######## design 1 ########
design_1/drive_strength.png
Scale: 2 px per um.
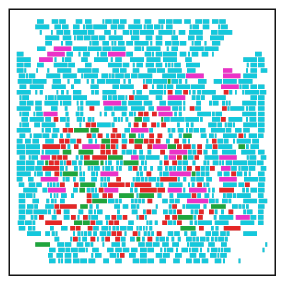

===== config.mk =====
export PLATFORM = sky130hd
export DESIGN_NAME = fetch_stage
export DESIGN_NICKNAME = d
export VERILOG_FILES = /design/src/rtl/cpu_pkg.sv /design/src/rtl/fetch_npc_mux.sv /design/src/rtl/fetch_stage.sv
export SDC_FILE = /design/constraint.sdc
export NUM_CORES = 1
export LEC_CHECK = 0
export ABC_AREA = 0
export CORE_MARGIN = 3
export CORE_UTILIZATION = 40
export DETAILED_ROUTE_END_ITERATION = 8
export PLACE_DENSITY_LB_ADDON = 0.2
export SYNTH_ARGS = -nofsm -noshare
export SYNTH_HDL_FRONTEND = slang
export SYNTH_SLANG_ARGS = --single-unit

===== constraint.sdc =====
create_clock -name clk -period 1.91 [get_ports clk]
set_input_delay 0.573 -clock clk [delete_from_list [all_inputs] [get_ports clk]]
set_output_delay 0.573 -clock clk [all_outputs]
set_load 0.01 [all_outputs]

===== src/rtl/cpu_pkg.sv =====
// Shared MIPS core constants: reset/exception vectors, fetch window and IF/ID layout.
// Fetch address checking is compiled in only when FETCH_ADDR_CHECK_EN is defined.
package cpu_pkg;

   localparam int unsigned XLEN      = 32;
   localparam int unsigned INSTR_W   = 32;
   localparam int unsigned EXCCODE_W = 5;

   localparam logic [XLEN-1:0] RESET_PC   = 32'h0000_3000;
   localparam logic [XLEN-1:0] EXC_VECTOR = 32'h0000_4180;
   localparam logic [XLEN-1:0] IM_BASE    = 32'h0000_3000;
   localparam int unsigned     IM_WORDS   = 2048;
   localparam logic [XLEN-1:0] IM_LAST    = IM_BASE + 32'(4 * IM_WORDS) - 32'd4;

   localparam logic [EXCCODE_W-1:0] EXC_ADEL = 5'd4;

   typedef enum logic [2:0] {
      NPC_SEQ,
      NPC_HOLD,
      NPC_BRANCH,
      NPC_EPC,
      NPC_VEC
   } npc_src_e;

   typedef struct packed {
      logic [INSTR_W-1:0] instr;
      logic [XLEN-1:0]    pc;
      logic [XLEN-1:0]    pc8;
      logic               bd;
      logic               valid;
   } if_id_t;

   function automatic logic fetch_addr_err(input logic [XLEN-1:0] pc);
      return (pc[1:0] != 2'b00) || (pc < IM_BASE) || (pc > IM_LAST);
   endfunction

endpackage


===== src/rtl/fetch_npc_mux.sv =====
// Next-PC priority selector: exception > ERET > stall hold > ID redirect > sequential.
module fetch_npc_mux
   import cpu_pkg::*;
(
   input  logic [31:0] pc_f,
   input  logic        exc_req,
   input  logic        eret,
   input  logic [31:0] epc,
   input  logic        stall,
   input  logic        npc_sel,
   input  logic [31:0] npc_target,
   output logic [31:0] npc
);

   npc_src_e src;

   always_comb begin
      src = NPC_SEQ;
      if (exc_req)      src = NPC_VEC;
      else if (eret)    src = NPC_EPC;
      else if (stall)   src = NPC_HOLD;
      else if (npc_sel) src = NPC_BRANCH;
   end

   always_comb begin
      npc = pc_f + 32'd4;
      case (src)
         NPC_VEC:    npc = EXC_VECTOR;
         NPC_EPC:    npc = epc;
         NPC_HOLD:   npc = pc_f;
         NPC_BRANCH: npc = npc_target;
         default:    npc = pc_f + 32'd4;
      endcase
   end

endmodule


===== src/rtl/fetch_stage.sv =====
// MIPS IF stage: program counter and IF/ID pipeline register.
// Define FETCH_ADDR_CHECK_EN to tag misaligned/out-of-range fetches as AdEL.
module fetch_stage
   import cpu_pkg::*;
(
   input  logic        clk,
   input  logic        reset_n,
   input  logic        stall,
   input  logic        npc_sel,
   input  logic [31:0] npc_target,
   input  logic        id_is_jb,
   input  logic        exc_req,
   input  logic        eret,
   input  logic [31:0] epc,
   output logic [31:0] pc_f,
   input  logic [31:0] instr_f,
   output logic [31:0] instr_d,
   output logic [31:0] pc_d,
   output logic [31:0] pc8_d,
   output logic        bd_d,
   output logic        exc_d,
   output logic [4:0]  exccode_d,
   output logic        valid_d
);

   logic [31:0] pc_q;
   logic [31:0] npc;
   logic        flush;
   logic        fetch_err;
   if_id_t      if_id_q;
   if_id_t      if_id_n;

   assign flush = exc_req | eret;

   fetch_npc_mux u_npc_mux (
      .pc_f       (pc_q),
      .exc_req    (exc_req),
      .eret       (eret),
      .epc        (epc),
      .stall      (stall),
      .npc_sel    (npc_sel),
      .npc_target (npc_target),
      .npc        (npc)
   );

`ifdef FETCH_ADDR_CHECK_EN
   assign fetch_err = fetch_addr_err(pc_q);
`else
   assign fetch_err = 1'b0;
`endif

   // A faulting fetch enters IF/ID as a nop but keeps its address for EPC.
   always_comb begin
      if_id_n = if_id_q;
      if (flush) begin
         if_id_n = '0;
      end else if (!stall) begin
         if_id_n.instr = fetch_err ? '0 : instr_f;
         if_id_n.pc    = pc_q;
         if_id_n.pc8   = pc_q + 32'd8;
         if_id_n.bd    = id_is_jb;
         if_id_n.valid = 1'b1;
      end
   end

   always_ff @(posedge clk) begin
      if (!reset_n) begin
         pc_q    <= RESET_PC;
         if_id_q <= '0;
      end else begin
         pc_q    <= npc;
         if_id_q <= if_id_n;
      end
   end

`ifdef FETCH_ADDR_CHECK_EN
   logic exc_q;

   always_ff @(posedge clk) begin
      if (!reset_n || flush) begin
         exc_q <= 1'b0;
      end else if (!stall) begin
         exc_q <= fetch_err;
      end
   end

   assign exc_d     = exc_q;
   assign exccode_d = exc_q ? EXC_ADEL : '0;
`else
   assign exc_d     = 1'b0;
   assign exccode_d = '0;
`endif

   assign pc_f    = pc_q;
   assign instr_d = if_id_q.instr;
   assign pc_d    = if_id_q.pc;
   assign pc8_d   = if_id_q.pc8;
   assign bd_d    = if_id_q.bd;
   assign valid_d = if_id_q.valid;

endmodule


######## design 2 ########
--- src/rtl/dct_approx_pkg.sv ---
// Shared types and index helpers for the streaming
// Walsh-Hadamard (multiplier-free DCT approximation) block.
package dct_approx_pkg;

   typedef enum logic [1:0] {
      COLLECT,
      COMPUTE,
      OUTPUT
   } state_t;

   // Widest coefficient index supported (N up to 16)
   localparam int MAX_LOG2N = 4;

   function automatic int clog2(input int v);
      int r;
      r = 0;
      for (int i = 0; i < 31; i++)
         if ((1 << i) < v) r = i + 1;
      return r;
   endfunction

   // Sequency index -> natural Hadamard row:
   // gray code, then reverse the low log2n bits.
   function automatic logic [MAX_LOG2N-1:0] seq_to_nat(
      input logic [MAX_LOG2N-1:0] k,
      input int                   log2n
   );
      logic [MAX_LOG2N-1:0] g;
      logic [MAX_LOG2N-1:0] r;
      g = k ^ (k >> 1);
      r = '0;
      for (int i = 0; i < MAX_LOG2N; i++)
         if (i < log2n) r[i] = g[log2n-1-i];
      return r;
   endfunction

endpackage

--- src/rtl/dct_approx_stream_bfly.sv ---
// One radix-2 Hadamard butterfly stage over the flat
// coefficient buffer; the stage input picks the span 2^s.
module wht_butterfly_stage #(
   parameter int N     = 8,
   parameter int OUT_W = 11,
   parameter int LOG2N = 3
)(
   input  logic [N*OUT_W-1:0] i_buf,
   input  logic [LOG2N-1:0]   i_stage,
   output logic [N*OUT_W-1:0] o_buf
);

   logic signed [OUT_W-1:0] w_in  [N];
   logic signed [OUT_W-1:0] w_stg [LOG2N][N];
   logic signed [OUT_W-1:0] w_sel [N];

   for (genvar i = 0; i < N; i++) begin : g_io
      assign w_in[i] = i_buf[i*OUT_W +: OUT_W];
      assign o_buf[i*OUT_W +: OUT_W] = w_sel[i];
   end

   // Every stage is built statically; the pair partner is
   // resolved at elaboration, so no index ever leaves 0..N-1.
   for (genvar s = 0; s < LOG2N; s++) begin : g_stg
      for (genvar i = 0; i < N; i++) begin : g_el
         if (((i >> s) & 1) == 0) begin : g_sum
            assign w_stg[s][i] = w_in[i] + w_in[i+(1<<s)];
         end else begin : g_dif
            assign w_stg[s][i] = w_in[i-(1<<s)] - w_in[i];
         end
      end
   end

   // select the active stage result
   always_comb begin
      w_sel = w_stg[0];
      for (int s = 1; s < LOG2N; s++)
         if (32'(i_stage) == s) w_sel = w_stg[s];
   end

endmodule

--- src/rtl/dct_approx_stream.sv ---
// Streaming N-point Walsh-Hadamard transform: collect N pixels,
// one butterfly stage per clock, then stream N coefficients.
module dct_approx_stream
   import dct_approx_pkg::*;
#(
   parameter  int DATA_W = 8,
   parameter  int N      = 8,
   parameter  int ORDER  = 1,
   localparam int LOG2N  = clog2(N),
   localparam int OUT_W  = DATA_W + LOG2N
)(
   input  logic              clk,
   input  logic              rst_n,
   input  logic              in_valid,
   output logic              in_ready,
   input  logic [DATA_W-1:0] in_pixel,
   output logic              out_valid,
   input  logic              out_ready,
   output logic [OUT_W-1:0]  out_coef,
   output logic [LOG2N-1:0]  out_idx,
   output logic              out_last,
   output logic              busy
);

   localparam logic [LOG2N-1:0] LAST_CNT = LOG2N'(N - 1);
   localparam logic [LOG2N-1:0] LAST_STG = LOG2N'(LOG2N - 1);

   state_t                  r_state;
   state_t                  w_next;
   logic [LOG2N-1:0]        r_cnt;
   logic [LOG2N-1:0]        r_stage;
   logic [LOG2N-1:0]        r_idx;
   logic signed [OUT_W-1:0] r_buf [N];

   logic [N*OUT_W-1:0]      w_flat;
   logic [N*OUT_W-1:0]      w_nxt;
   logic [LOG2N-1:0]        w_row;
   logic signed [OUT_W-1:0] w_ext;
   logic                    w_in_hs;
   logic                    w_out_hs;

   assign w_ext = {{LOG2N{in_pixel[DATA_W-1]}}, in_pixel};
   assign w_in_hs  = in_valid & in_ready;
   assign w_out_hs = out_valid & out_ready;

   for (genvar i = 0; i < N; i++) begin : g_flat
      assign w_flat[i*OUT_W +: OUT_W] = r_buf[i];
   end

   wht_butterfly_stage #(
      .N     (N),
      .OUT_W (OUT_W),
      .LOG2N (LOG2N)
   ) u_bfly (
      .i_buf   (w_flat),
      .i_stage (r_stage),
      .o_buf   (w_nxt)
   );

   // map output index to the natural Hadamard row
   always_comb begin
      w_row = r_idx;
      if (ORDER == 1)
         w_row = LOG2N'(seq_to_nat(MAX_LOG2N'(r_idx), LOG2N));
   end

   // state register
   always_ff @(posedge clk or negedge rst_n) begin
      if (!rst_n) r_state <= COLLECT;
      else        r_state <= w_next;
   end

   // next state and handshake/status outputs
   always_comb begin
      w_next    = r_state;
      in_ready  = 1'b0;
      out_valid = 1'b0;
      busy      = 1'b0;
      unique case (r_state)
         COLLECT: begin
            in_ready = 1'b1;
            if (in_valid && r_cnt == LAST_CNT)
               w_next = COMPUTE;
         end
         COMPUTE: begin
            busy = 1'b1;
            if (r_stage == LAST_STG)
               w_next = OUTPUT;
         end
         OUTPUT: begin
            busy      = 1'b1;
            out_valid = 1'b1;
            if (out_ready && r_idx == LAST_CNT)
               w_next = COLLECT;
         end
         default: w_next = COLLECT;
      endcase
   end

   assign out_coef = out_valid ? r_buf[w_row] : '0;
   assign out_idx  = r_idx;
   assign out_last = out_valid && (r_idx == LAST_CNT);

   // pixel, stage and output index counters
   always_ff @(posedge clk or negedge rst_n) begin
      if (!rst_n) begin
         r_cnt   <= '0;
         r_stage <= '0;
         r_idx   <= '0;
      end else begin
         if (w_in_hs)
            r_cnt <= (r_cnt == LAST_CNT) ? '0 : r_cnt + 1'b1;
         if (r_state == COMPUTE)
            r_stage <= (r_stage == LAST_STG) ? '0 : r_stage + 1'b1;
         if (w_out_hs)
            r_idx <= (r_idx == LAST_CNT) ? '0 : r_idx + 1'b1;
      end
   end

   // pixel capture, then in-place butterfly per compute cycle
   always_ff @(posedge clk) begin
      if (w_in_hs) begin
         r_buf[r_cnt] <= w_ext;
      end else if (r_state == COMPUTE) begin
         for (int i = 0; i < N; i++)
            r_buf[i] <= w_nxt[i*OUT_W +: OUT_W];
      end
   end

endmodule

--- config.mk ---
export PLATFORM = sky130hd
export DESIGN_NAME = dct_approx_stream
export DESIGN_NICKNAME = d
export VERILOG_FILES = /design/src/rtl/dct_approx_pkg.sv /design/src/rtl/dct_approx_stream_bfly.sv /design/src/rtl/dct_approx_stream.sv
export SDC_FILE = /design/constraint.sdc
export NUM_CORES = 1
export LEC_CHECK = 0
export CAP_MARGIN = 25
export CORE_MARGIN = 2
export CORE_UTILIZATION = 50
export DETAILED_ROUTE_END_ITERATION = 12
export GPL_TIMING_DRIVEN = 0
export PLACE_DENSITY = 0.66
export RECOVER_POWER = 100
export SETUP_SLACK_MARGIN = 0.15
export SLEW_MARGIN = 20
export SYNTH_ARGS = -nofsm -noshare
export SYNTH_HDL_FRONTEND = slang
export SYNTH_HIERARCHICAL = 1
export SYNTH_SLANG_ARGS = --single-unit
export TNS_END_PERCENT = 30
--- constraint.sdc ---
create_clock -name clk -period 6.8 [get_ports clk]
set_input_delay 0.68 -clock clk [delete_from_list [all_inputs] [get_ports clk]]
set_output_delay 0.68 -clock clk [all_outputs]
set_load 0.05 [all_outputs]
design_2/final_clocks.png
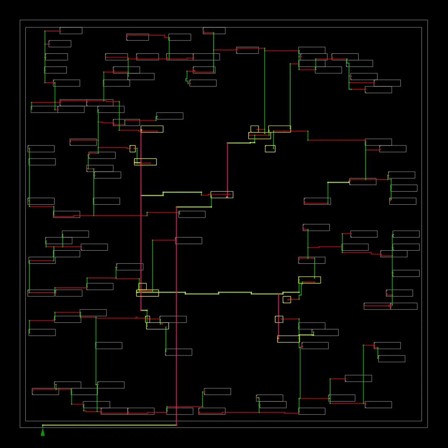
Insertion Delay late pin: 0.38 ns
sequential cell count of the final layout: 99
final-layout clock buffer total: 9

design_2/wire_density.png
Scale: 2 px per um. The die is cut into 34 by 34 equal tiles; dark purple is low, yellow is high, scaled to the fullest tile. Values are wire area over tile area, all layers added.
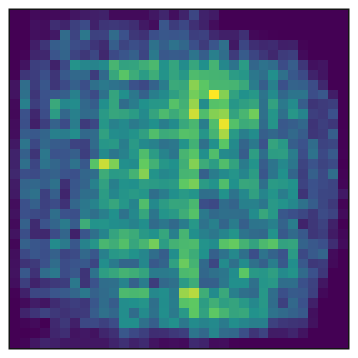
10% of the tiles are nearly empty. The mean over all tiles is 0.29. 23% of the tiles are over half the peak. The emptiest ninth of the die: top right. The fullest tile reaches 0.89. The densest ninth of the die: middle.
vias: 12900
global router's overall resource usage: 34.5%
wire length per cell after detailed routing: 23.5 um
aggregate routed wire length: 49000 um

==> flow_metrics.env, design 2 <==
# flow metrics
export IMPL_grt_setup_unrepaired="no"
export IMPL_fp_row_count=60
export IMPL_grt_busiest_layer="met2"
export IMPL_post_cts_setup_buffer_count=0
export IMPL_maxCapViolations=2
export IMPL_r2r_start="r_stage[0]"
export IMPL_dr_wl_met2_um=21300
export IMPL_ioPinCount=30
export IMPL_failed_checks="max-capacitance violations, max-slew violations"
export IMPL_status="finished, violations left"
export IMPL_detailed_place_area_um2=14400
export IMPL_synth_async_sr_flop_share_pct=11.1
export IMPL_number_of_hold_buffers_added_after_cts=0
export IMPL_clock_path_buffers=2
export IMPL_fa_ha_area_share_pct=19.9
export IMPL_final_hold_worst_slack_ns=0.548
export IMPL_maxSlewViolCount=24
export IMPL_ys_dominant_reg_cell="sky130_fd_sc_hd__edfxtp_1"
design_1/final_clocks.png
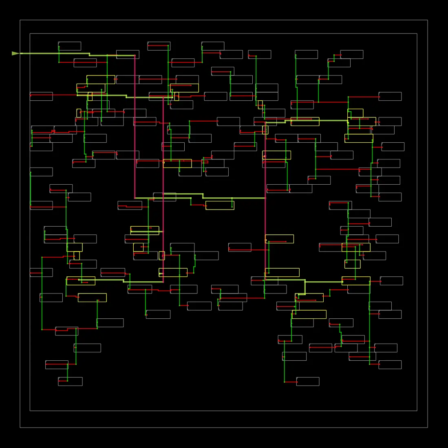
TritonCTS Buffers: 17
worst-case clock skew: 0.00625 ns

Notes on design_1/drive_strength.png above:
drive 1 or less: in cyan, cells 880, share 81%. drive 6 and up: in magenta, cells 32, share 3.0%. drive 3 to 4: in red, cells 134, share 12%. drive 2: in green, cells 35, share 3.2%.

==> flow_metrics.env, design 1 <==
# flow metrics
export IMPL_status="finished clean"
export IMPL_ioPinCount=239
export IMPL_post_cts_setup_buffer_count=0
export IMPL_gr_usage_all_layers_pct=24.4
export IMPL_final_hold_viol_count=0
export IMPL_synth_area_top_cells="sky130_fd_sc_hd__dfxtp_1 (40%), sky130_fd_sc_hd__mux2i_1 (10%), sky130_fd_sc_hd__nor2_1 (6.0%)"
export IMPL_synth_cell_area_um2=6370
export IMPL_number_of_hold_buffers_added_after_cts=0
export IMPL_ys_sh_aoi_pct=17.5
export IMPL_cts_htree_levels=4
export IMPL_synth_edff_count=0
export IMPL_setup_total_negative_slack_ns=0
export IMPL_numSynthFlops=127
export IMPL_routed_wirelength_um=22000
export IMPL_area_growth_syn_to_layout_pct=62.5
export IMPL_synth_async_sr_flop_share_pct=0
export IMPL_register_area_um2=2590
export IMPL_grt_antenna_before_repair=0
export IMPL_area_share_combinational_pct=33.1
export IMPL_grt_pass1_wl_um=34400
export IMPL_finalSetupViolCount=0
export IMPL_worst_path_dominant_cell_family="buffers and inverters"

######## design 3 ########
design_3/met3.png
Scale: 2 px per um. Cells faint in the background.
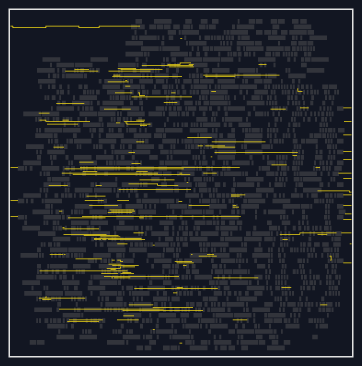

--- config.mk ---
export PLATFORM = sky130hd
export DESIGN_NAME = touch_filter
export DESIGN_NICKNAME = d
export VERILOG_FILES = /design/src/rtl/touch_filter.sv
export SDC_FILE = /design/constraint.sdc
export NUM_CORES = 1
export LEC_CHECK = 0
export ABC_AREA = 1
export CAP_MARGIN = 20
export CORE_AREA = 2 2 169 171
export DETAILED_ROUTE_END_ITERATION = 16
export DIE_AREA = 0 0 171 173
export GPL_TIMING_DRIVEN = 1
export PLACE_DENSITY = 0.61
export SLEW_MARGIN = 20
export SYNTH_ARGS = -nofsm -noshare
export SYNTH_HDL_FRONTEND = slang
export SYNTH_SLANG_ARGS = --single-unit
export TNS_END_PERCENT = 50
--- constraint.sdc ---
create_clock -name clock -period 7.6 [get_ports clock]
set_input_delay 1.52 -clock clock [delete_from_list [all_inputs] [get_ports clock]]
set_output_delay 1.52 -clock clock [all_outputs]
set_load 0.05 [all_outputs]
--- src/rtl/touch_filter.sv ---
// rtl/touch_filter.sv - touch-panel sample conditioner: outlier reject, window average, loss debounce
//
// Ports:
//   clock, reset       system clock, asynchronous active-high reset
//   valid_in           one-cycle strobe qualifying x_in / y_in / touched_in
//   x_in, y_in         raw 12-bit panel coordinates
//   touched_in         panel reports contact
//   x_out, y_out       filtered (window-averaged) position, registered
//   ball_present       tracking flag (high while in TRACK)
//   valid_out          one-cycle pulse when x_out / y_out are refreshed
//   reject_count       saturating count of rejected outliers

module touch_filter #(
   parameter int DEPTH_LOG2   = 2,
   parameter int MAX_JUMP     = 400,
   parameter int LOST_COUNT   = 8,
   parameter int FORCE_ACCEPT = 3
) (
   input  logic        clock,
   input  logic        reset,
   input  logic        valid_in,
   input  logic [11:0] x_in,
   input  logic [11:0] y_in,
   input  logic        touched_in,
   output logic [11:0] x_out,
   output logic [11:0] y_out,
   output logic        ball_present,
   output logic        valid_out,
   output logic [7:0]  reject_count
);

   localparam int DEPTH = 1 << DEPTH_LOG2;
   localparam int SW    = 12 + DEPTH_LOG2;
   localparam int MW    = $clog2(LOST_COUNT + 1);
   localparam int OW    = $clog2(FORCE_ACCEPT + 1);

   typedef enum logic {
      ST_LOST  = 1'b0,
      ST_TRACK = 1'b1
   } state_t;

   state_t state_q, state_d;

   // stage 1: captured sample
   logic        cap_vld_q;
   logic [11:0] cap_x_q, cap_y_q;
   logic        cap_t_q;

   // stage 2: pipeline occupancy and "window changed" flag
   logic        stg2_q;
   logic        emit_q;

   logic [11:0]           buf_x_q [DEPTH];
   logic [11:0]           buf_y_q [DEPTH];
   logic [SW-1:0]         sum_x_q, sum_y_q;
   logic [DEPTH_LOG2-1:0] wr_ptr_q;
   logic [MW-1:0]         miss_q, miss_d;
   logic [OW-1:0]         outl_q, outl_d;
   logic [7:0]            reject_q;
   logic [11:0]           x_out_q, y_out_q;
   logic                  valid_out_q;

   logic                  do_preload, do_push, do_reject;
   logic                  outlier;
   logic signed [12:0]    dx, dy;
   logic [12:0]           adx, ady;

   // Outlier distance is measured against the currently published position.
   always_comb begin
      dx      = $signed({1'b0, cap_x_q}) - $signed({1'b0, x_out_q});
      dy      = $signed({1'b0, cap_y_q}) - $signed({1'b0, y_out_q});
      adx     = dx[12] ? $unsigned(-dx) : $unsigned(dx);
      ady     = dy[12] ? $unsigned(-dy) : $unsigned(dy);
      outlier = (adx > 13'(MAX_JUMP)) || (ady > 13'(MAX_JUMP));
   end

   always_ff @(posedge clock or posedge reset) begin
      if (reset) begin
         state_q <= ST_LOST;
         miss_q  <= '0;
         outl_q  <= '0;
      end else begin
         state_q <= state_d;
         miss_q  <= miss_d;
         outl_q  <= outl_d;
      end
   end

   always_comb begin
      state_d    = state_q;
      miss_d     = miss_q;
      outl_d     = outl_q;
      do_preload = 1'b0;
      do_push    = 1'b0;
      do_reject  = 1'b0;
      if (cap_vld_q) begin
         case (state_q)
            ST_LOST: begin
               if (cap_t_q) begin
                  do_preload = 1'b1;
                  state_d    = ST_TRACK;
                  miss_d     = '0;
                  outl_d     = '0;
               end
            end
            ST_TRACK: begin
               if (!cap_t_q) begin
                  outl_d = '0;
                  if (miss_q == MW'(LOST_COUNT - 1)) begin
                     state_d = ST_LOST;
                     miss_d  = '0;
                  end else begin
                     miss_d = miss_q + MW'(1);
                  end
               end else begin
                  miss_d = '0;
                  if (outlier) begin
                     // Persistent "outliers" mean the ball really moved: re-acquire.
                     if (outl_q == OW'(FORCE_ACCEPT - 1)) begin
                        do_preload = 1'b1;
                        outl_d     = '0;
                     end else begin
                        do_reject = 1'b1;
                        outl_d    = outl_q + OW'(1);
                     end
                  end else begin
                     do_push = 1'b1;
                     outl_d  = '0;
                  end
               end
            end
            default: state_d = ST_LOST;
         endcase
      end
   end

   always_ff @(posedge clock or posedge reset) begin
      if (reset) begin
         cap_vld_q   <= 1'b0;
         cap_x_q     <= '0;
         cap_y_q     <= '0;
         cap_t_q     <= 1'b0;
         stg2_q      <= 1'b0;
         emit_q      <= 1'b0;
         sum_x_q     <= '0;
         sum_y_q     <= '0;
         wr_ptr_q    <= '0;
         reject_q    <= '0;
         x_out_q     <= 12'd2048;
         y_out_q     <= 12'd2048;
         valid_out_q <= 1'b0;
         for (int i = 0; i < DEPTH; i++) begin
            buf_x_q[i] <= '0;
            buf_y_q[i] <= '0;
         end
      end else begin
         // Only one sample in flight: strobes during stages 1/2 are dropped.
         cap_vld_q <= valid_in && !cap_vld_q && !stg2_q;
         if (valid_in && !cap_vld_q && !stg2_q) begin
            cap_x_q <= x_in;
            cap_y_q <= y_in;
            cap_t_q <= touched_in;
         end

         stg2_q <= cap_vld_q;
         emit_q <= do_preload || do_push;

         if (do_preload) begin
            for (int i = 0; i < DEPTH; i++) begin
               buf_x_q[i] <= cap_x_q;
               buf_y_q[i] <= cap_y_q;
            end
            sum_x_q  <= {cap_x_q, {DEPTH_LOG2{1'b0}}};
            sum_y_q  <= {cap_y_q, {DEPTH_LOG2{1'b0}}};
            wr_ptr_q <= '0;
         end else if (do_push) begin
            buf_x_q[wr_ptr_q] <= cap_x_q;
            buf_y_q[wr_ptr_q] <= cap_y_q;
            sum_x_q  <= sum_x_q + SW'(cap_x_q) - SW'(buf_x_q[wr_ptr_q]);
            sum_y_q  <= sum_y_q + SW'(cap_y_q) - SW'(buf_y_q[wr_ptr_q]);
            wr_ptr_q <= wr_ptr_q + DEPTH_LOG2'(1);
         end

         if (do_reject && (reject_q != 8'hFF)) begin
            reject_q <= reject_q + 8'd1;
         end

         valid_out_q <= emit_q;
         if (emit_q) begin
            x_out_q <= sum_x_q[SW-1 -: 12];
            y_out_q <= sum_y_q[SW-1 -: 12];
         end
      end
   end

   assign x_out        = x_out_q;
   assign y_out        = y_out_q;
   assign ball_present = (state_q == ST_TRACK);
   assign valid_out    = valid_out_q;
   assign reject_count = reject_q;

endmodule

######## design 4 ########
**config.mk**
```make
export PLATFORM = sky130hd
export DESIGN_NAME = ste_microwire
export DESIGN_NICKNAME = d
export VERILOG_FILES = /design/src/rtl/ste_microwire.sv
export SDC_FILE = /design/constraint.sdc
export NUM_CORES = 1
export LEC_CHECK = 0
export CORE_UTILIZATION = 35
export DETAILED_ROUTE_END_ITERATION = 12
export PLACE_DENSITY = 0.6
export SETUP_SLACK_MARGIN = 0.2
export SKIP_CTS_REPAIR_TIMING = 1
export SYNTH_ARGS = -nofsm -noshare
export SYNTH_HDL_FRONTEND = slang
export SYNTH_SLANG_ARGS = --single-unit
```
**constraint.sdc**
```tcl
create_clock -name clk32 -period 2.55 [get_ports clk32]
set_input_delay 0.51 -clock clk32 [delete_from_list [all_inputs] [get_ports clk32]]
set_output_delay 0.51 -clock clk32 [all_outputs]
set_load 0.02 [all_outputs]
```
**src/rtl/ste_microwire.sv**
```systemverilog
// STE Microwire master: serialises the DATA/MASK register pair onto MWCLK/MWDATA/MWEN_N.
// Define LMC1992_EN to compile in the LMC1992 command decoder; otherwise volume/tone outputs are constants.
module ste_microwire (
    input  logic        clk32,
    input  logic        resb,
    input  logic        CS,
    input  logic [5:0]  A,
    input  logic        RW,
    input  logic [15:0] DIN,
    output logic [15:0] DOUT,
    output logic        BUSY,
    output logic        MWCLK,
    output logic        MWDATA,
    output logic        MWEN_N,
    output logic [5:0]  MASTER_VOL,
    output logic [4:0]  LEFT_VOL,
    output logic [4:0]  RIGHT_VOL,
    output logic [3:0]  BASS,
    output logic [3:0]  TREBLE,
    output logic [1:0]  MIX
);

    typedef enum logic [0:0] {ST_IDLE = 1'b0, ST_SHIFT = 1'b1} state_t;

    localparam logic [5:0] A_DATA  = 6'h11;
    localparam logic [5:0] A_MASK  = 6'h12;
    localparam logic [5:0] MV_RST  = 6'd40;
    localparam logic [4:0] LV_RST  = 5'd20;
    localparam logic [4:0] RV_RST  = 5'd20;
    localparam logic [3:0] BS_RST  = 4'd6;
    localparam logic [3:0] TR_RST  = 4'd6;
    localparam logic [1:0] MX_RST  = 2'd1;

    state_t      state_r, state_s;
    logic [15:0] data_r, data_s;
    logic [15:0] mask_r, mask_s;
    logic [4:0]  phase_r, phase_s;
    logic [3:0]  bit_r, bit_s;
    logic        wr_data_s, wr_mask_s, last_s;
    logic        busy_s, mwen_n_s, mwclk_s, mwdata_s;

    assign wr_data_s = CS & ~RW & (A == A_DATA) & (state_r == ST_IDLE);
    assign wr_mask_s = CS & ~RW & (A == A_MASK) & (state_r == ST_IDLE);
    assign last_s    = (state_r == ST_SHIFT) & (phase_r == 5'd31) & (bit_r == 4'd15);

    // FSM state register
    always_ff @(posedge clk32 or negedge resb) begin
        if (!resb) begin
            state_r <= ST_IDLE;
        end else begin
            state_r <= state_s;
        end
    end

    // FSM next-state logic
    always_comb begin
        state_s = state_r;
        case (state_r)
            ST_IDLE:  if (wr_data_s) state_s = ST_SHIFT; else state_s = ST_IDLE;
            ST_SHIFT: if (last_s)    state_s = ST_IDLE;  else state_s = ST_SHIFT;
            default:  state_s = ST_IDLE;
        endcase
    end

    // Datapath next values: CPU loads when idle, rotation at the end of every bit period
    always_comb begin
        data_s  = data_r;
        mask_s  = mask_r;
        phase_s = phase_r;
        bit_s   = bit_r;
        if (state_r == ST_IDLE) begin
            phase_s = 5'd0;
            bit_s   = 4'd0;
            if (wr_data_s) data_s = DIN; else data_s = data_r;
            if (wr_mask_s) mask_s = DIN; else mask_s = mask_r;
        end else begin
            phase_s = phase_r + 5'd1;
            if (phase_r == 5'd31) begin
                data_s = {data_r[14:0], data_r[15]};
                mask_s = {mask_r[14:0], mask_r[15]};
                bit_s  = bit_r + 4'd1;
            end else begin
                data_s = data_r;
                mask_s = mask_r;
                bit_s  = bit_r;
            end
        end
    end

    // Datapath registers
    always_ff @(posedge clk32 or negedge resb) begin
        if (!resb) begin
            data_r  <= 16'h0000;
            mask_r  <= 16'h0000;
            phase_r <= 5'd0;
            bit_r   <= 4'd0;
        end else begin
            data_r  <= data_s;
            mask_r  <= mask_s;
            phase_r <= phase_s;
            bit_r   <= bit_s;
        end
    end

    // FSM outputs, computed from next state so the pins are registered without extra latency
    always_comb begin
        busy_s   = (state_s == ST_SHIFT);
        mwen_n_s = ~busy_s;
        mwdata_s = busy_s & data_s[15];
        mwclk_s  = busy_s & mask_s[15] & (phase_s >= 5'd8) & (phase_s <= 5'd23);
    end

    // Registered Microwire pins and status
    always_ff @(posedge clk32 or negedge resb) begin
        if (!resb) begin
            BUSY   <= 1'b0;
            MWEN_N <= 1'b1;
            MWDATA <= 1'b0;
            MWCLK  <= 1'b0;
        end else begin
            BUSY   <= busy_s;
            MWEN_N <= mwen_n_s;
            MWDATA <= mwdata_s;
            MWCLK  <= mwclk_s;
        end
    end

    // CPU read mux; reads have no side effects
    always_comb begin
        DOUT = 16'h0000;
        if (CS && RW) begin
            case (A)
                A_DATA:  DOUT = data_r;
                A_MASK:  DOUT = mask_r;
                default: DOUT = 16'h0000;
            endcase
        end else begin
            DOUT = 16'h0000;
        end
    end

`ifdef LMC1992_EN
    logic [10:0] sr_r;
    logic [4:0]  cnt_r;
    logic        mwen_d_r;
    logic        capture_s, mwen_rise_s;
    logic [5:0]  master_vol_r;
    logic [4:0]  left_vol_r, right_vol_r;
    logic [3:0]  bass_r, treble_r;
    logic [1:0]  mix_r;

    function automatic logic cmd_ok(input logic [4:0] cnt, input logic [10:0] sr);
        return (cnt >= 5'd11) && (sr[10:9] == 2'b10);
    endfunction

    // Capture happens on the cycle MWCLK is first high within a bit period
    assign capture_s   = (state_r == ST_SHIFT) & (phase_r == 5'd8) & mask_r[15];
    assign mwen_rise_s = MWEN_N & ~mwen_d_r;

    // Received-bit shift register and saturating bit count
    always_ff @(posedge clk32 or negedge resb) begin
        if (!resb) begin
            sr_r     <= 11'd0;
            cnt_r    <= 5'd0;
            mwen_d_r <= 1'b1;
        end else begin
            mwen_d_r <= MWEN_N;
            if (wr_data_s) begin
                cnt_r <= 5'd0;
            end else if (capture_s) begin
                sr_r <= {sr_r[9:0], data_r[15]};
                if (cnt_r != 5'd16) cnt_r <= cnt_r + 5'd1;
            end
        end
    end

    // Command execution when the enable is released
    always_ff @(posedge clk32 or negedge resb) begin
        if (!resb) begin
            master_vol_r <= MV_RST;
            left_vol_r   <= LV_RST;
            right_vol_r  <= RV_RST;
            bass_r       <= BS_RST;
            treble_r     <= TR_RST;
            mix_r        <= MX_RST;
        end else if (mwen_rise_s && cmd_ok(cnt_r, sr_r)) begin
            case (sr_r[8:6])
                3'b000:  mix_r        <= sr_r[1:0];
                3'b001:  bass_r       <= sr_r[3:0];
                3'b010:  treble_r     <= sr_r[3:0];
                3'b011:  master_vol_r <= sr_r[5:0];
                3'b100:  right_vol_r  <= sr_r[4:0];
                3'b101:  left_vol_r   <= sr_r[4:0];
                default: ;
            endcase
        end
    end

    assign MASTER_VOL = master_vol_r;
    assign LEFT_VOL   = left_vol_r;
    assign RIGHT_VOL  = right_vol_r;
    assign BASS       = bass_r;
    assign TREBLE     = treble_r;
    assign MIX        = mix_r;
`else
    assign MASTER_VOL = MV_RST;
    assign LEFT_VOL   = LV_RST;
    assign RIGHT_VOL  = RV_RST;
    assign BASS       = BS_RST;
    assign TREBLE     = TR_RST;
    assign MIX        = MX_RST;
`endif

endmodule

```

==> screenshots <==
Signal metal coverage by tile.
picture 1
Scale: 4 px per um. The die is cut into 18 by 18 equal tiles; dark purple is low, yellow is high, scaled to the fullest tile. Values are wire area over tile area, all layers added.
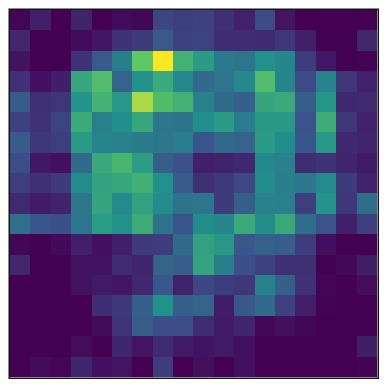
picture 2
Scale: 2 px per um. The die is cut into 34 by 35 equal tiles; dark purple is low, yellow is high, scaled to the fullest tile. Values are wire area over tile area, all layers added.
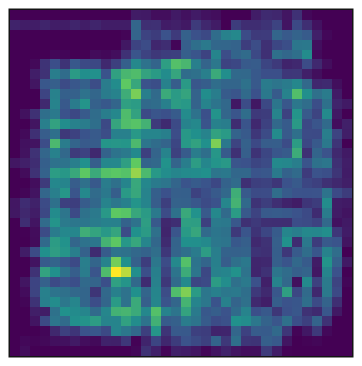
- design 3 = picture 2
- design 4 = picture 1

design_3/cell_classes.png
Scale: 3 px per um.
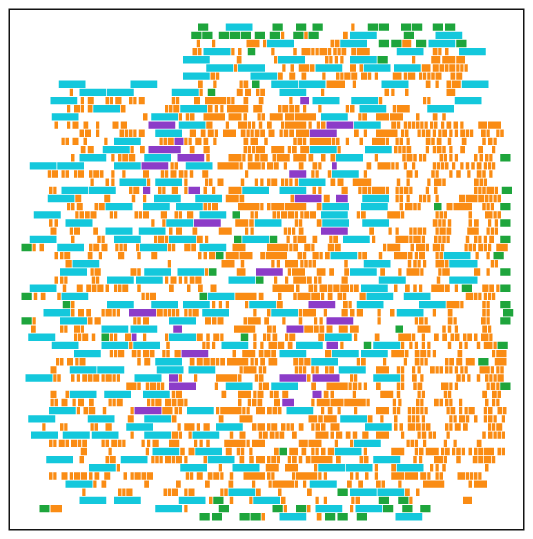
other buffers and delay cells: in green, cells 78. clock drivers and dummy loads: in purple, cells 32. flip-flops: in cyan, cells 194. all other logic: in orange, cells 1465.

## Picture notes: design_3/met3.png
The longest straight run is 79.6 um. The layer holds 5.4% of the routed length.
aggregate routed wire length: 35300 um
vias: 11500
fraction of met3 tracks used by global routing: 3.46%

==> flow_metrics.env, design 3 <==
# flow metrics
export IMPL_clk_pin_slew_worst_paths_ns=0.08
export IMPL_r2r_end="buf_y_q[20]"
export IMPL_globalRouteOverflowTotal=0
export IMPL_critical_path_peak_fanout=25
export IMPL_area_share_clock_buf_inv_pct=4.15
export IMPL_maxSlewViolCount=0
export IMPL_worst_slew_pin_slew_ns=1.08
export IMPL_nFillCells=2751
export IMPL_register_area_um2=4860
export IMPL_synth_async_sr_flop_share_pct=100
export IMPL_nFlopsAndLatches=194
export IMPL_post_synth_xor_area_fraction_pct=2.17
export IMPL_clk_power_uw=923
export IMPL_place_hpwl_um=24100
export IMPL_synth_cell_area_um2=12900
export IMPL_status="finished clean"
export IMPL_antenna_cells=0
export IMPL_ys_sh_aoi_pct=7.87
export IMPL_routed_wl_met3_um=1890
export IMPL_ys_dominant_reg_cell="sky130_fd_sc_hd__dfrtp_1"
design_4/cell_classes.png
Scale: 4 px per um.
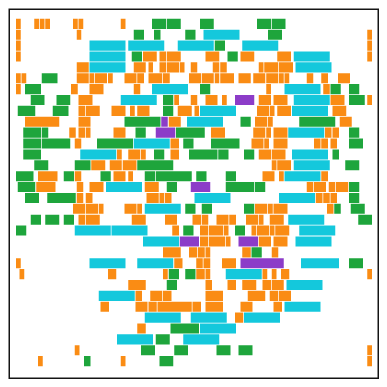
clock drivers and dummy loads: in purple, cells 7. all other logic: in orange, cells 219. other buffers and delay cells: in green, cells 88. flip-flops: in cyan, cells 45.

design_4/met3.png
Scale: 4 px per um. Cells faint in the background.
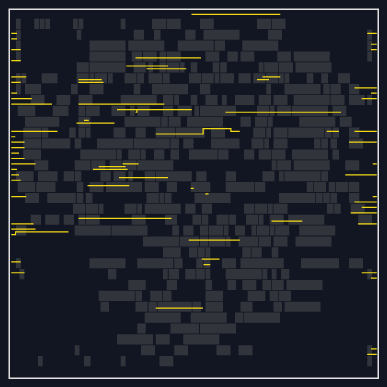
The layer carries 439 um of wire. The longest straight run is 28.5 um. The layer holds 6.2% of the routed length. The wires run mostly horizontal. 66 nets have wire on it.
fraction of met3 tracks used by global routing: 2.32%
aggregate routed wire length: 7130 um
vias: 2500

==> flow_metrics.env, design 4 <==
# flow metrics
export IMPL_place_hpwl_um=4630
export IMPL_synth_area_leader_cell="sky130_fd_sc_hd__dfrtp_1"
export IMPL_r2r_start="phase_r[0]"
export IMPL_detailed_place_area_um2=3460
export IMPL_globalRouteOverflowTotal=0
export IMPL_setup_total_negative_slack_ns=0
export IMPL_top_cell="sky130_fd_sc_hd__dfrtp_1"
export IMPL_dr_wl_met2_um=3210
export IMPL_clock_root_buffer="sky130_fd_sc_hd__clkbuf_8"
export IMPL_grt_antenna_before_repair=0
export IMPL_antenna_cells=0
export IMPL_synth_async_sr_flop_share_pct=100
export IMPL_status="finished clean"
export IMPL_crit_start="A[2]"
export IMPL_critPathSlowestCell="sky130_fd_sc_hd__nor4b_4"

######## design 5 ########
design_5/drive_strength.png
Scale: 2 px per um.
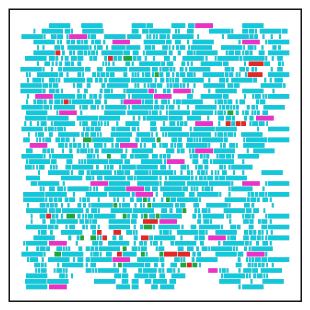

[src/rtl/button_debounce.sv]
// Push-button conditioner: per-bit 2-FF synchronizer, counter debouncer,
// and registered press / release / long-press pulses.
`timescale 1ns/1ps
module button_debounce #(
  parameter int unsigned BTN         = 4,
  parameter int unsigned CLKFREQ     = 100,
  parameter int unsigned DEBOUNCE_US = 10000,
  parameter int unsigned LONG_US     = 1000000,
  parameter int unsigned ACTIVE_LOW  = 0
) (
  input  logic           clk,
  input  logic           rst,
  input  logic [BTN-1:0] btn_in,
  output logic [BTN-1:0] btn_level,
  output logic [BTN-1:0] btn_press,
  output logic [BTN-1:0] btn_release,
  output logic [BTN-1:0] btn_long
);

  localparam int unsigned DbCycles   = CLKFREQ * DEBOUNCE_US;
  localparam int unsigned LongCycles = CLKFREQ * LONG_US;
  localparam int unsigned CntW       = (DbCycles > 2) ? $clog2(DbCycles) : 1;
  localparam int unsigned HoldW      = (LongCycles > 1) ? $clog2(LongCycles + 1) : 1;

  localparam logic [CntW-1:0]  DbLast   = CntW'(DbCycles - 1);
  localparam logic [HoldW-1:0] HoldMax  = HoldW'(LongCycles);
  localparam logic [HoldW-1:0] HoldLast = HoldW'(LongCycles - 1);

  logic [BTN-1:0] pin;
  logic [BTN-1:0] sync1_q, sync_q;
  logic [BTN-1:0] level_q, press_q, release_q, long_q;
  logic [BTN-1:0] expire, rise, fall, long_hit;
  logic [CntW-1:0]  cnt_q  [BTN];
  logic [HoldW-1:0] hold_q [BTN];

  assign pin = (ACTIVE_LOW != 0) ? ~btn_in : btn_in;

  always_comb begin
    expire   = '0;
    long_hit = '0;
    for (int unsigned i = 0; i < BTN; i++) begin
      expire[i] = (sync_q[i] != level_q[i]) && (cnt_q[i] == DbLast);
    end
    rise = expire & sync_q;
    fall = expire & ~sync_q;
    // A release landing on the long-press edge suppresses the long pulse.
    for (int unsigned i = 0; i < BTN; i++) begin
      long_hit[i] = level_q[i] && !fall[i] && (hold_q[i] == HoldLast);
    end
  end

  always_ff @(posedge clk) begin
    if (rst) begin
      sync1_q   <= '0;
      sync_q    <= '0;
      level_q   <= '0;
      press_q   <= '0;
      release_q <= '0;
      long_q    <= '0;
      for (int unsigned i = 0; i < BTN; i++) begin
        cnt_q[i]  <= '0;
        hold_q[i] <= '0;
      end
    end else begin
      sync1_q   <= pin;
      sync_q    <= sync1_q;
      level_q   <= (level_q | rise) & ~fall;
      press_q   <= rise;
      release_q <= fall;
      long_q    <= long_hit;
      for (int unsigned i = 0; i < BTN; i++) begin
        if ((sync_q[i] == level_q[i]) || expire[i]) begin
          cnt_q[i] <= '0;
        end else begin
          cnt_q[i] <= cnt_q[i] + CntW'(1);
        end
        // Level is 0 on the press edge, so this also clears hold there.
        if (!level_q[i]) begin
          hold_q[i] <= '0;
        end else if (hold_q[i] < HoldMax) begin
          hold_q[i] <= hold_q[i] + HoldW'(1);
        end
      end
    end
  end

  assign btn_level   = level_q;
  assign btn_press   = press_q;
  assign btn_release = release_q;
  assign btn_long    = long_q;

endmodule

[config.mk]
export PLATFORM = sky130hd
export DESIGN_NAME = button_debounce
export DESIGN_NICKNAME = d
export VERILOG_FILES = /design/src/rtl/button_debounce.sv
export SDC_FILE = /design/constraint.sdc
export NUM_CORES = 1
export LEC_CHECK = 0
export CAP_MARGIN = 20
export CORE_MARGIN = 5
export CORE_UTILIZATION = 60
export CTS_CLUSTER_SIZE = 10
export DETAILED_ROUTE_END_ITERATION = 10
export MAX_ROUTING_LAYER = met4
export PLACE_DENSITY = 0.77
export SLEW_MARGIN = 20
export SYNTH_ARGS = -nofsm -noshare
export SYNTH_HDL_FRONTEND = slang
export SYNTH_SLANG_ARGS = --single-unit
[constraint.sdc]
create_clock -name clk -period 3 [get_ports clk]
set_input_delay 0.3 -clock clk [delete_from_list [all_inputs] [get_ports clk]]
set_output_delay 0.3 -clock clk [all_outputs]
set_load 0.02 [all_outputs]
######## design 6 ########
## src/rtl/piso_serializer_if.sv

```systemverilog
// Load and serial-link signal bundle for piso_serializer.
// The serializer takes the slave side; the producer/consumer side takes master.
interface piso_serializer_if #(
    parameter int DATA_LENGTH = 12
);
    logic                   load_valid;
    logic                   load_ready;
    logic [DATA_LENGTH-1:0] data_in_p;
    logic                   ser_out;
    logic                   ser_valid;
    logic                   ser_ready;
    logic                   ser_last;
    logic                   busy;

    modport slave (
        input  load_valid,
        input  data_in_p,
        input  ser_ready,
        output load_ready,
        output ser_out,
        output ser_valid,
        output ser_last,
        output busy
    );

    modport master (
        output load_valid,
        output data_in_p,
        output ser_ready,
        input  load_ready,
        input  ser_out,
        input  ser_valid,
        input  ser_last,
        input  busy
    );
endinterface

```

## src/rtl/piso_serializer.sv

```systemverilog
// Parallel-in/serial-out shifter: loads a word on a valid/ready handshake and
// emits it one bit per accepted beat, with a frame-last marker and backpressure.
module piso_serializer #(
    parameter int DATA_LENGTH = 12,
    parameter int MSB_FIRST   = 1
) (
    input  logic                clk,
    input  logic                reset_n,
    piso_serializer_if.slave    bus
);
    localparam int CNT_W = (DATA_LENGTH > 1) ? $clog2(DATA_LENGTH) : 1;
    localparam logic [CNT_W-1:0] LAST_CNT = CNT_W'(DATA_LENGTH - 1);

    typedef enum logic [0:0] {
        ST_IDLE  = 1'b0,
        ST_SHIFT = 1'b1
    } state_t;

    state_t                 state_r;
    state_t                 state_s;
    logic [DATA_LENGTH-1:0] shreg_r;
    logic [DATA_LENGTH-1:0] shreg_s;
    logic [CNT_W-1:0]       count_r;
    logic [CNT_W-1:0]       count_s;

    logic                   is_shift_s;
    logic                   last_s;
    logic                   head_s;
    logic [DATA_LENGTH-1:0] shifted_s;
    logic                   load_ready_s;
    logic                   load_hs_s;
    logic                   beat_s;

    // The output end of the shift register depends on bit order; the vacated bit is zero-filled.
    generate
        if (MSB_FIRST != 0) begin : g_msb_first
            assign head_s    = shreg_r[DATA_LENGTH-1];
            assign shifted_s = {shreg_r[DATA_LENGTH-2:0], 1'b0};
        end else begin : g_lsb_first
            assign head_s    = shreg_r[0];
            assign shifted_s = {1'b0, shreg_r[DATA_LENGTH-1:1]};
        end
    endgenerate

    assign is_shift_s   = (state_r == ST_SHIFT);
    assign last_s       = is_shift_s & (count_r == LAST_CNT);
    // A word may be accepted in the same cycle the previous one retires, so frames run back-to-back.
    assign load_ready_s = ~is_shift_s | (last_s & bus.ser_ready);
    assign load_hs_s    = bus.load_valid & load_ready_s;
    assign beat_s       = is_shift_s & bus.ser_ready;

    assign bus.load_ready = load_ready_s;
    assign bus.ser_valid  = is_shift_s;
    assign bus.ser_out    = is_shift_s & head_s;
    assign bus.ser_last   = last_s;
    assign bus.busy       = is_shift_s;

    // Next-state, shift and count decode.
    always_comb begin
        state_s = state_r;
        shreg_s = shreg_r;
        count_s = count_r;
        case (state_r)
            ST_IDLE: begin
                if (load_hs_s) begin
                    state_s = ST_SHIFT;
                    shreg_s = bus.data_in_p;
                    count_s = '0;
                end else begin
                    state_s = ST_IDLE;
                end
            end
            ST_SHIFT: begin
                if (beat_s) begin
                    if (!last_s) begin
                        shreg_s = shifted_s;
                        count_s = count_r + CNT_W'(1);
                    end else if (load_hs_s) begin
                        shreg_s = bus.data_in_p;
                        count_s = '0;
                    end else begin
                        state_s = ST_IDLE;
                        shreg_s = '0;
                        count_s = '0;
                    end
                end else begin
                    state_s = ST_SHIFT;
                end
            end
            default: begin
                state_s = ST_IDLE;
                shreg_s = '0;
                count_s = '0;
            end
        endcase
    end

    // State, shift register and bit counter.
    always_ff @(posedge clk or negedge reset_n) begin
        if (!reset_n) begin
            state_r <= ST_IDLE;
            shreg_r <= '0;
            count_r <= '0;
        end else begin
            state_r <= state_s;
            shreg_r <= shreg_s;
            count_r <= count_s;
        end
    end
endmodule

```

## src/flat_wrapper.sv

```systemverilog
// flat-port wrapper written by rule: the top's interface ports become plain ports
module piso_serializer_flat 
#(
    parameter int DATA_LENGTH = 12,
    parameter int MSB_FIRST   = 1
)
  (clk, reset_n, bus_load_valid, bus_data_in_p, bus_ser_ready, bus_load_ready, bus_ser_out, bus_ser_valid, bus_ser_last, bus_busy);
  piso_serializer_if #(.DATA_LENGTH(DATA_LENGTH)) bus_i ();
  input  logic clk;
  input  logic reset_n;
  input wire logic [$bits(bus_i.load_valid)-1:0] bus_load_valid;
  input wire logic [$bits(bus_i.data_in_p)-1:0] bus_data_in_p;
  input wire logic [$bits(bus_i.ser_ready)-1:0] bus_ser_ready;
  output wire logic [$bits(bus_i.load_ready)-1:0] bus_load_ready;
  output wire logic [$bits(bus_i.ser_out)-1:0] bus_ser_out;
  output wire logic [$bits(bus_i.ser_valid)-1:0] bus_ser_valid;
  output wire logic [$bits(bus_i.ser_last)-1:0] bus_ser_last;
  output wire logic [$bits(bus_i.busy)-1:0] bus_busy;
  assign bus_i.load_valid = bus_load_valid;
  assign bus_i.data_in_p = bus_data_in_p;
  assign bus_i.ser_ready = bus_ser_ready;
  assign bus_load_ready = bus_i.load_ready;
  assign bus_ser_out = bus_i.ser_out;
  assign bus_ser_valid = bus_i.ser_valid;
  assign bus_ser_last = bus_i.ser_last;
  assign bus_busy = bus_i.busy;
  piso_serializer #(.DATA_LENGTH(DATA_LENGTH), .MSB_FIRST(MSB_FIRST)) u_core (.clk(clk), .reset_n(reset_n), .bus(bus_i));
endmodule
```

## config.mk

```make
export PLATFORM = sky130hd
export DESIGN_NAME = piso_serializer_flat
export DESIGN_NICKNAME = d
export VERILOG_FILES = /design/src/rtl/piso_serializer_if.sv /design/src/rtl/piso_serializer.sv /design/src/flat_wrapper.sv
export SDC_FILE = /design/constraint.sdc
export NUM_CORES = 1
export LEC_CHECK = 0
export ABC_AREA = 1
export CORE_ASPECT_RATIO = 0.8
export CORE_MARGIN = 2
export CORE_UTILIZATION = 45
export DETAILED_ROUTE_END_ITERATION = 16
export GPL_ROUTABILITY_DRIVEN = 0
export GPL_TIMING_DRIVEN = 0
export PLACE_DENSITY = 0.71
export SLEW_MARGIN = 20
export SYNTH_ARGS = -nofsm -noshare
export SYNTH_HDL_FRONTEND = slang
export SYNTH_SLANG_ARGS = --single-unit
```

## constraint.sdc

```tcl
create_clock -name clk -period 1.4 [get_ports clk]
set_input_delay 0.28 -clock clk [delete_from_list [all_inputs] [get_ports clk]]
set_output_delay 0.28 -clock clk [all_outputs]
set_load 0.01 [all_outputs]
```

######## design 7 ########
<file path="config.mk">
export PLATFORM = sky130hd
export DESIGN_NAME = load_store_unit
export DESIGN_NICKNAME = d
export VERILOG_FILES = /design/src/rtl/load_store_unit.sv
export SDC_FILE = /design/constraint.sdc
export NUM_CORES = 1
export LEC_CHECK = 0
export CAP_MARGIN = 30
export CORE_MARGIN = 2
export CORE_UTILIZATION = 39
export DETAILED_ROUTE_END_ITERATION = 12
export PLACE_DENSITY = 0.75
export SYNTH_ARGS = -nofsm -noshare
export SYNTH_HDL_FRONTEND = slang
export SYNTH_SLANG_ARGS = --single-unit
</file>
<file path="constraint.sdc">
create_clock -name clk_i -period 4.2 [get_ports clk_i]
set_clock_uncertainty 0.2 [all_clocks]
set_input_delay 0.84 -clock clk_i [delete_from_list [all_inputs] [get_ports clk_i]]
set_output_delay 0.84 -clock clk_i [all_outputs]
set_load 0.01 [all_outputs]
</file>
<file path="src/rtl/load_store_unit.sv">
`default_nettype none
// ============================================================================
// Module      : load_store_unit
// Description : Memory-access stage. Accepts one load/store request at a time,
//               runs a single Wishbone-style data-bus cycle and returns
//               aligned, sign/zero-extended load data or an error strobe.
//               Misaligned or illegal-size requests are rejected without a
//               bus cycle. A watchdog aborts bus cycles that never complete.
// Ports       : clk_i, rst_i            clock / async active-high reset
//               req_*                   request handshake and fields
//               resp_*                  one-cycle response to writeback
//               mem_*                   data-bus master interface
// Revision    : 1.0  initial release
// ============================================================================
module load_store_unit #(
    parameter int TIMEOUT_CYCLES = 64   // cycles in BUS before abort; 0 = never
) (
    input  logic        clk_i,
    input  logic        rst_i,
    // request
    input  logic        req_valid_i,
    output logic        req_ready_o,
    input  logic        req_we_i,
    input  logic [1:0]  req_size_i,
    input  logic        req_unsigned_i,
    input  logic [31:0] req_addr_i,
    input  logic [31:0] req_wdata_i,
    // response
    output logic        resp_valid_o,
    output logic [31:0] resp_rdata_o,
    output logic        resp_err_o,
    output logic        resp_misalign_o,
    // data bus
    output logic        mem_cyc_o,
    output logic        mem_stb_o,
    output logic        mem_we_o,
    output logic [31:0] mem_adr_o,
    output logic [3:0]  mem_sel_o,
    output logic [31:0] mem_dat_o,
    input  logic [31:0] mem_dat_i,
    input  logic        mem_ack_i,
    input  logic        mem_err_i
);

    localparam int CNT_W = (TIMEOUT_CYCLES > 1) ? $clog2(TIMEOUT_CYCLES + 1) : 1;
    // Counter value seen in the last permitted BUS cycle: the counter is 0 in
    // the first BUS cycle, so the abort fires on the TIMEOUT_CYCLES-th cycle.
    localparam logic [CNT_W-1:0] C_TIMEOUT_LAST =
        (TIMEOUT_CYCLES > 0) ? CNT_W'(TIMEOUT_CYCLES - 1) : '0;

    localparam logic [1:0] C_SIZE_BYTE = 2'b00;
    localparam logic [1:0] C_SIZE_HALF = 2'b01;
    localparam logic [1:0] C_SIZE_WORD = 2'b10;

    typedef enum logic [1:0] {
        S_IDLE = 2'd0,
        S_BUS  = 2'd1,
        S_RESP = 2'd2
    } state_t;

    state_t             state_q,        state_d;
    logic [CNT_W-1:0]   timeout_cnt_q,  timeout_cnt_d;
    logic [1:0]         size_q,         size_d;
    logic               unsigned_q,     unsigned_d;
    logic [1:0]         addr_lo_q,      addr_lo_d;
    logic               stb_q,          stb_d;
    logic               we_q,           we_d;
    logic [31:0]        adr_q,          adr_d;
    logic [3:0]         sel_q,          sel_d;
    logic [31:0]        dat_q,          dat_d;
    logic               resp_valid_q,   resp_valid_d;
    logic [31:0]        resp_rdata_q,   resp_rdata_d;
    logic               resp_err_q,     resp_err_d;
    logic               resp_misalign_q, resp_misalign_d;

    logic               w_accept;
    logic               w_misalign;
    logic               w_timeout;
    logic [3:0]         w_sel;
    logic [31:0]        w_wdata;
    logic [31:0]        w_shifted;
    logic [31:0]        w_load_data;

    assign w_accept = req_valid_i && (state_q == S_IDLE);

    // Request decode, evaluated on the raw inputs so the accept edge can load
    // the bus registers directly.
    always_comb begin
        w_misalign = 1'b0;
        w_sel      = 4'b0000;
        w_wdata    = req_wdata_i;
        case (req_size_i)
            C_SIZE_BYTE: begin
                w_sel   = 4'b0001 << req_addr_i[1:0];
                w_wdata = {4{req_wdata_i[7:0]}};
            end
            C_SIZE_HALF: begin
                w_misalign = req_addr_i[0];
                w_sel      = 4'b0011 << {req_addr_i[1], 1'b0};
                w_wdata    = {2{req_wdata_i[15:0]}};
            end
            C_SIZE_WORD: begin
                w_misalign = (req_addr_i[1:0] != 2'b00);
                w_sel      = 4'b1111;
                w_wdata    = req_wdata_i;
            end
            default: begin
                w_misalign = 1'b1;
            end
        endcase
    end

    assign w_timeout = (TIMEOUT_CYCLES > 0) && (timeout_cnt_q == C_TIMEOUT_LAST);

    // Right-justify the addressed lane, then extend according to size.
    assign w_shifted = mem_dat_i >> {addr_lo_q, 3'b000};

    always_comb begin
        w_load_data = 32'h0;
        case (size_q)
            C_SIZE_BYTE: w_load_data = unsigned_q ? {24'h0, w_shifted[7:0]}
                                                  : {{24{w_shifted[7]}}, w_shifted[7:0]};
            C_SIZE_HALF: w_load_data = unsigned_q ? {16'h0, w_shifted[15:0]}
                                                  : {{16{w_shifted[15]}}, w_shifted[15:0]};
            C_SIZE_WORD: w_load_data = w_shifted;
            default:     w_load_data = 32'h0;
        endcase
    end

    // Next-state and registered-output logic
    always_comb begin
        state_d         = state_q;
        timeout_cnt_d   = timeout_cnt_q;
        size_d          = size_q;
        unsigned_d      = unsigned_q;
        addr_lo_d       = addr_lo_q;
        stb_d           = stb_q;
        we_d            = we_q;
        adr_d           = adr_q;
        sel_d           = sel_q;
        dat_d           = dat_q;
        resp_valid_d    = 1'b0;
        resp_rdata_d    = 32'h0;
        resp_err_d      = 1'b0;
        resp_misalign_d = 1'b0;

        case (state_q)
            S_IDLE: begin
                if (w_accept) begin
                    size_d     = req_size_i;
                    unsigned_d = req_unsigned_i;
                    addr_lo_d  = req_addr_i[1:0];
                    if (w_misalign) begin
                        state_d         = S_RESP;
                        resp_valid_d    = 1'b1;
                        resp_err_d      = 1'b1;
                        resp_misalign_d = 1'b1;
                    end else begin
                        state_d       = S_BUS;
                        timeout_cnt_d = '0;
                        stb_d         = 1'b1;
                        we_d          = req_we_i;
                        adr_d         = {req_addr_i[31:2], 2'b00};
                        sel_d         = w_sel;
                        dat_d         = w_wdata;
                    end
                end
            end

            S_BUS: begin
                if (mem_err_i || mem_ack_i || w_timeout) begin
                    state_d      = S_RESP;
                    resp_valid_d = 1'b1;
                    stb_d        = 1'b0;
                    we_d         = 1'b0;
                    adr_d        = 32'h0;
                    sel_d        = 4'b0000;
                    dat_d        = 32'h0;
                    // Error takes priority over a simultaneous ack.
                    if (mem_err_i || !mem_ack_i) begin
                        resp_err_d = 1'b1;
                    end else if (!we_q) begin
                        resp_rdata_d = w_load_data;
                    end
                end else begin
                    timeout_cnt_d = timeout_cnt_q + CNT_W'(1);
                end
            end

            S_RESP: begin
                state_d = S_IDLE;
            end

            default: begin
                state_d = S_IDLE;
            end
        endcase
    end

    always_ff @(posedge clk_i or posedge rst_i) begin
        if (rst_i) begin
            state_q         <= S_IDLE;
            timeout_cnt_q   <= '0;
            size_q          <= 2'b00;
            unsigned_q      <= 1'b0;
            addr_lo_q       <= 2'b00;
            stb_q           <= 1'b0;
            we_q            <= 1'b0;
            adr_q           <= 32'h0;
            sel_q           <= 4'b0000;
            dat_q           <= 32'h0;
            resp_valid_q    <= 1'b0;
            resp_rdata_q    <= 32'h0;
            resp_err_q      <= 1'b0;
            resp_misalign_q <= 1'b0;
        end else begin
            state_q         <= state_d;
            timeout_cnt_q   <= timeout_cnt_d;
            size_q          <= size_d;
            unsigned_q      <= unsigned_d;
            addr_lo_q       <= addr_lo_d;
            stb_q           <= stb_d;
            we_q            <= we_d;
            adr_q           <= adr_d;
            sel_q           <= sel_d;
            dat_q           <= dat_d;
            resp_valid_q    <= resp_valid_d;
            resp_rdata_q    <= resp_rdata_d;
            resp_err_q      <= resp_err_d;
            resp_misalign_q <= resp_misalign_d;
        end
    end

    assign req_ready_o     = (state_q == S_IDLE);
    assign resp_valid_o    = resp_valid_q;
    assign resp_rdata_o    = resp_rdata_q;
    assign resp_err_o      = resp_err_q;
    assign resp_misalign_o = resp_misalign_q;
    assign mem_cyc_o       = stb_q;
    assign mem_stb_o       = stb_q;
    assign mem_we_o        = we_q;
    assign mem_adr_o       = adr_q;
    assign mem_sel_o       = sel_q;
    assign mem_dat_o       = dat_q;

endmodule
`default_nettype wire

</file>
######## design 8 ########
File: src/rtl/pc_pkg.sv
// pc_pkg: shared constants and types for the IF-stage program counter unit
package pc_pkg;
    localparam int          PC_WIDTH       = 32;
    localparam logic [31:0] PC_RESET_ADDR  = 32'h0000_3000;
    localparam logic [31:0] PC_EXC_ADDR    = 32'h0000_4180;
    localparam logic [31:0] PC_IM_BASE     = 32'h0000_3000;
    localparam int          PC_IM_WORDS    = 4096;
    localparam int          PC_TRACE_DEPTH = 8;
    localparam logic [4:0]  EXC_ADEL       = 5'd4;
    typedef enum logic {KIND_ERET, KIND_BR} kind_t;
    typedef enum logic {ST_RUN, ST_HOLD} state_t;
endpackage

File: src/rtl/pc_unit_if.sv
// pc_unit_if: redirect requests, fetch address outputs and trace read port of the PC unit
interface pc_unit_if #(
    parameter int WIDTH       = 32,
    parameter int TRACE_DEPTH = 8
);
    localparam int IW = $clog2(TRACE_DEPTH);
    logic             en;
    logic             br_valid;
    logic [WIDTH-1:0] br_target;
    logic             eret_valid;
    logic [WIDTH-1:0] epc;
    logic             exc_valid;
    logic [WIDTH-1:0] pc;
    logic [WIDTH-1:0] pc_plus8;
    logic             fetch_exc;
    logic [4:0]       fetch_exc_code;
    logic             redirect_pending;
    logic [IW-1:0]    trace_idx;
    logic [WIDTH-1:0] trace_data;
    logic [IW:0]      trace_count;
    modport master (
        output en, br_valid, br_target, eret_valid, epc, exc_valid, trace_idx,
        input  pc, pc_plus8, fetch_exc, fetch_exc_code, redirect_pending, trace_data, trace_count
    );
    modport slave (
        input  en, br_valid, br_target, eret_valid, epc, exc_valid, trace_idx,
        output pc, pc_plus8, fetch_exc, fetch_exc_code, redirect_pending, trace_data, trace_count
    );
endinterface

File: src/rtl/pc_trace_buf.sv
// pc_trace_buf: circular log of redirect targets, read back by age (0 = newest)
module pc_trace_buf #(
    parameter int WIDTH = 32,
    parameter int DEPTH = 8,
    localparam int IW = $clog2(DEPTH)
) (
    input  logic             clk,
    input  logic             reset,
    input  logic             push,
    input  logic [WIDTH-1:0] push_data,
    input  logic [IW-1:0]    idx,
    output logic [WIDTH-1:0] data,
    output logic [IW:0]      count
);
    logic [WIDTH-1:0] mem [DEPTH];
    logic [IW-1:0]    wp;
    // Ring write overwriting the oldest slot; occupancy saturates at DEPTH
    always_ff @(posedge clk) begin
        if (reset) begin
            wp    <= '0;
            count <= '0;
        end else if (push) begin
            mem[wp] <= push_data;
            wp      <= wp + IW'(1);
            if (count != (IW+1)'(DEPTH)) count <= count + (IW+1)'(1);
        end
    end
    assign data = ({1'b0, idx} < count) ? mem[wp - idx - IW'(1)] : '0;
endmodule

File: src/rtl/pc_unit.sv
// pc_unit: IF-stage PC with prioritised redirects, stall capture and fetch fault flag; PC_TRACE_EN adds a redirect trace
module pc_unit import pc_pkg::*; #(
    parameter int               WIDTH       = PC_WIDTH,
    parameter logic [WIDTH-1:0] RESET_ADDR  = WIDTH'(PC_RESET_ADDR),
    parameter logic [WIDTH-1:0] EXC_ADDR    = WIDTH'(PC_EXC_ADDR),
    parameter logic [WIDTH-1:0] IM_BASE     = WIDTH'(PC_IM_BASE),
    parameter int               IM_WORDS    = PC_IM_WORDS,
    parameter int               TRACE_DEPTH = PC_TRACE_DEPTH
) (
    input logic      clk,
    input logic      reset,
    pc_unit_if.slave bus
);
    localparam logic [WIDTH:0] IM_LO = {1'b0, IM_BASE};
    localparam logic [WIDTH:0] IM_HI = IM_LO + ((WIDTH+1)'(IM_WORDS) << 2);
    state_t           state;
    kind_t            kind;
    logic [WIDTH-1:0] pc;
    logic [WIDTH-1:0] target;
    logic             fexc;
    // Redirect priority: exception, ERET, branch, pending replay, then sequential
    always_ff @(posedge clk) begin
        if (reset) begin
            pc     <= RESET_ADDR;
            state  <= ST_RUN;
            kind   <= KIND_BR;
            target <= '0;
        end else if (bus.exc_valid) begin
            pc    <= EXC_ADDR;
            state <= ST_RUN;
        end else if (bus.eret_valid) begin
            if (bus.en) begin
                pc    <= bus.epc;
                state <= ST_RUN;
            end else begin
                target <= bus.epc;
                kind   <= KIND_ERET;
                state  <= ST_HOLD;
            end
        end else if (bus.br_valid) begin
            if (bus.en) begin
                pc    <= bus.br_target;
                state <= ST_RUN;
            end else if (!(state == ST_HOLD && kind == KIND_ERET)) begin
                target <= bus.br_target;
                kind   <= KIND_BR;
                state  <= ST_HOLD;
            end
        end else if (bus.en) begin
            pc    <= (state == ST_HOLD) ? target : pc + WIDTH'(4);
            state <= ST_RUN;
        end
    end
    assign fexc                 = (pc[1:0] != 2'b00) || ({1'b0, pc} < IM_LO) || ({1'b0, pc} >= IM_HI);
    assign bus.pc               = pc;
    assign bus.pc_plus8         = pc + WIDTH'(8);
    assign bus.fetch_exc        = fexc;
    assign bus.fetch_exc_code   = fexc ? EXC_ADEL : 5'd0;
    assign bus.redirect_pending = state == ST_HOLD;
`ifdef PC_TRACE_EN
    logic             push;
    logic [WIDTH-1:0] push_data;
    assign push      = !reset && (bus.exc_valid || (bus.en && (bus.eret_valid || bus.br_valid || state == ST_HOLD)));
    assign push_data = bus.exc_valid ? EXC_ADDR : bus.eret_valid ? bus.epc : bus.br_valid ? bus.br_target : target;
    pc_trace_buf #(.WIDTH(WIDTH), .DEPTH(TRACE_DEPTH)) u_trace (
        .clk       (clk),
        .reset     (reset),
        .push      (push),
        .push_data (push_data),
        .idx       (bus.trace_idx),
        .data      (bus.trace_data),
        .count     (bus.trace_count)
    );
`else
    logic unused_trace_idx;
    assign unused_trace_idx = ^bus.trace_idx;
    assign bus.trace_data   = '0;
    assign bus.trace_count  = '0;
`endif
endmodule

File: src/flat_wrapper.sv
// flat-port wrapper written by rule: the top's interface ports become plain ports
module pc_unit_flat import pc_pkg::*;
#(
    parameter int               WIDTH       = PC_WIDTH,
    parameter logic [WIDTH-1:0] RESET_ADDR  = WIDTH'(PC_RESET_ADDR),
    parameter logic [WIDTH-1:0] EXC_ADDR    = WIDTH'(PC_EXC_ADDR),
    parameter logic [WIDTH-1:0] IM_BASE     = WIDTH'(PC_IM_BASE),
    parameter int               IM_WORDS    = PC_IM_WORDS,
    parameter int               TRACE_DEPTH = PC_TRACE_DEPTH
)
  (clk, reset, bus_en, bus_br_valid, bus_br_target, bus_eret_valid, bus_epc, bus_exc_valid, bus_trace_idx, bus_pc, bus_pc_plus8, bus_fetch_exc, bus_fetch_exc_code, bus_redirect_pending, bus_trace_data, bus_trace_count);
  pc_unit_if #(.WIDTH(WIDTH), .TRACE_DEPTH(TRACE_DEPTH)) bus_i ();
  input logic clk;
  input logic reset;
  input wire logic [$bits(bus_i.en)-1:0] bus_en;
  input wire logic [$bits(bus_i.br_valid)-1:0] bus_br_valid;
  input wire logic [$bits(bus_i.br_target)-1:0] bus_br_target;
  input wire logic [$bits(bus_i.eret_valid)-1:0] bus_eret_valid;
  input wire logic [$bits(bus_i.epc)-1:0] bus_epc;
  input wire logic [$bits(bus_i.exc_valid)-1:0] bus_exc_valid;
  input wire logic [$bits(bus_i.trace_idx)-1:0] bus_trace_idx;
  output wire logic [$bits(bus_i.pc)-1:0] bus_pc;
  output wire logic [$bits(bus_i.pc_plus8)-1:0] bus_pc_plus8;
  output wire logic [$bits(bus_i.fetch_exc)-1:0] bus_fetch_exc;
  output wire logic [$bits(bus_i.fetch_exc_code)-1:0] bus_fetch_exc_code;
  output wire logic [$bits(bus_i.redirect_pending)-1:0] bus_redirect_pending;
  output wire logic [$bits(bus_i.trace_data)-1:0] bus_trace_data;
  output wire logic [$bits(bus_i.trace_count)-1:0] bus_trace_count;
  assign bus_i.en = bus_en;
  assign bus_i.br_valid = bus_br_valid;
  assign bus_i.br_target = bus_br_target;
  assign bus_i.eret_valid = bus_eret_valid;
  assign bus_i.epc = bus_epc;
  assign bus_i.exc_valid = bus_exc_valid;
  assign bus_i.trace_idx = bus_trace_idx;
  assign bus_pc = bus_i.pc;
  assign bus_pc_plus8 = bus_i.pc_plus8;
  assign bus_fetch_exc = bus_i.fetch_exc;
  assign bus_fetch_exc_code = bus_i.fetch_exc_code;
  assign bus_redirect_pending = bus_i.redirect_pending;
  assign bus_trace_data = bus_i.trace_data;
  assign bus_trace_count = bus_i.trace_count;
  pc_unit #(.WIDTH(WIDTH), .RESET_ADDR(RESET_ADDR), .EXC_ADDR(EXC_ADDR), .IM_BASE(IM_BASE), .IM_WORDS(IM_WORDS), .TRACE_DEPTH(TRACE_DEPTH)) u_core (.clk(clk), .reset(reset), .bus(bus_i));
endmodule
File: config.mk
export PLATFORM = sky130hd
export DESIGN_NAME = pc_unit_flat
export DESIGN_NICKNAME = d
export VERILOG_FILES = /design/src/rtl/pc_pkg.sv /design/src/rtl/pc_unit_if.sv /design/src/rtl/pc_trace_buf.sv /design/src/rtl/pc_unit.sv /design/src/flat_wrapper.sv
export SDC_FILE = /design/constraint.sdc
export NUM_CORES = 1
export LEC_CHECK = 0
export ABC_AREA = 1
export CORE_MARGIN = 2
export CORE_UTILIZATION = 35
export DETAILED_ROUTE_END_ITERATION = 8
export PLACE_DENSITY = 0.71
export SETUP_SLACK_MARGIN = 0.1
export SYNTH_ARGS = -nofsm -noshare
export SYNTH_HDL_FRONTEND = slang
export SYNTH_SLANG_ARGS = --single-unit
File: constraint.sdc
create_clock -name clk -period 1.84 [get_ports clk]
set_clock_uncertainty 0.05 [all_clocks]
set_input_delay 0.368 -clock clk [delete_from_list [all_inputs] [get_ports clk]]
set_output_delay 0.368 -clock clk [all_outputs]
set_load 0.02 [all_outputs]
design_5/wire_density.png
Scale: 2 px per um. The die is cut into 29 by 29 equal tiles; dark purple is low, yellow is high, scaled to the fullest tile. Values are wire area over tile area, all layers added.
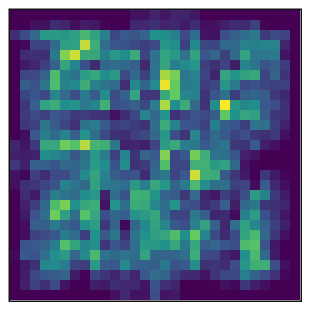
14% of the tiles are nearly empty. 16% of the tiles are over half the peak. The fullest tile reaches 0.51. The mean over all tiles is 0.14.
global router's overall resource usage: 18.7%
wire length per cell after detailed routing: 13.9 um
vias: 7452
aggregate routed wire length: 19200 um

design_5/final_clocks.png
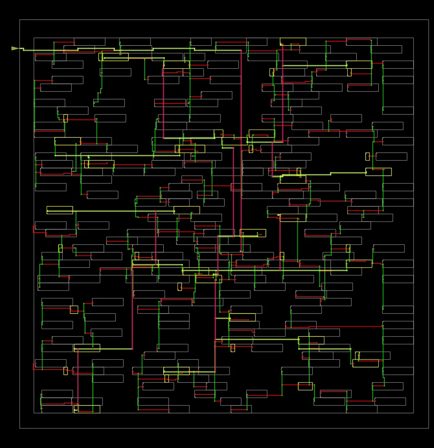
sequential cell count of the final layout: 212
final-layout clock buffer total: 44
worst-case clock skew: 0.0294 ns
TritonCTS Buffers: 25

## Picture notes: design_5/drive_strength.png
drive 3 to 4: in red, cells 18, share 1.6%. drive 6 and up: in magenta, cells 27, share 2.3%. drive 2: in green, cells 25, share 2.2%. drive 1 or less: in cyan, cells 1086, share 94%.
worst path setup slack after routing: 0.461 ns
Non-CTS buffers: 31
area overhead of the layout relative to synthesis: 13.4%

==> flow_metrics.env, design 5 <==
# flow metrics
export IMPL_layout_top_cells_excl_fill_tap="sky130_fd_sc_hd__nor2_1 (216), sky130_fd_sc_hd__edfxtp_1 (188), sky130_fd_sc_hd__xor2_1 (109), sky130_fd_sc_hd__nand3_1 (96), sky130_fd_sc_hd__conb_1 (80)"
export IMPL_residual_drc=0
export IMPL_final_hold_viol_count=0
export IMPL_nFillCells=1384
export IMPL_ctsResizeCount=0
export IMPL_dr_wl_met2_um=9110
export IMPL_maxSlewViolCount=0
export IMPL_synth_edff_count=188
export IMPL_synth_area_mux_share_pct=0.365
export IMPL_post_synth_main_logic_family="simple AND/OR/NAND/NOR gates"
export IMPL_pg_seq_mw=3.29
export IMPL_status="finished clean"
export IMPL_synth_async_sr_flop_share_pct=0
export IMPL_ys_sh_aoi_pct=1.28
export IMPL_power_leakage_nw=4.27
export IMPL_antenna_cells=0
export IMPL_power_frac_clock_pct=44.2
export IMPL_worst_setup_path_endpoint="cnt_q[2][5]"
export IMPL_final_period_utilization_pct=84.6
export IMPL_cts_htree_levels=1
export IMPL_synth_cell_area_um2=11000
export IMPL_power_ir_vdd_worst_mv=0.403
export IMPL_inv_count=16
export IMPL_tap_cells=229
export IMPL_final_layout_size_suffix_gt1_share_pct=6.06
export IMPL_final_hold_worst_slack_ns=0.339
export IMPL_routed_wl_met3_um=650
export IMPL_top_cell="sky130_fd_sc_hd__nor2_1"
export IMPL_critPathSlowestCell="sky130_fd_sc_hd__or3_1"
export IMPL_placement_io_buffers=21
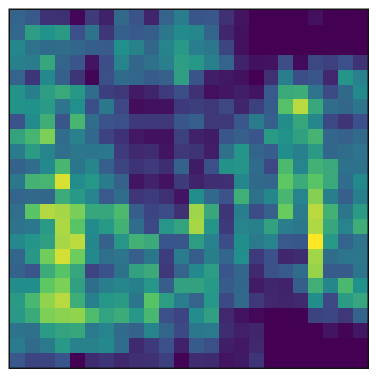
design_7/wire_density.png
Scale: 3 px per um. The die is cut into 24 by 24 equal tiles; dark purple is low, yellow is high, scaled to the fullest tile. Values are wire area over tile area, all layers added.
8.7% of the tiles are nearly empty. The fullest tile reaches 0.53. The mean over all tiles is 0.18. 24% of the tiles are over half the peak.
global router's overall resource usage: 22.3%
wire length per cell after detailed routing: 18.4 um

==> flow_metrics.env, design 7 <==
# flow metrics
export IMPL_status="finished clean"
export IMPL_final_hold_viol_count=0
export IMPL_post_cts_setup_buffer_count=0
export IMPL_placement_io_buffers=209
export IMPL_synth_yosys_warnings=0
export IMPL_layout_top_cells_excl_fill_tap="sky130_fd_sc_hd__clkdlybuf4s50_1 (209), sky130_fd_sc_hd__dfrtp_1 (117), sky130_fd_sc_hd__a22o_1 (48), sky130_fd_sc_hd__mux2i_1 (43), sky130_fd_sc_hd__nand2_1 (34)"
export IMPL_p_comb_mw=1.23
export IMPL_inv_count=8
export IMPL_synth_async_sr_flop_share_pct=100
export IMPL_die_height_um=119
export IMPL_tap_cells=176
export IMPL_floorplan_core_area_um2=13100
export IMPL_detailed_route_vias_per_instance=5.30
export IMPL_residual_drc=0
export IMPL_power_combinational_fraction_pct=28.8
export IMPL_synth_area_top_cells="sky130_fd_sc_hd__dfrtp_1 (57%), sky130_fd_sc_hd__mux2i_1 (8.3%), sky130_fd_sc_hd__a22o_1 (8.1%)"
export IMPL_fp_row_count=42
export IMPL_fa_ha_area_share_pct=0.242
export IMPL_final_cells=836
export IMPL_worst_path_dominant_cell_family="buffers and inverters"
export IMPL_die_w_um=119
export IMPL_logic_gates=285
export IMPL_ys_area_um2=5170
export IMPL_hold_end="mem_dat_o[12]"
export IMPL_synthDominantCellAreaShare_pct=56.6
export IMPL_critPathSlowestCell="sky130_fd_sc_hd__buf_4"
export IMPL_finalSetupViolCount=0
export IMPL_power_frac_clock_pct=35.6
export IMPL_synth_cell_area_um2=5170
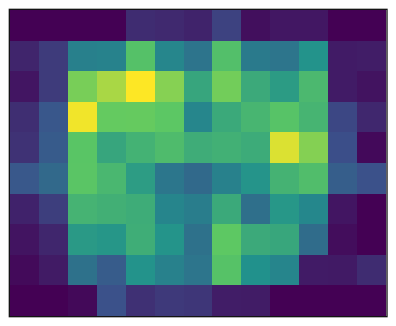
design_6/wire_density.png
Scale: 6 px per um. The die is cut into 13 by 10 equal tiles; dark purple is low, yellow is high, scaled to the fullest tile. Values are wire area over tile area, all layers added.
11% of the tiles are nearly empty. The mean over all tiles is 0.18. The fullest tile reaches 0.50. The densest ninth of the die: middle. The emptiest ninth of the die: bottom right. 39% of the tiles are over half the peak.

==> flow_metrics.env, design 6 <==
# flow metrics
export IMPL_sequentialPowerShare_pct=33.9
export IMPL_globalRouteOverflowTotal=0
export IMPL_floorplan_core_area_um2=2680
export IMPL_finalSetupViolCount=3
export IMPL_critPathKind="reg -> out"
export IMPL_pg_seq_uw=769
export IMPL_grt_pass1_vias=1294
export IMPL_power_leakage_nw=0.902
export IMPL_top_cell="sky130_fd_sc_hd__nand2_1"
export IMPL_power_ir_vdd_worst_mv=0.832
export IMPL_synth_area_leader_cell="sky130_fd_sc_hd__dfrtp_1"
export IMPL_failed_checks="negative setup slack"
export IMPL_worst_ep_required_time_ns=1.12
export IMPL_r2r_end="u_core.shreg_r[5]"
export IMPL_synth_yosys_warnings=0
export IMPL_post_cts_setup_buffer_count=16
export IMPL_gr_usage_all_layers_pct=23.9
export IMPL_normalized_max_slew_margin_pct=44.9
export IMPL_r2r_slack_ns=0
export IMPL_area_share_combinational_pct=39.7
export IMPL_final_layout_size_suffix_gt1_share_pct=42.4
export IMPL_ctsResizeCount=42
export IMPL_vias=1320
export IMPL_crit_path_cell_trace="ha_4 > nand4_1 > nand2_2 > buf_6 > buf_6"
export IMPL_layout_setup_ws_ns=-0.223
export IMPL_final_cells=262
export IMPL_status="finished, violations left"
export IMPL_worst_slew_pin_slew_ns=0.824
export IMPL_final_hold_viol_count=0
export IMPL_die_height_um=51.0
design_8/wire_density.png
Scale: 3 px per um. The die is cut into 25 by 25 equal tiles; dark purple is low, yellow is high, scaled to the fullest tile. Values are wire area over tile area, all layers added.
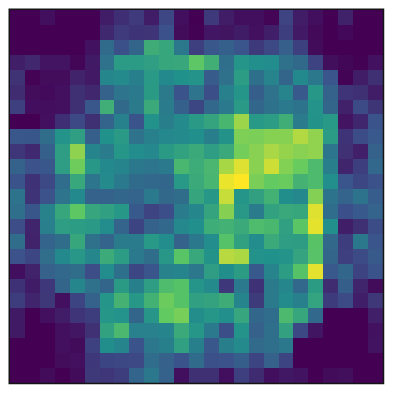
The densest ninth of the die: middle. 27% of the tiles are over half the peak. The emptiest ninth of the die: top left.

==> flow_metrics.env, design 8 <==
# flow metrics
export IMPL_status="finished, violations left"
export IMPL_failed_checks="negative setup slack"
export IMPL_ys_area_um2=5060
export IMPL_syn_instance_count=804
export IMPL_floorplan_core_area_um2=14000
export IMPL_max_freq_ghz=0.457
export IMPL_switching_power_mw=1.43
export IMPL_largest_register_ffs=32
export IMPL_tap_cells=180
export IMPL_synth_simple_gate_area_share_pct=34.9
export IMPL_final_net_count=1182
export IMPL_routed_wl_met3_um=1540
export IMPL_layout_setup_ws_ns=-0.349
export IMPL_area_share_combinational_pct=42.3
export IMPL_setup_total_negative_slack_ns=-6.16
export IMPL_maxPowerGroup="clock"
export IMPL_clock_path_buffers=2
export IMPL_max_stage_delay_ns=0.36
export IMPL_setup_worst_path_start_class="register"
export IMPL_clock_sink_count=66
export IMPL_top_cell="sky130_fd_sc_hd__nand2_1"
export IMPL_finalSetupViolCount=28
export IMPL_area_share_sequential_pct=15.8
export IMPL_fp_row_count=43
export IMPL_routed_wirelength_um=20000


==> notes/layouts.md <==
Pictures saved along the way, in no particular order.

M3 wires.
shot_01.png
Scale: 2 px per um. Cells faint in the background.
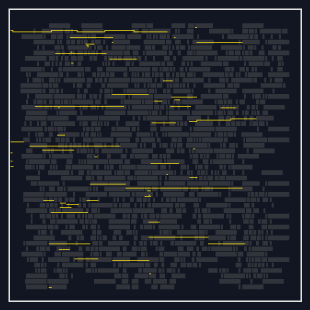
shot_02.png
Scale: 2 px per um. Cells faint in the background.
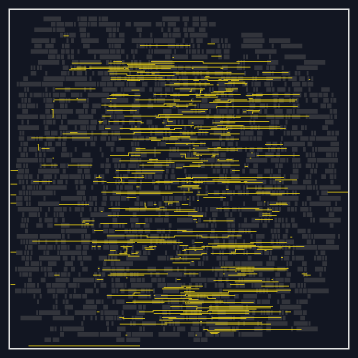
shot_03.png
Scale: 3 px per um. Cells faint in the background.
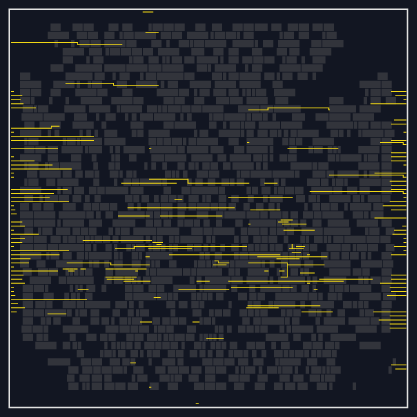
shot_04.png
Scale: 6 px per um. Cells faint in the background.
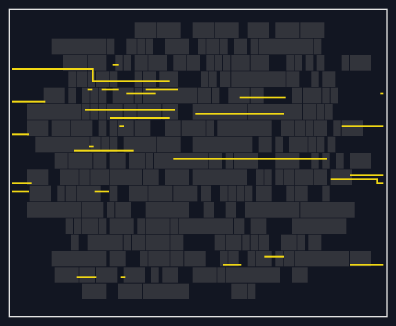
shot_05.png
Scale: 3 px per um. Cells faint in the background.
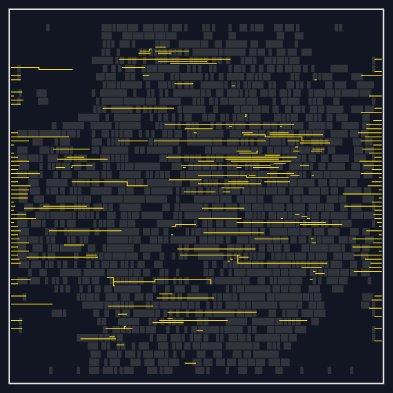
shot_06.png
Scale: 3 px per um. Cells faint in the background.
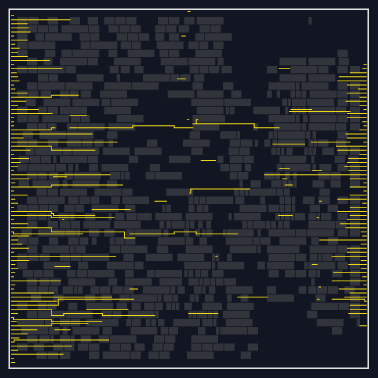
shot_01.png: design 5
shot_05.png: design 8
shot_02.png: design 2
shot_06.png: design 7
shot_04.png: design 6
shot_03.png: design 1
Of these, smallest die: shot_04.png


==> notes/layouts.md <==
Pictures saved along the way, in no particular order.

Clock wiring as the flow saved it.
image #1
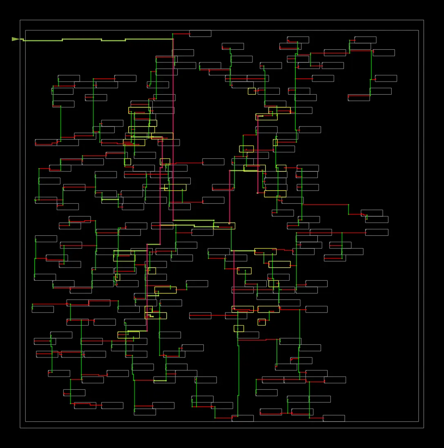
image #2
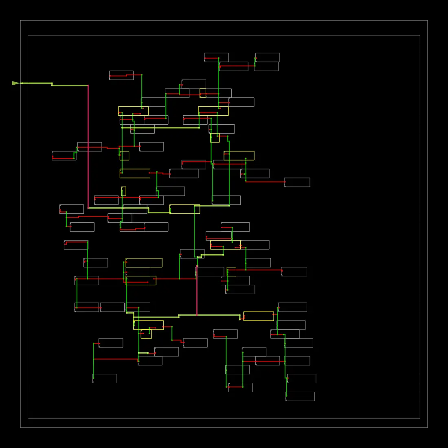
image #3
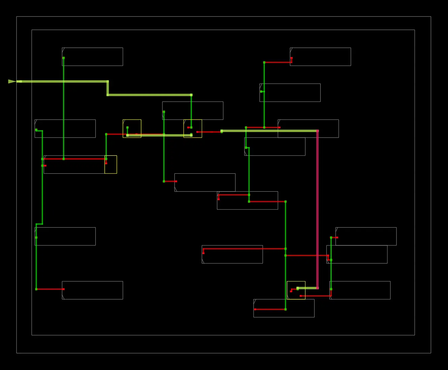
image #4
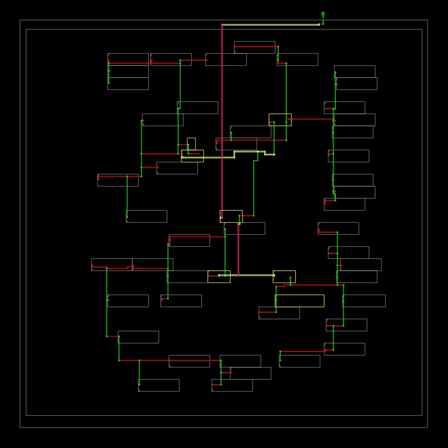
image #5
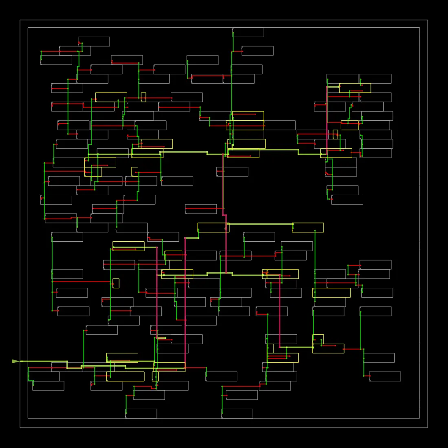
- most clock buffers: image #5
- most sequential cells: image #1
| from | picture |
|---|---|
| design 6 | image #3 |
| design 4 | image #4 |
| design 8 | image #2 |
| design 7 | image #5 |
| design 3 | image #1 |

Power figures rest on the tool's default switching activity, not on a simulated workload.
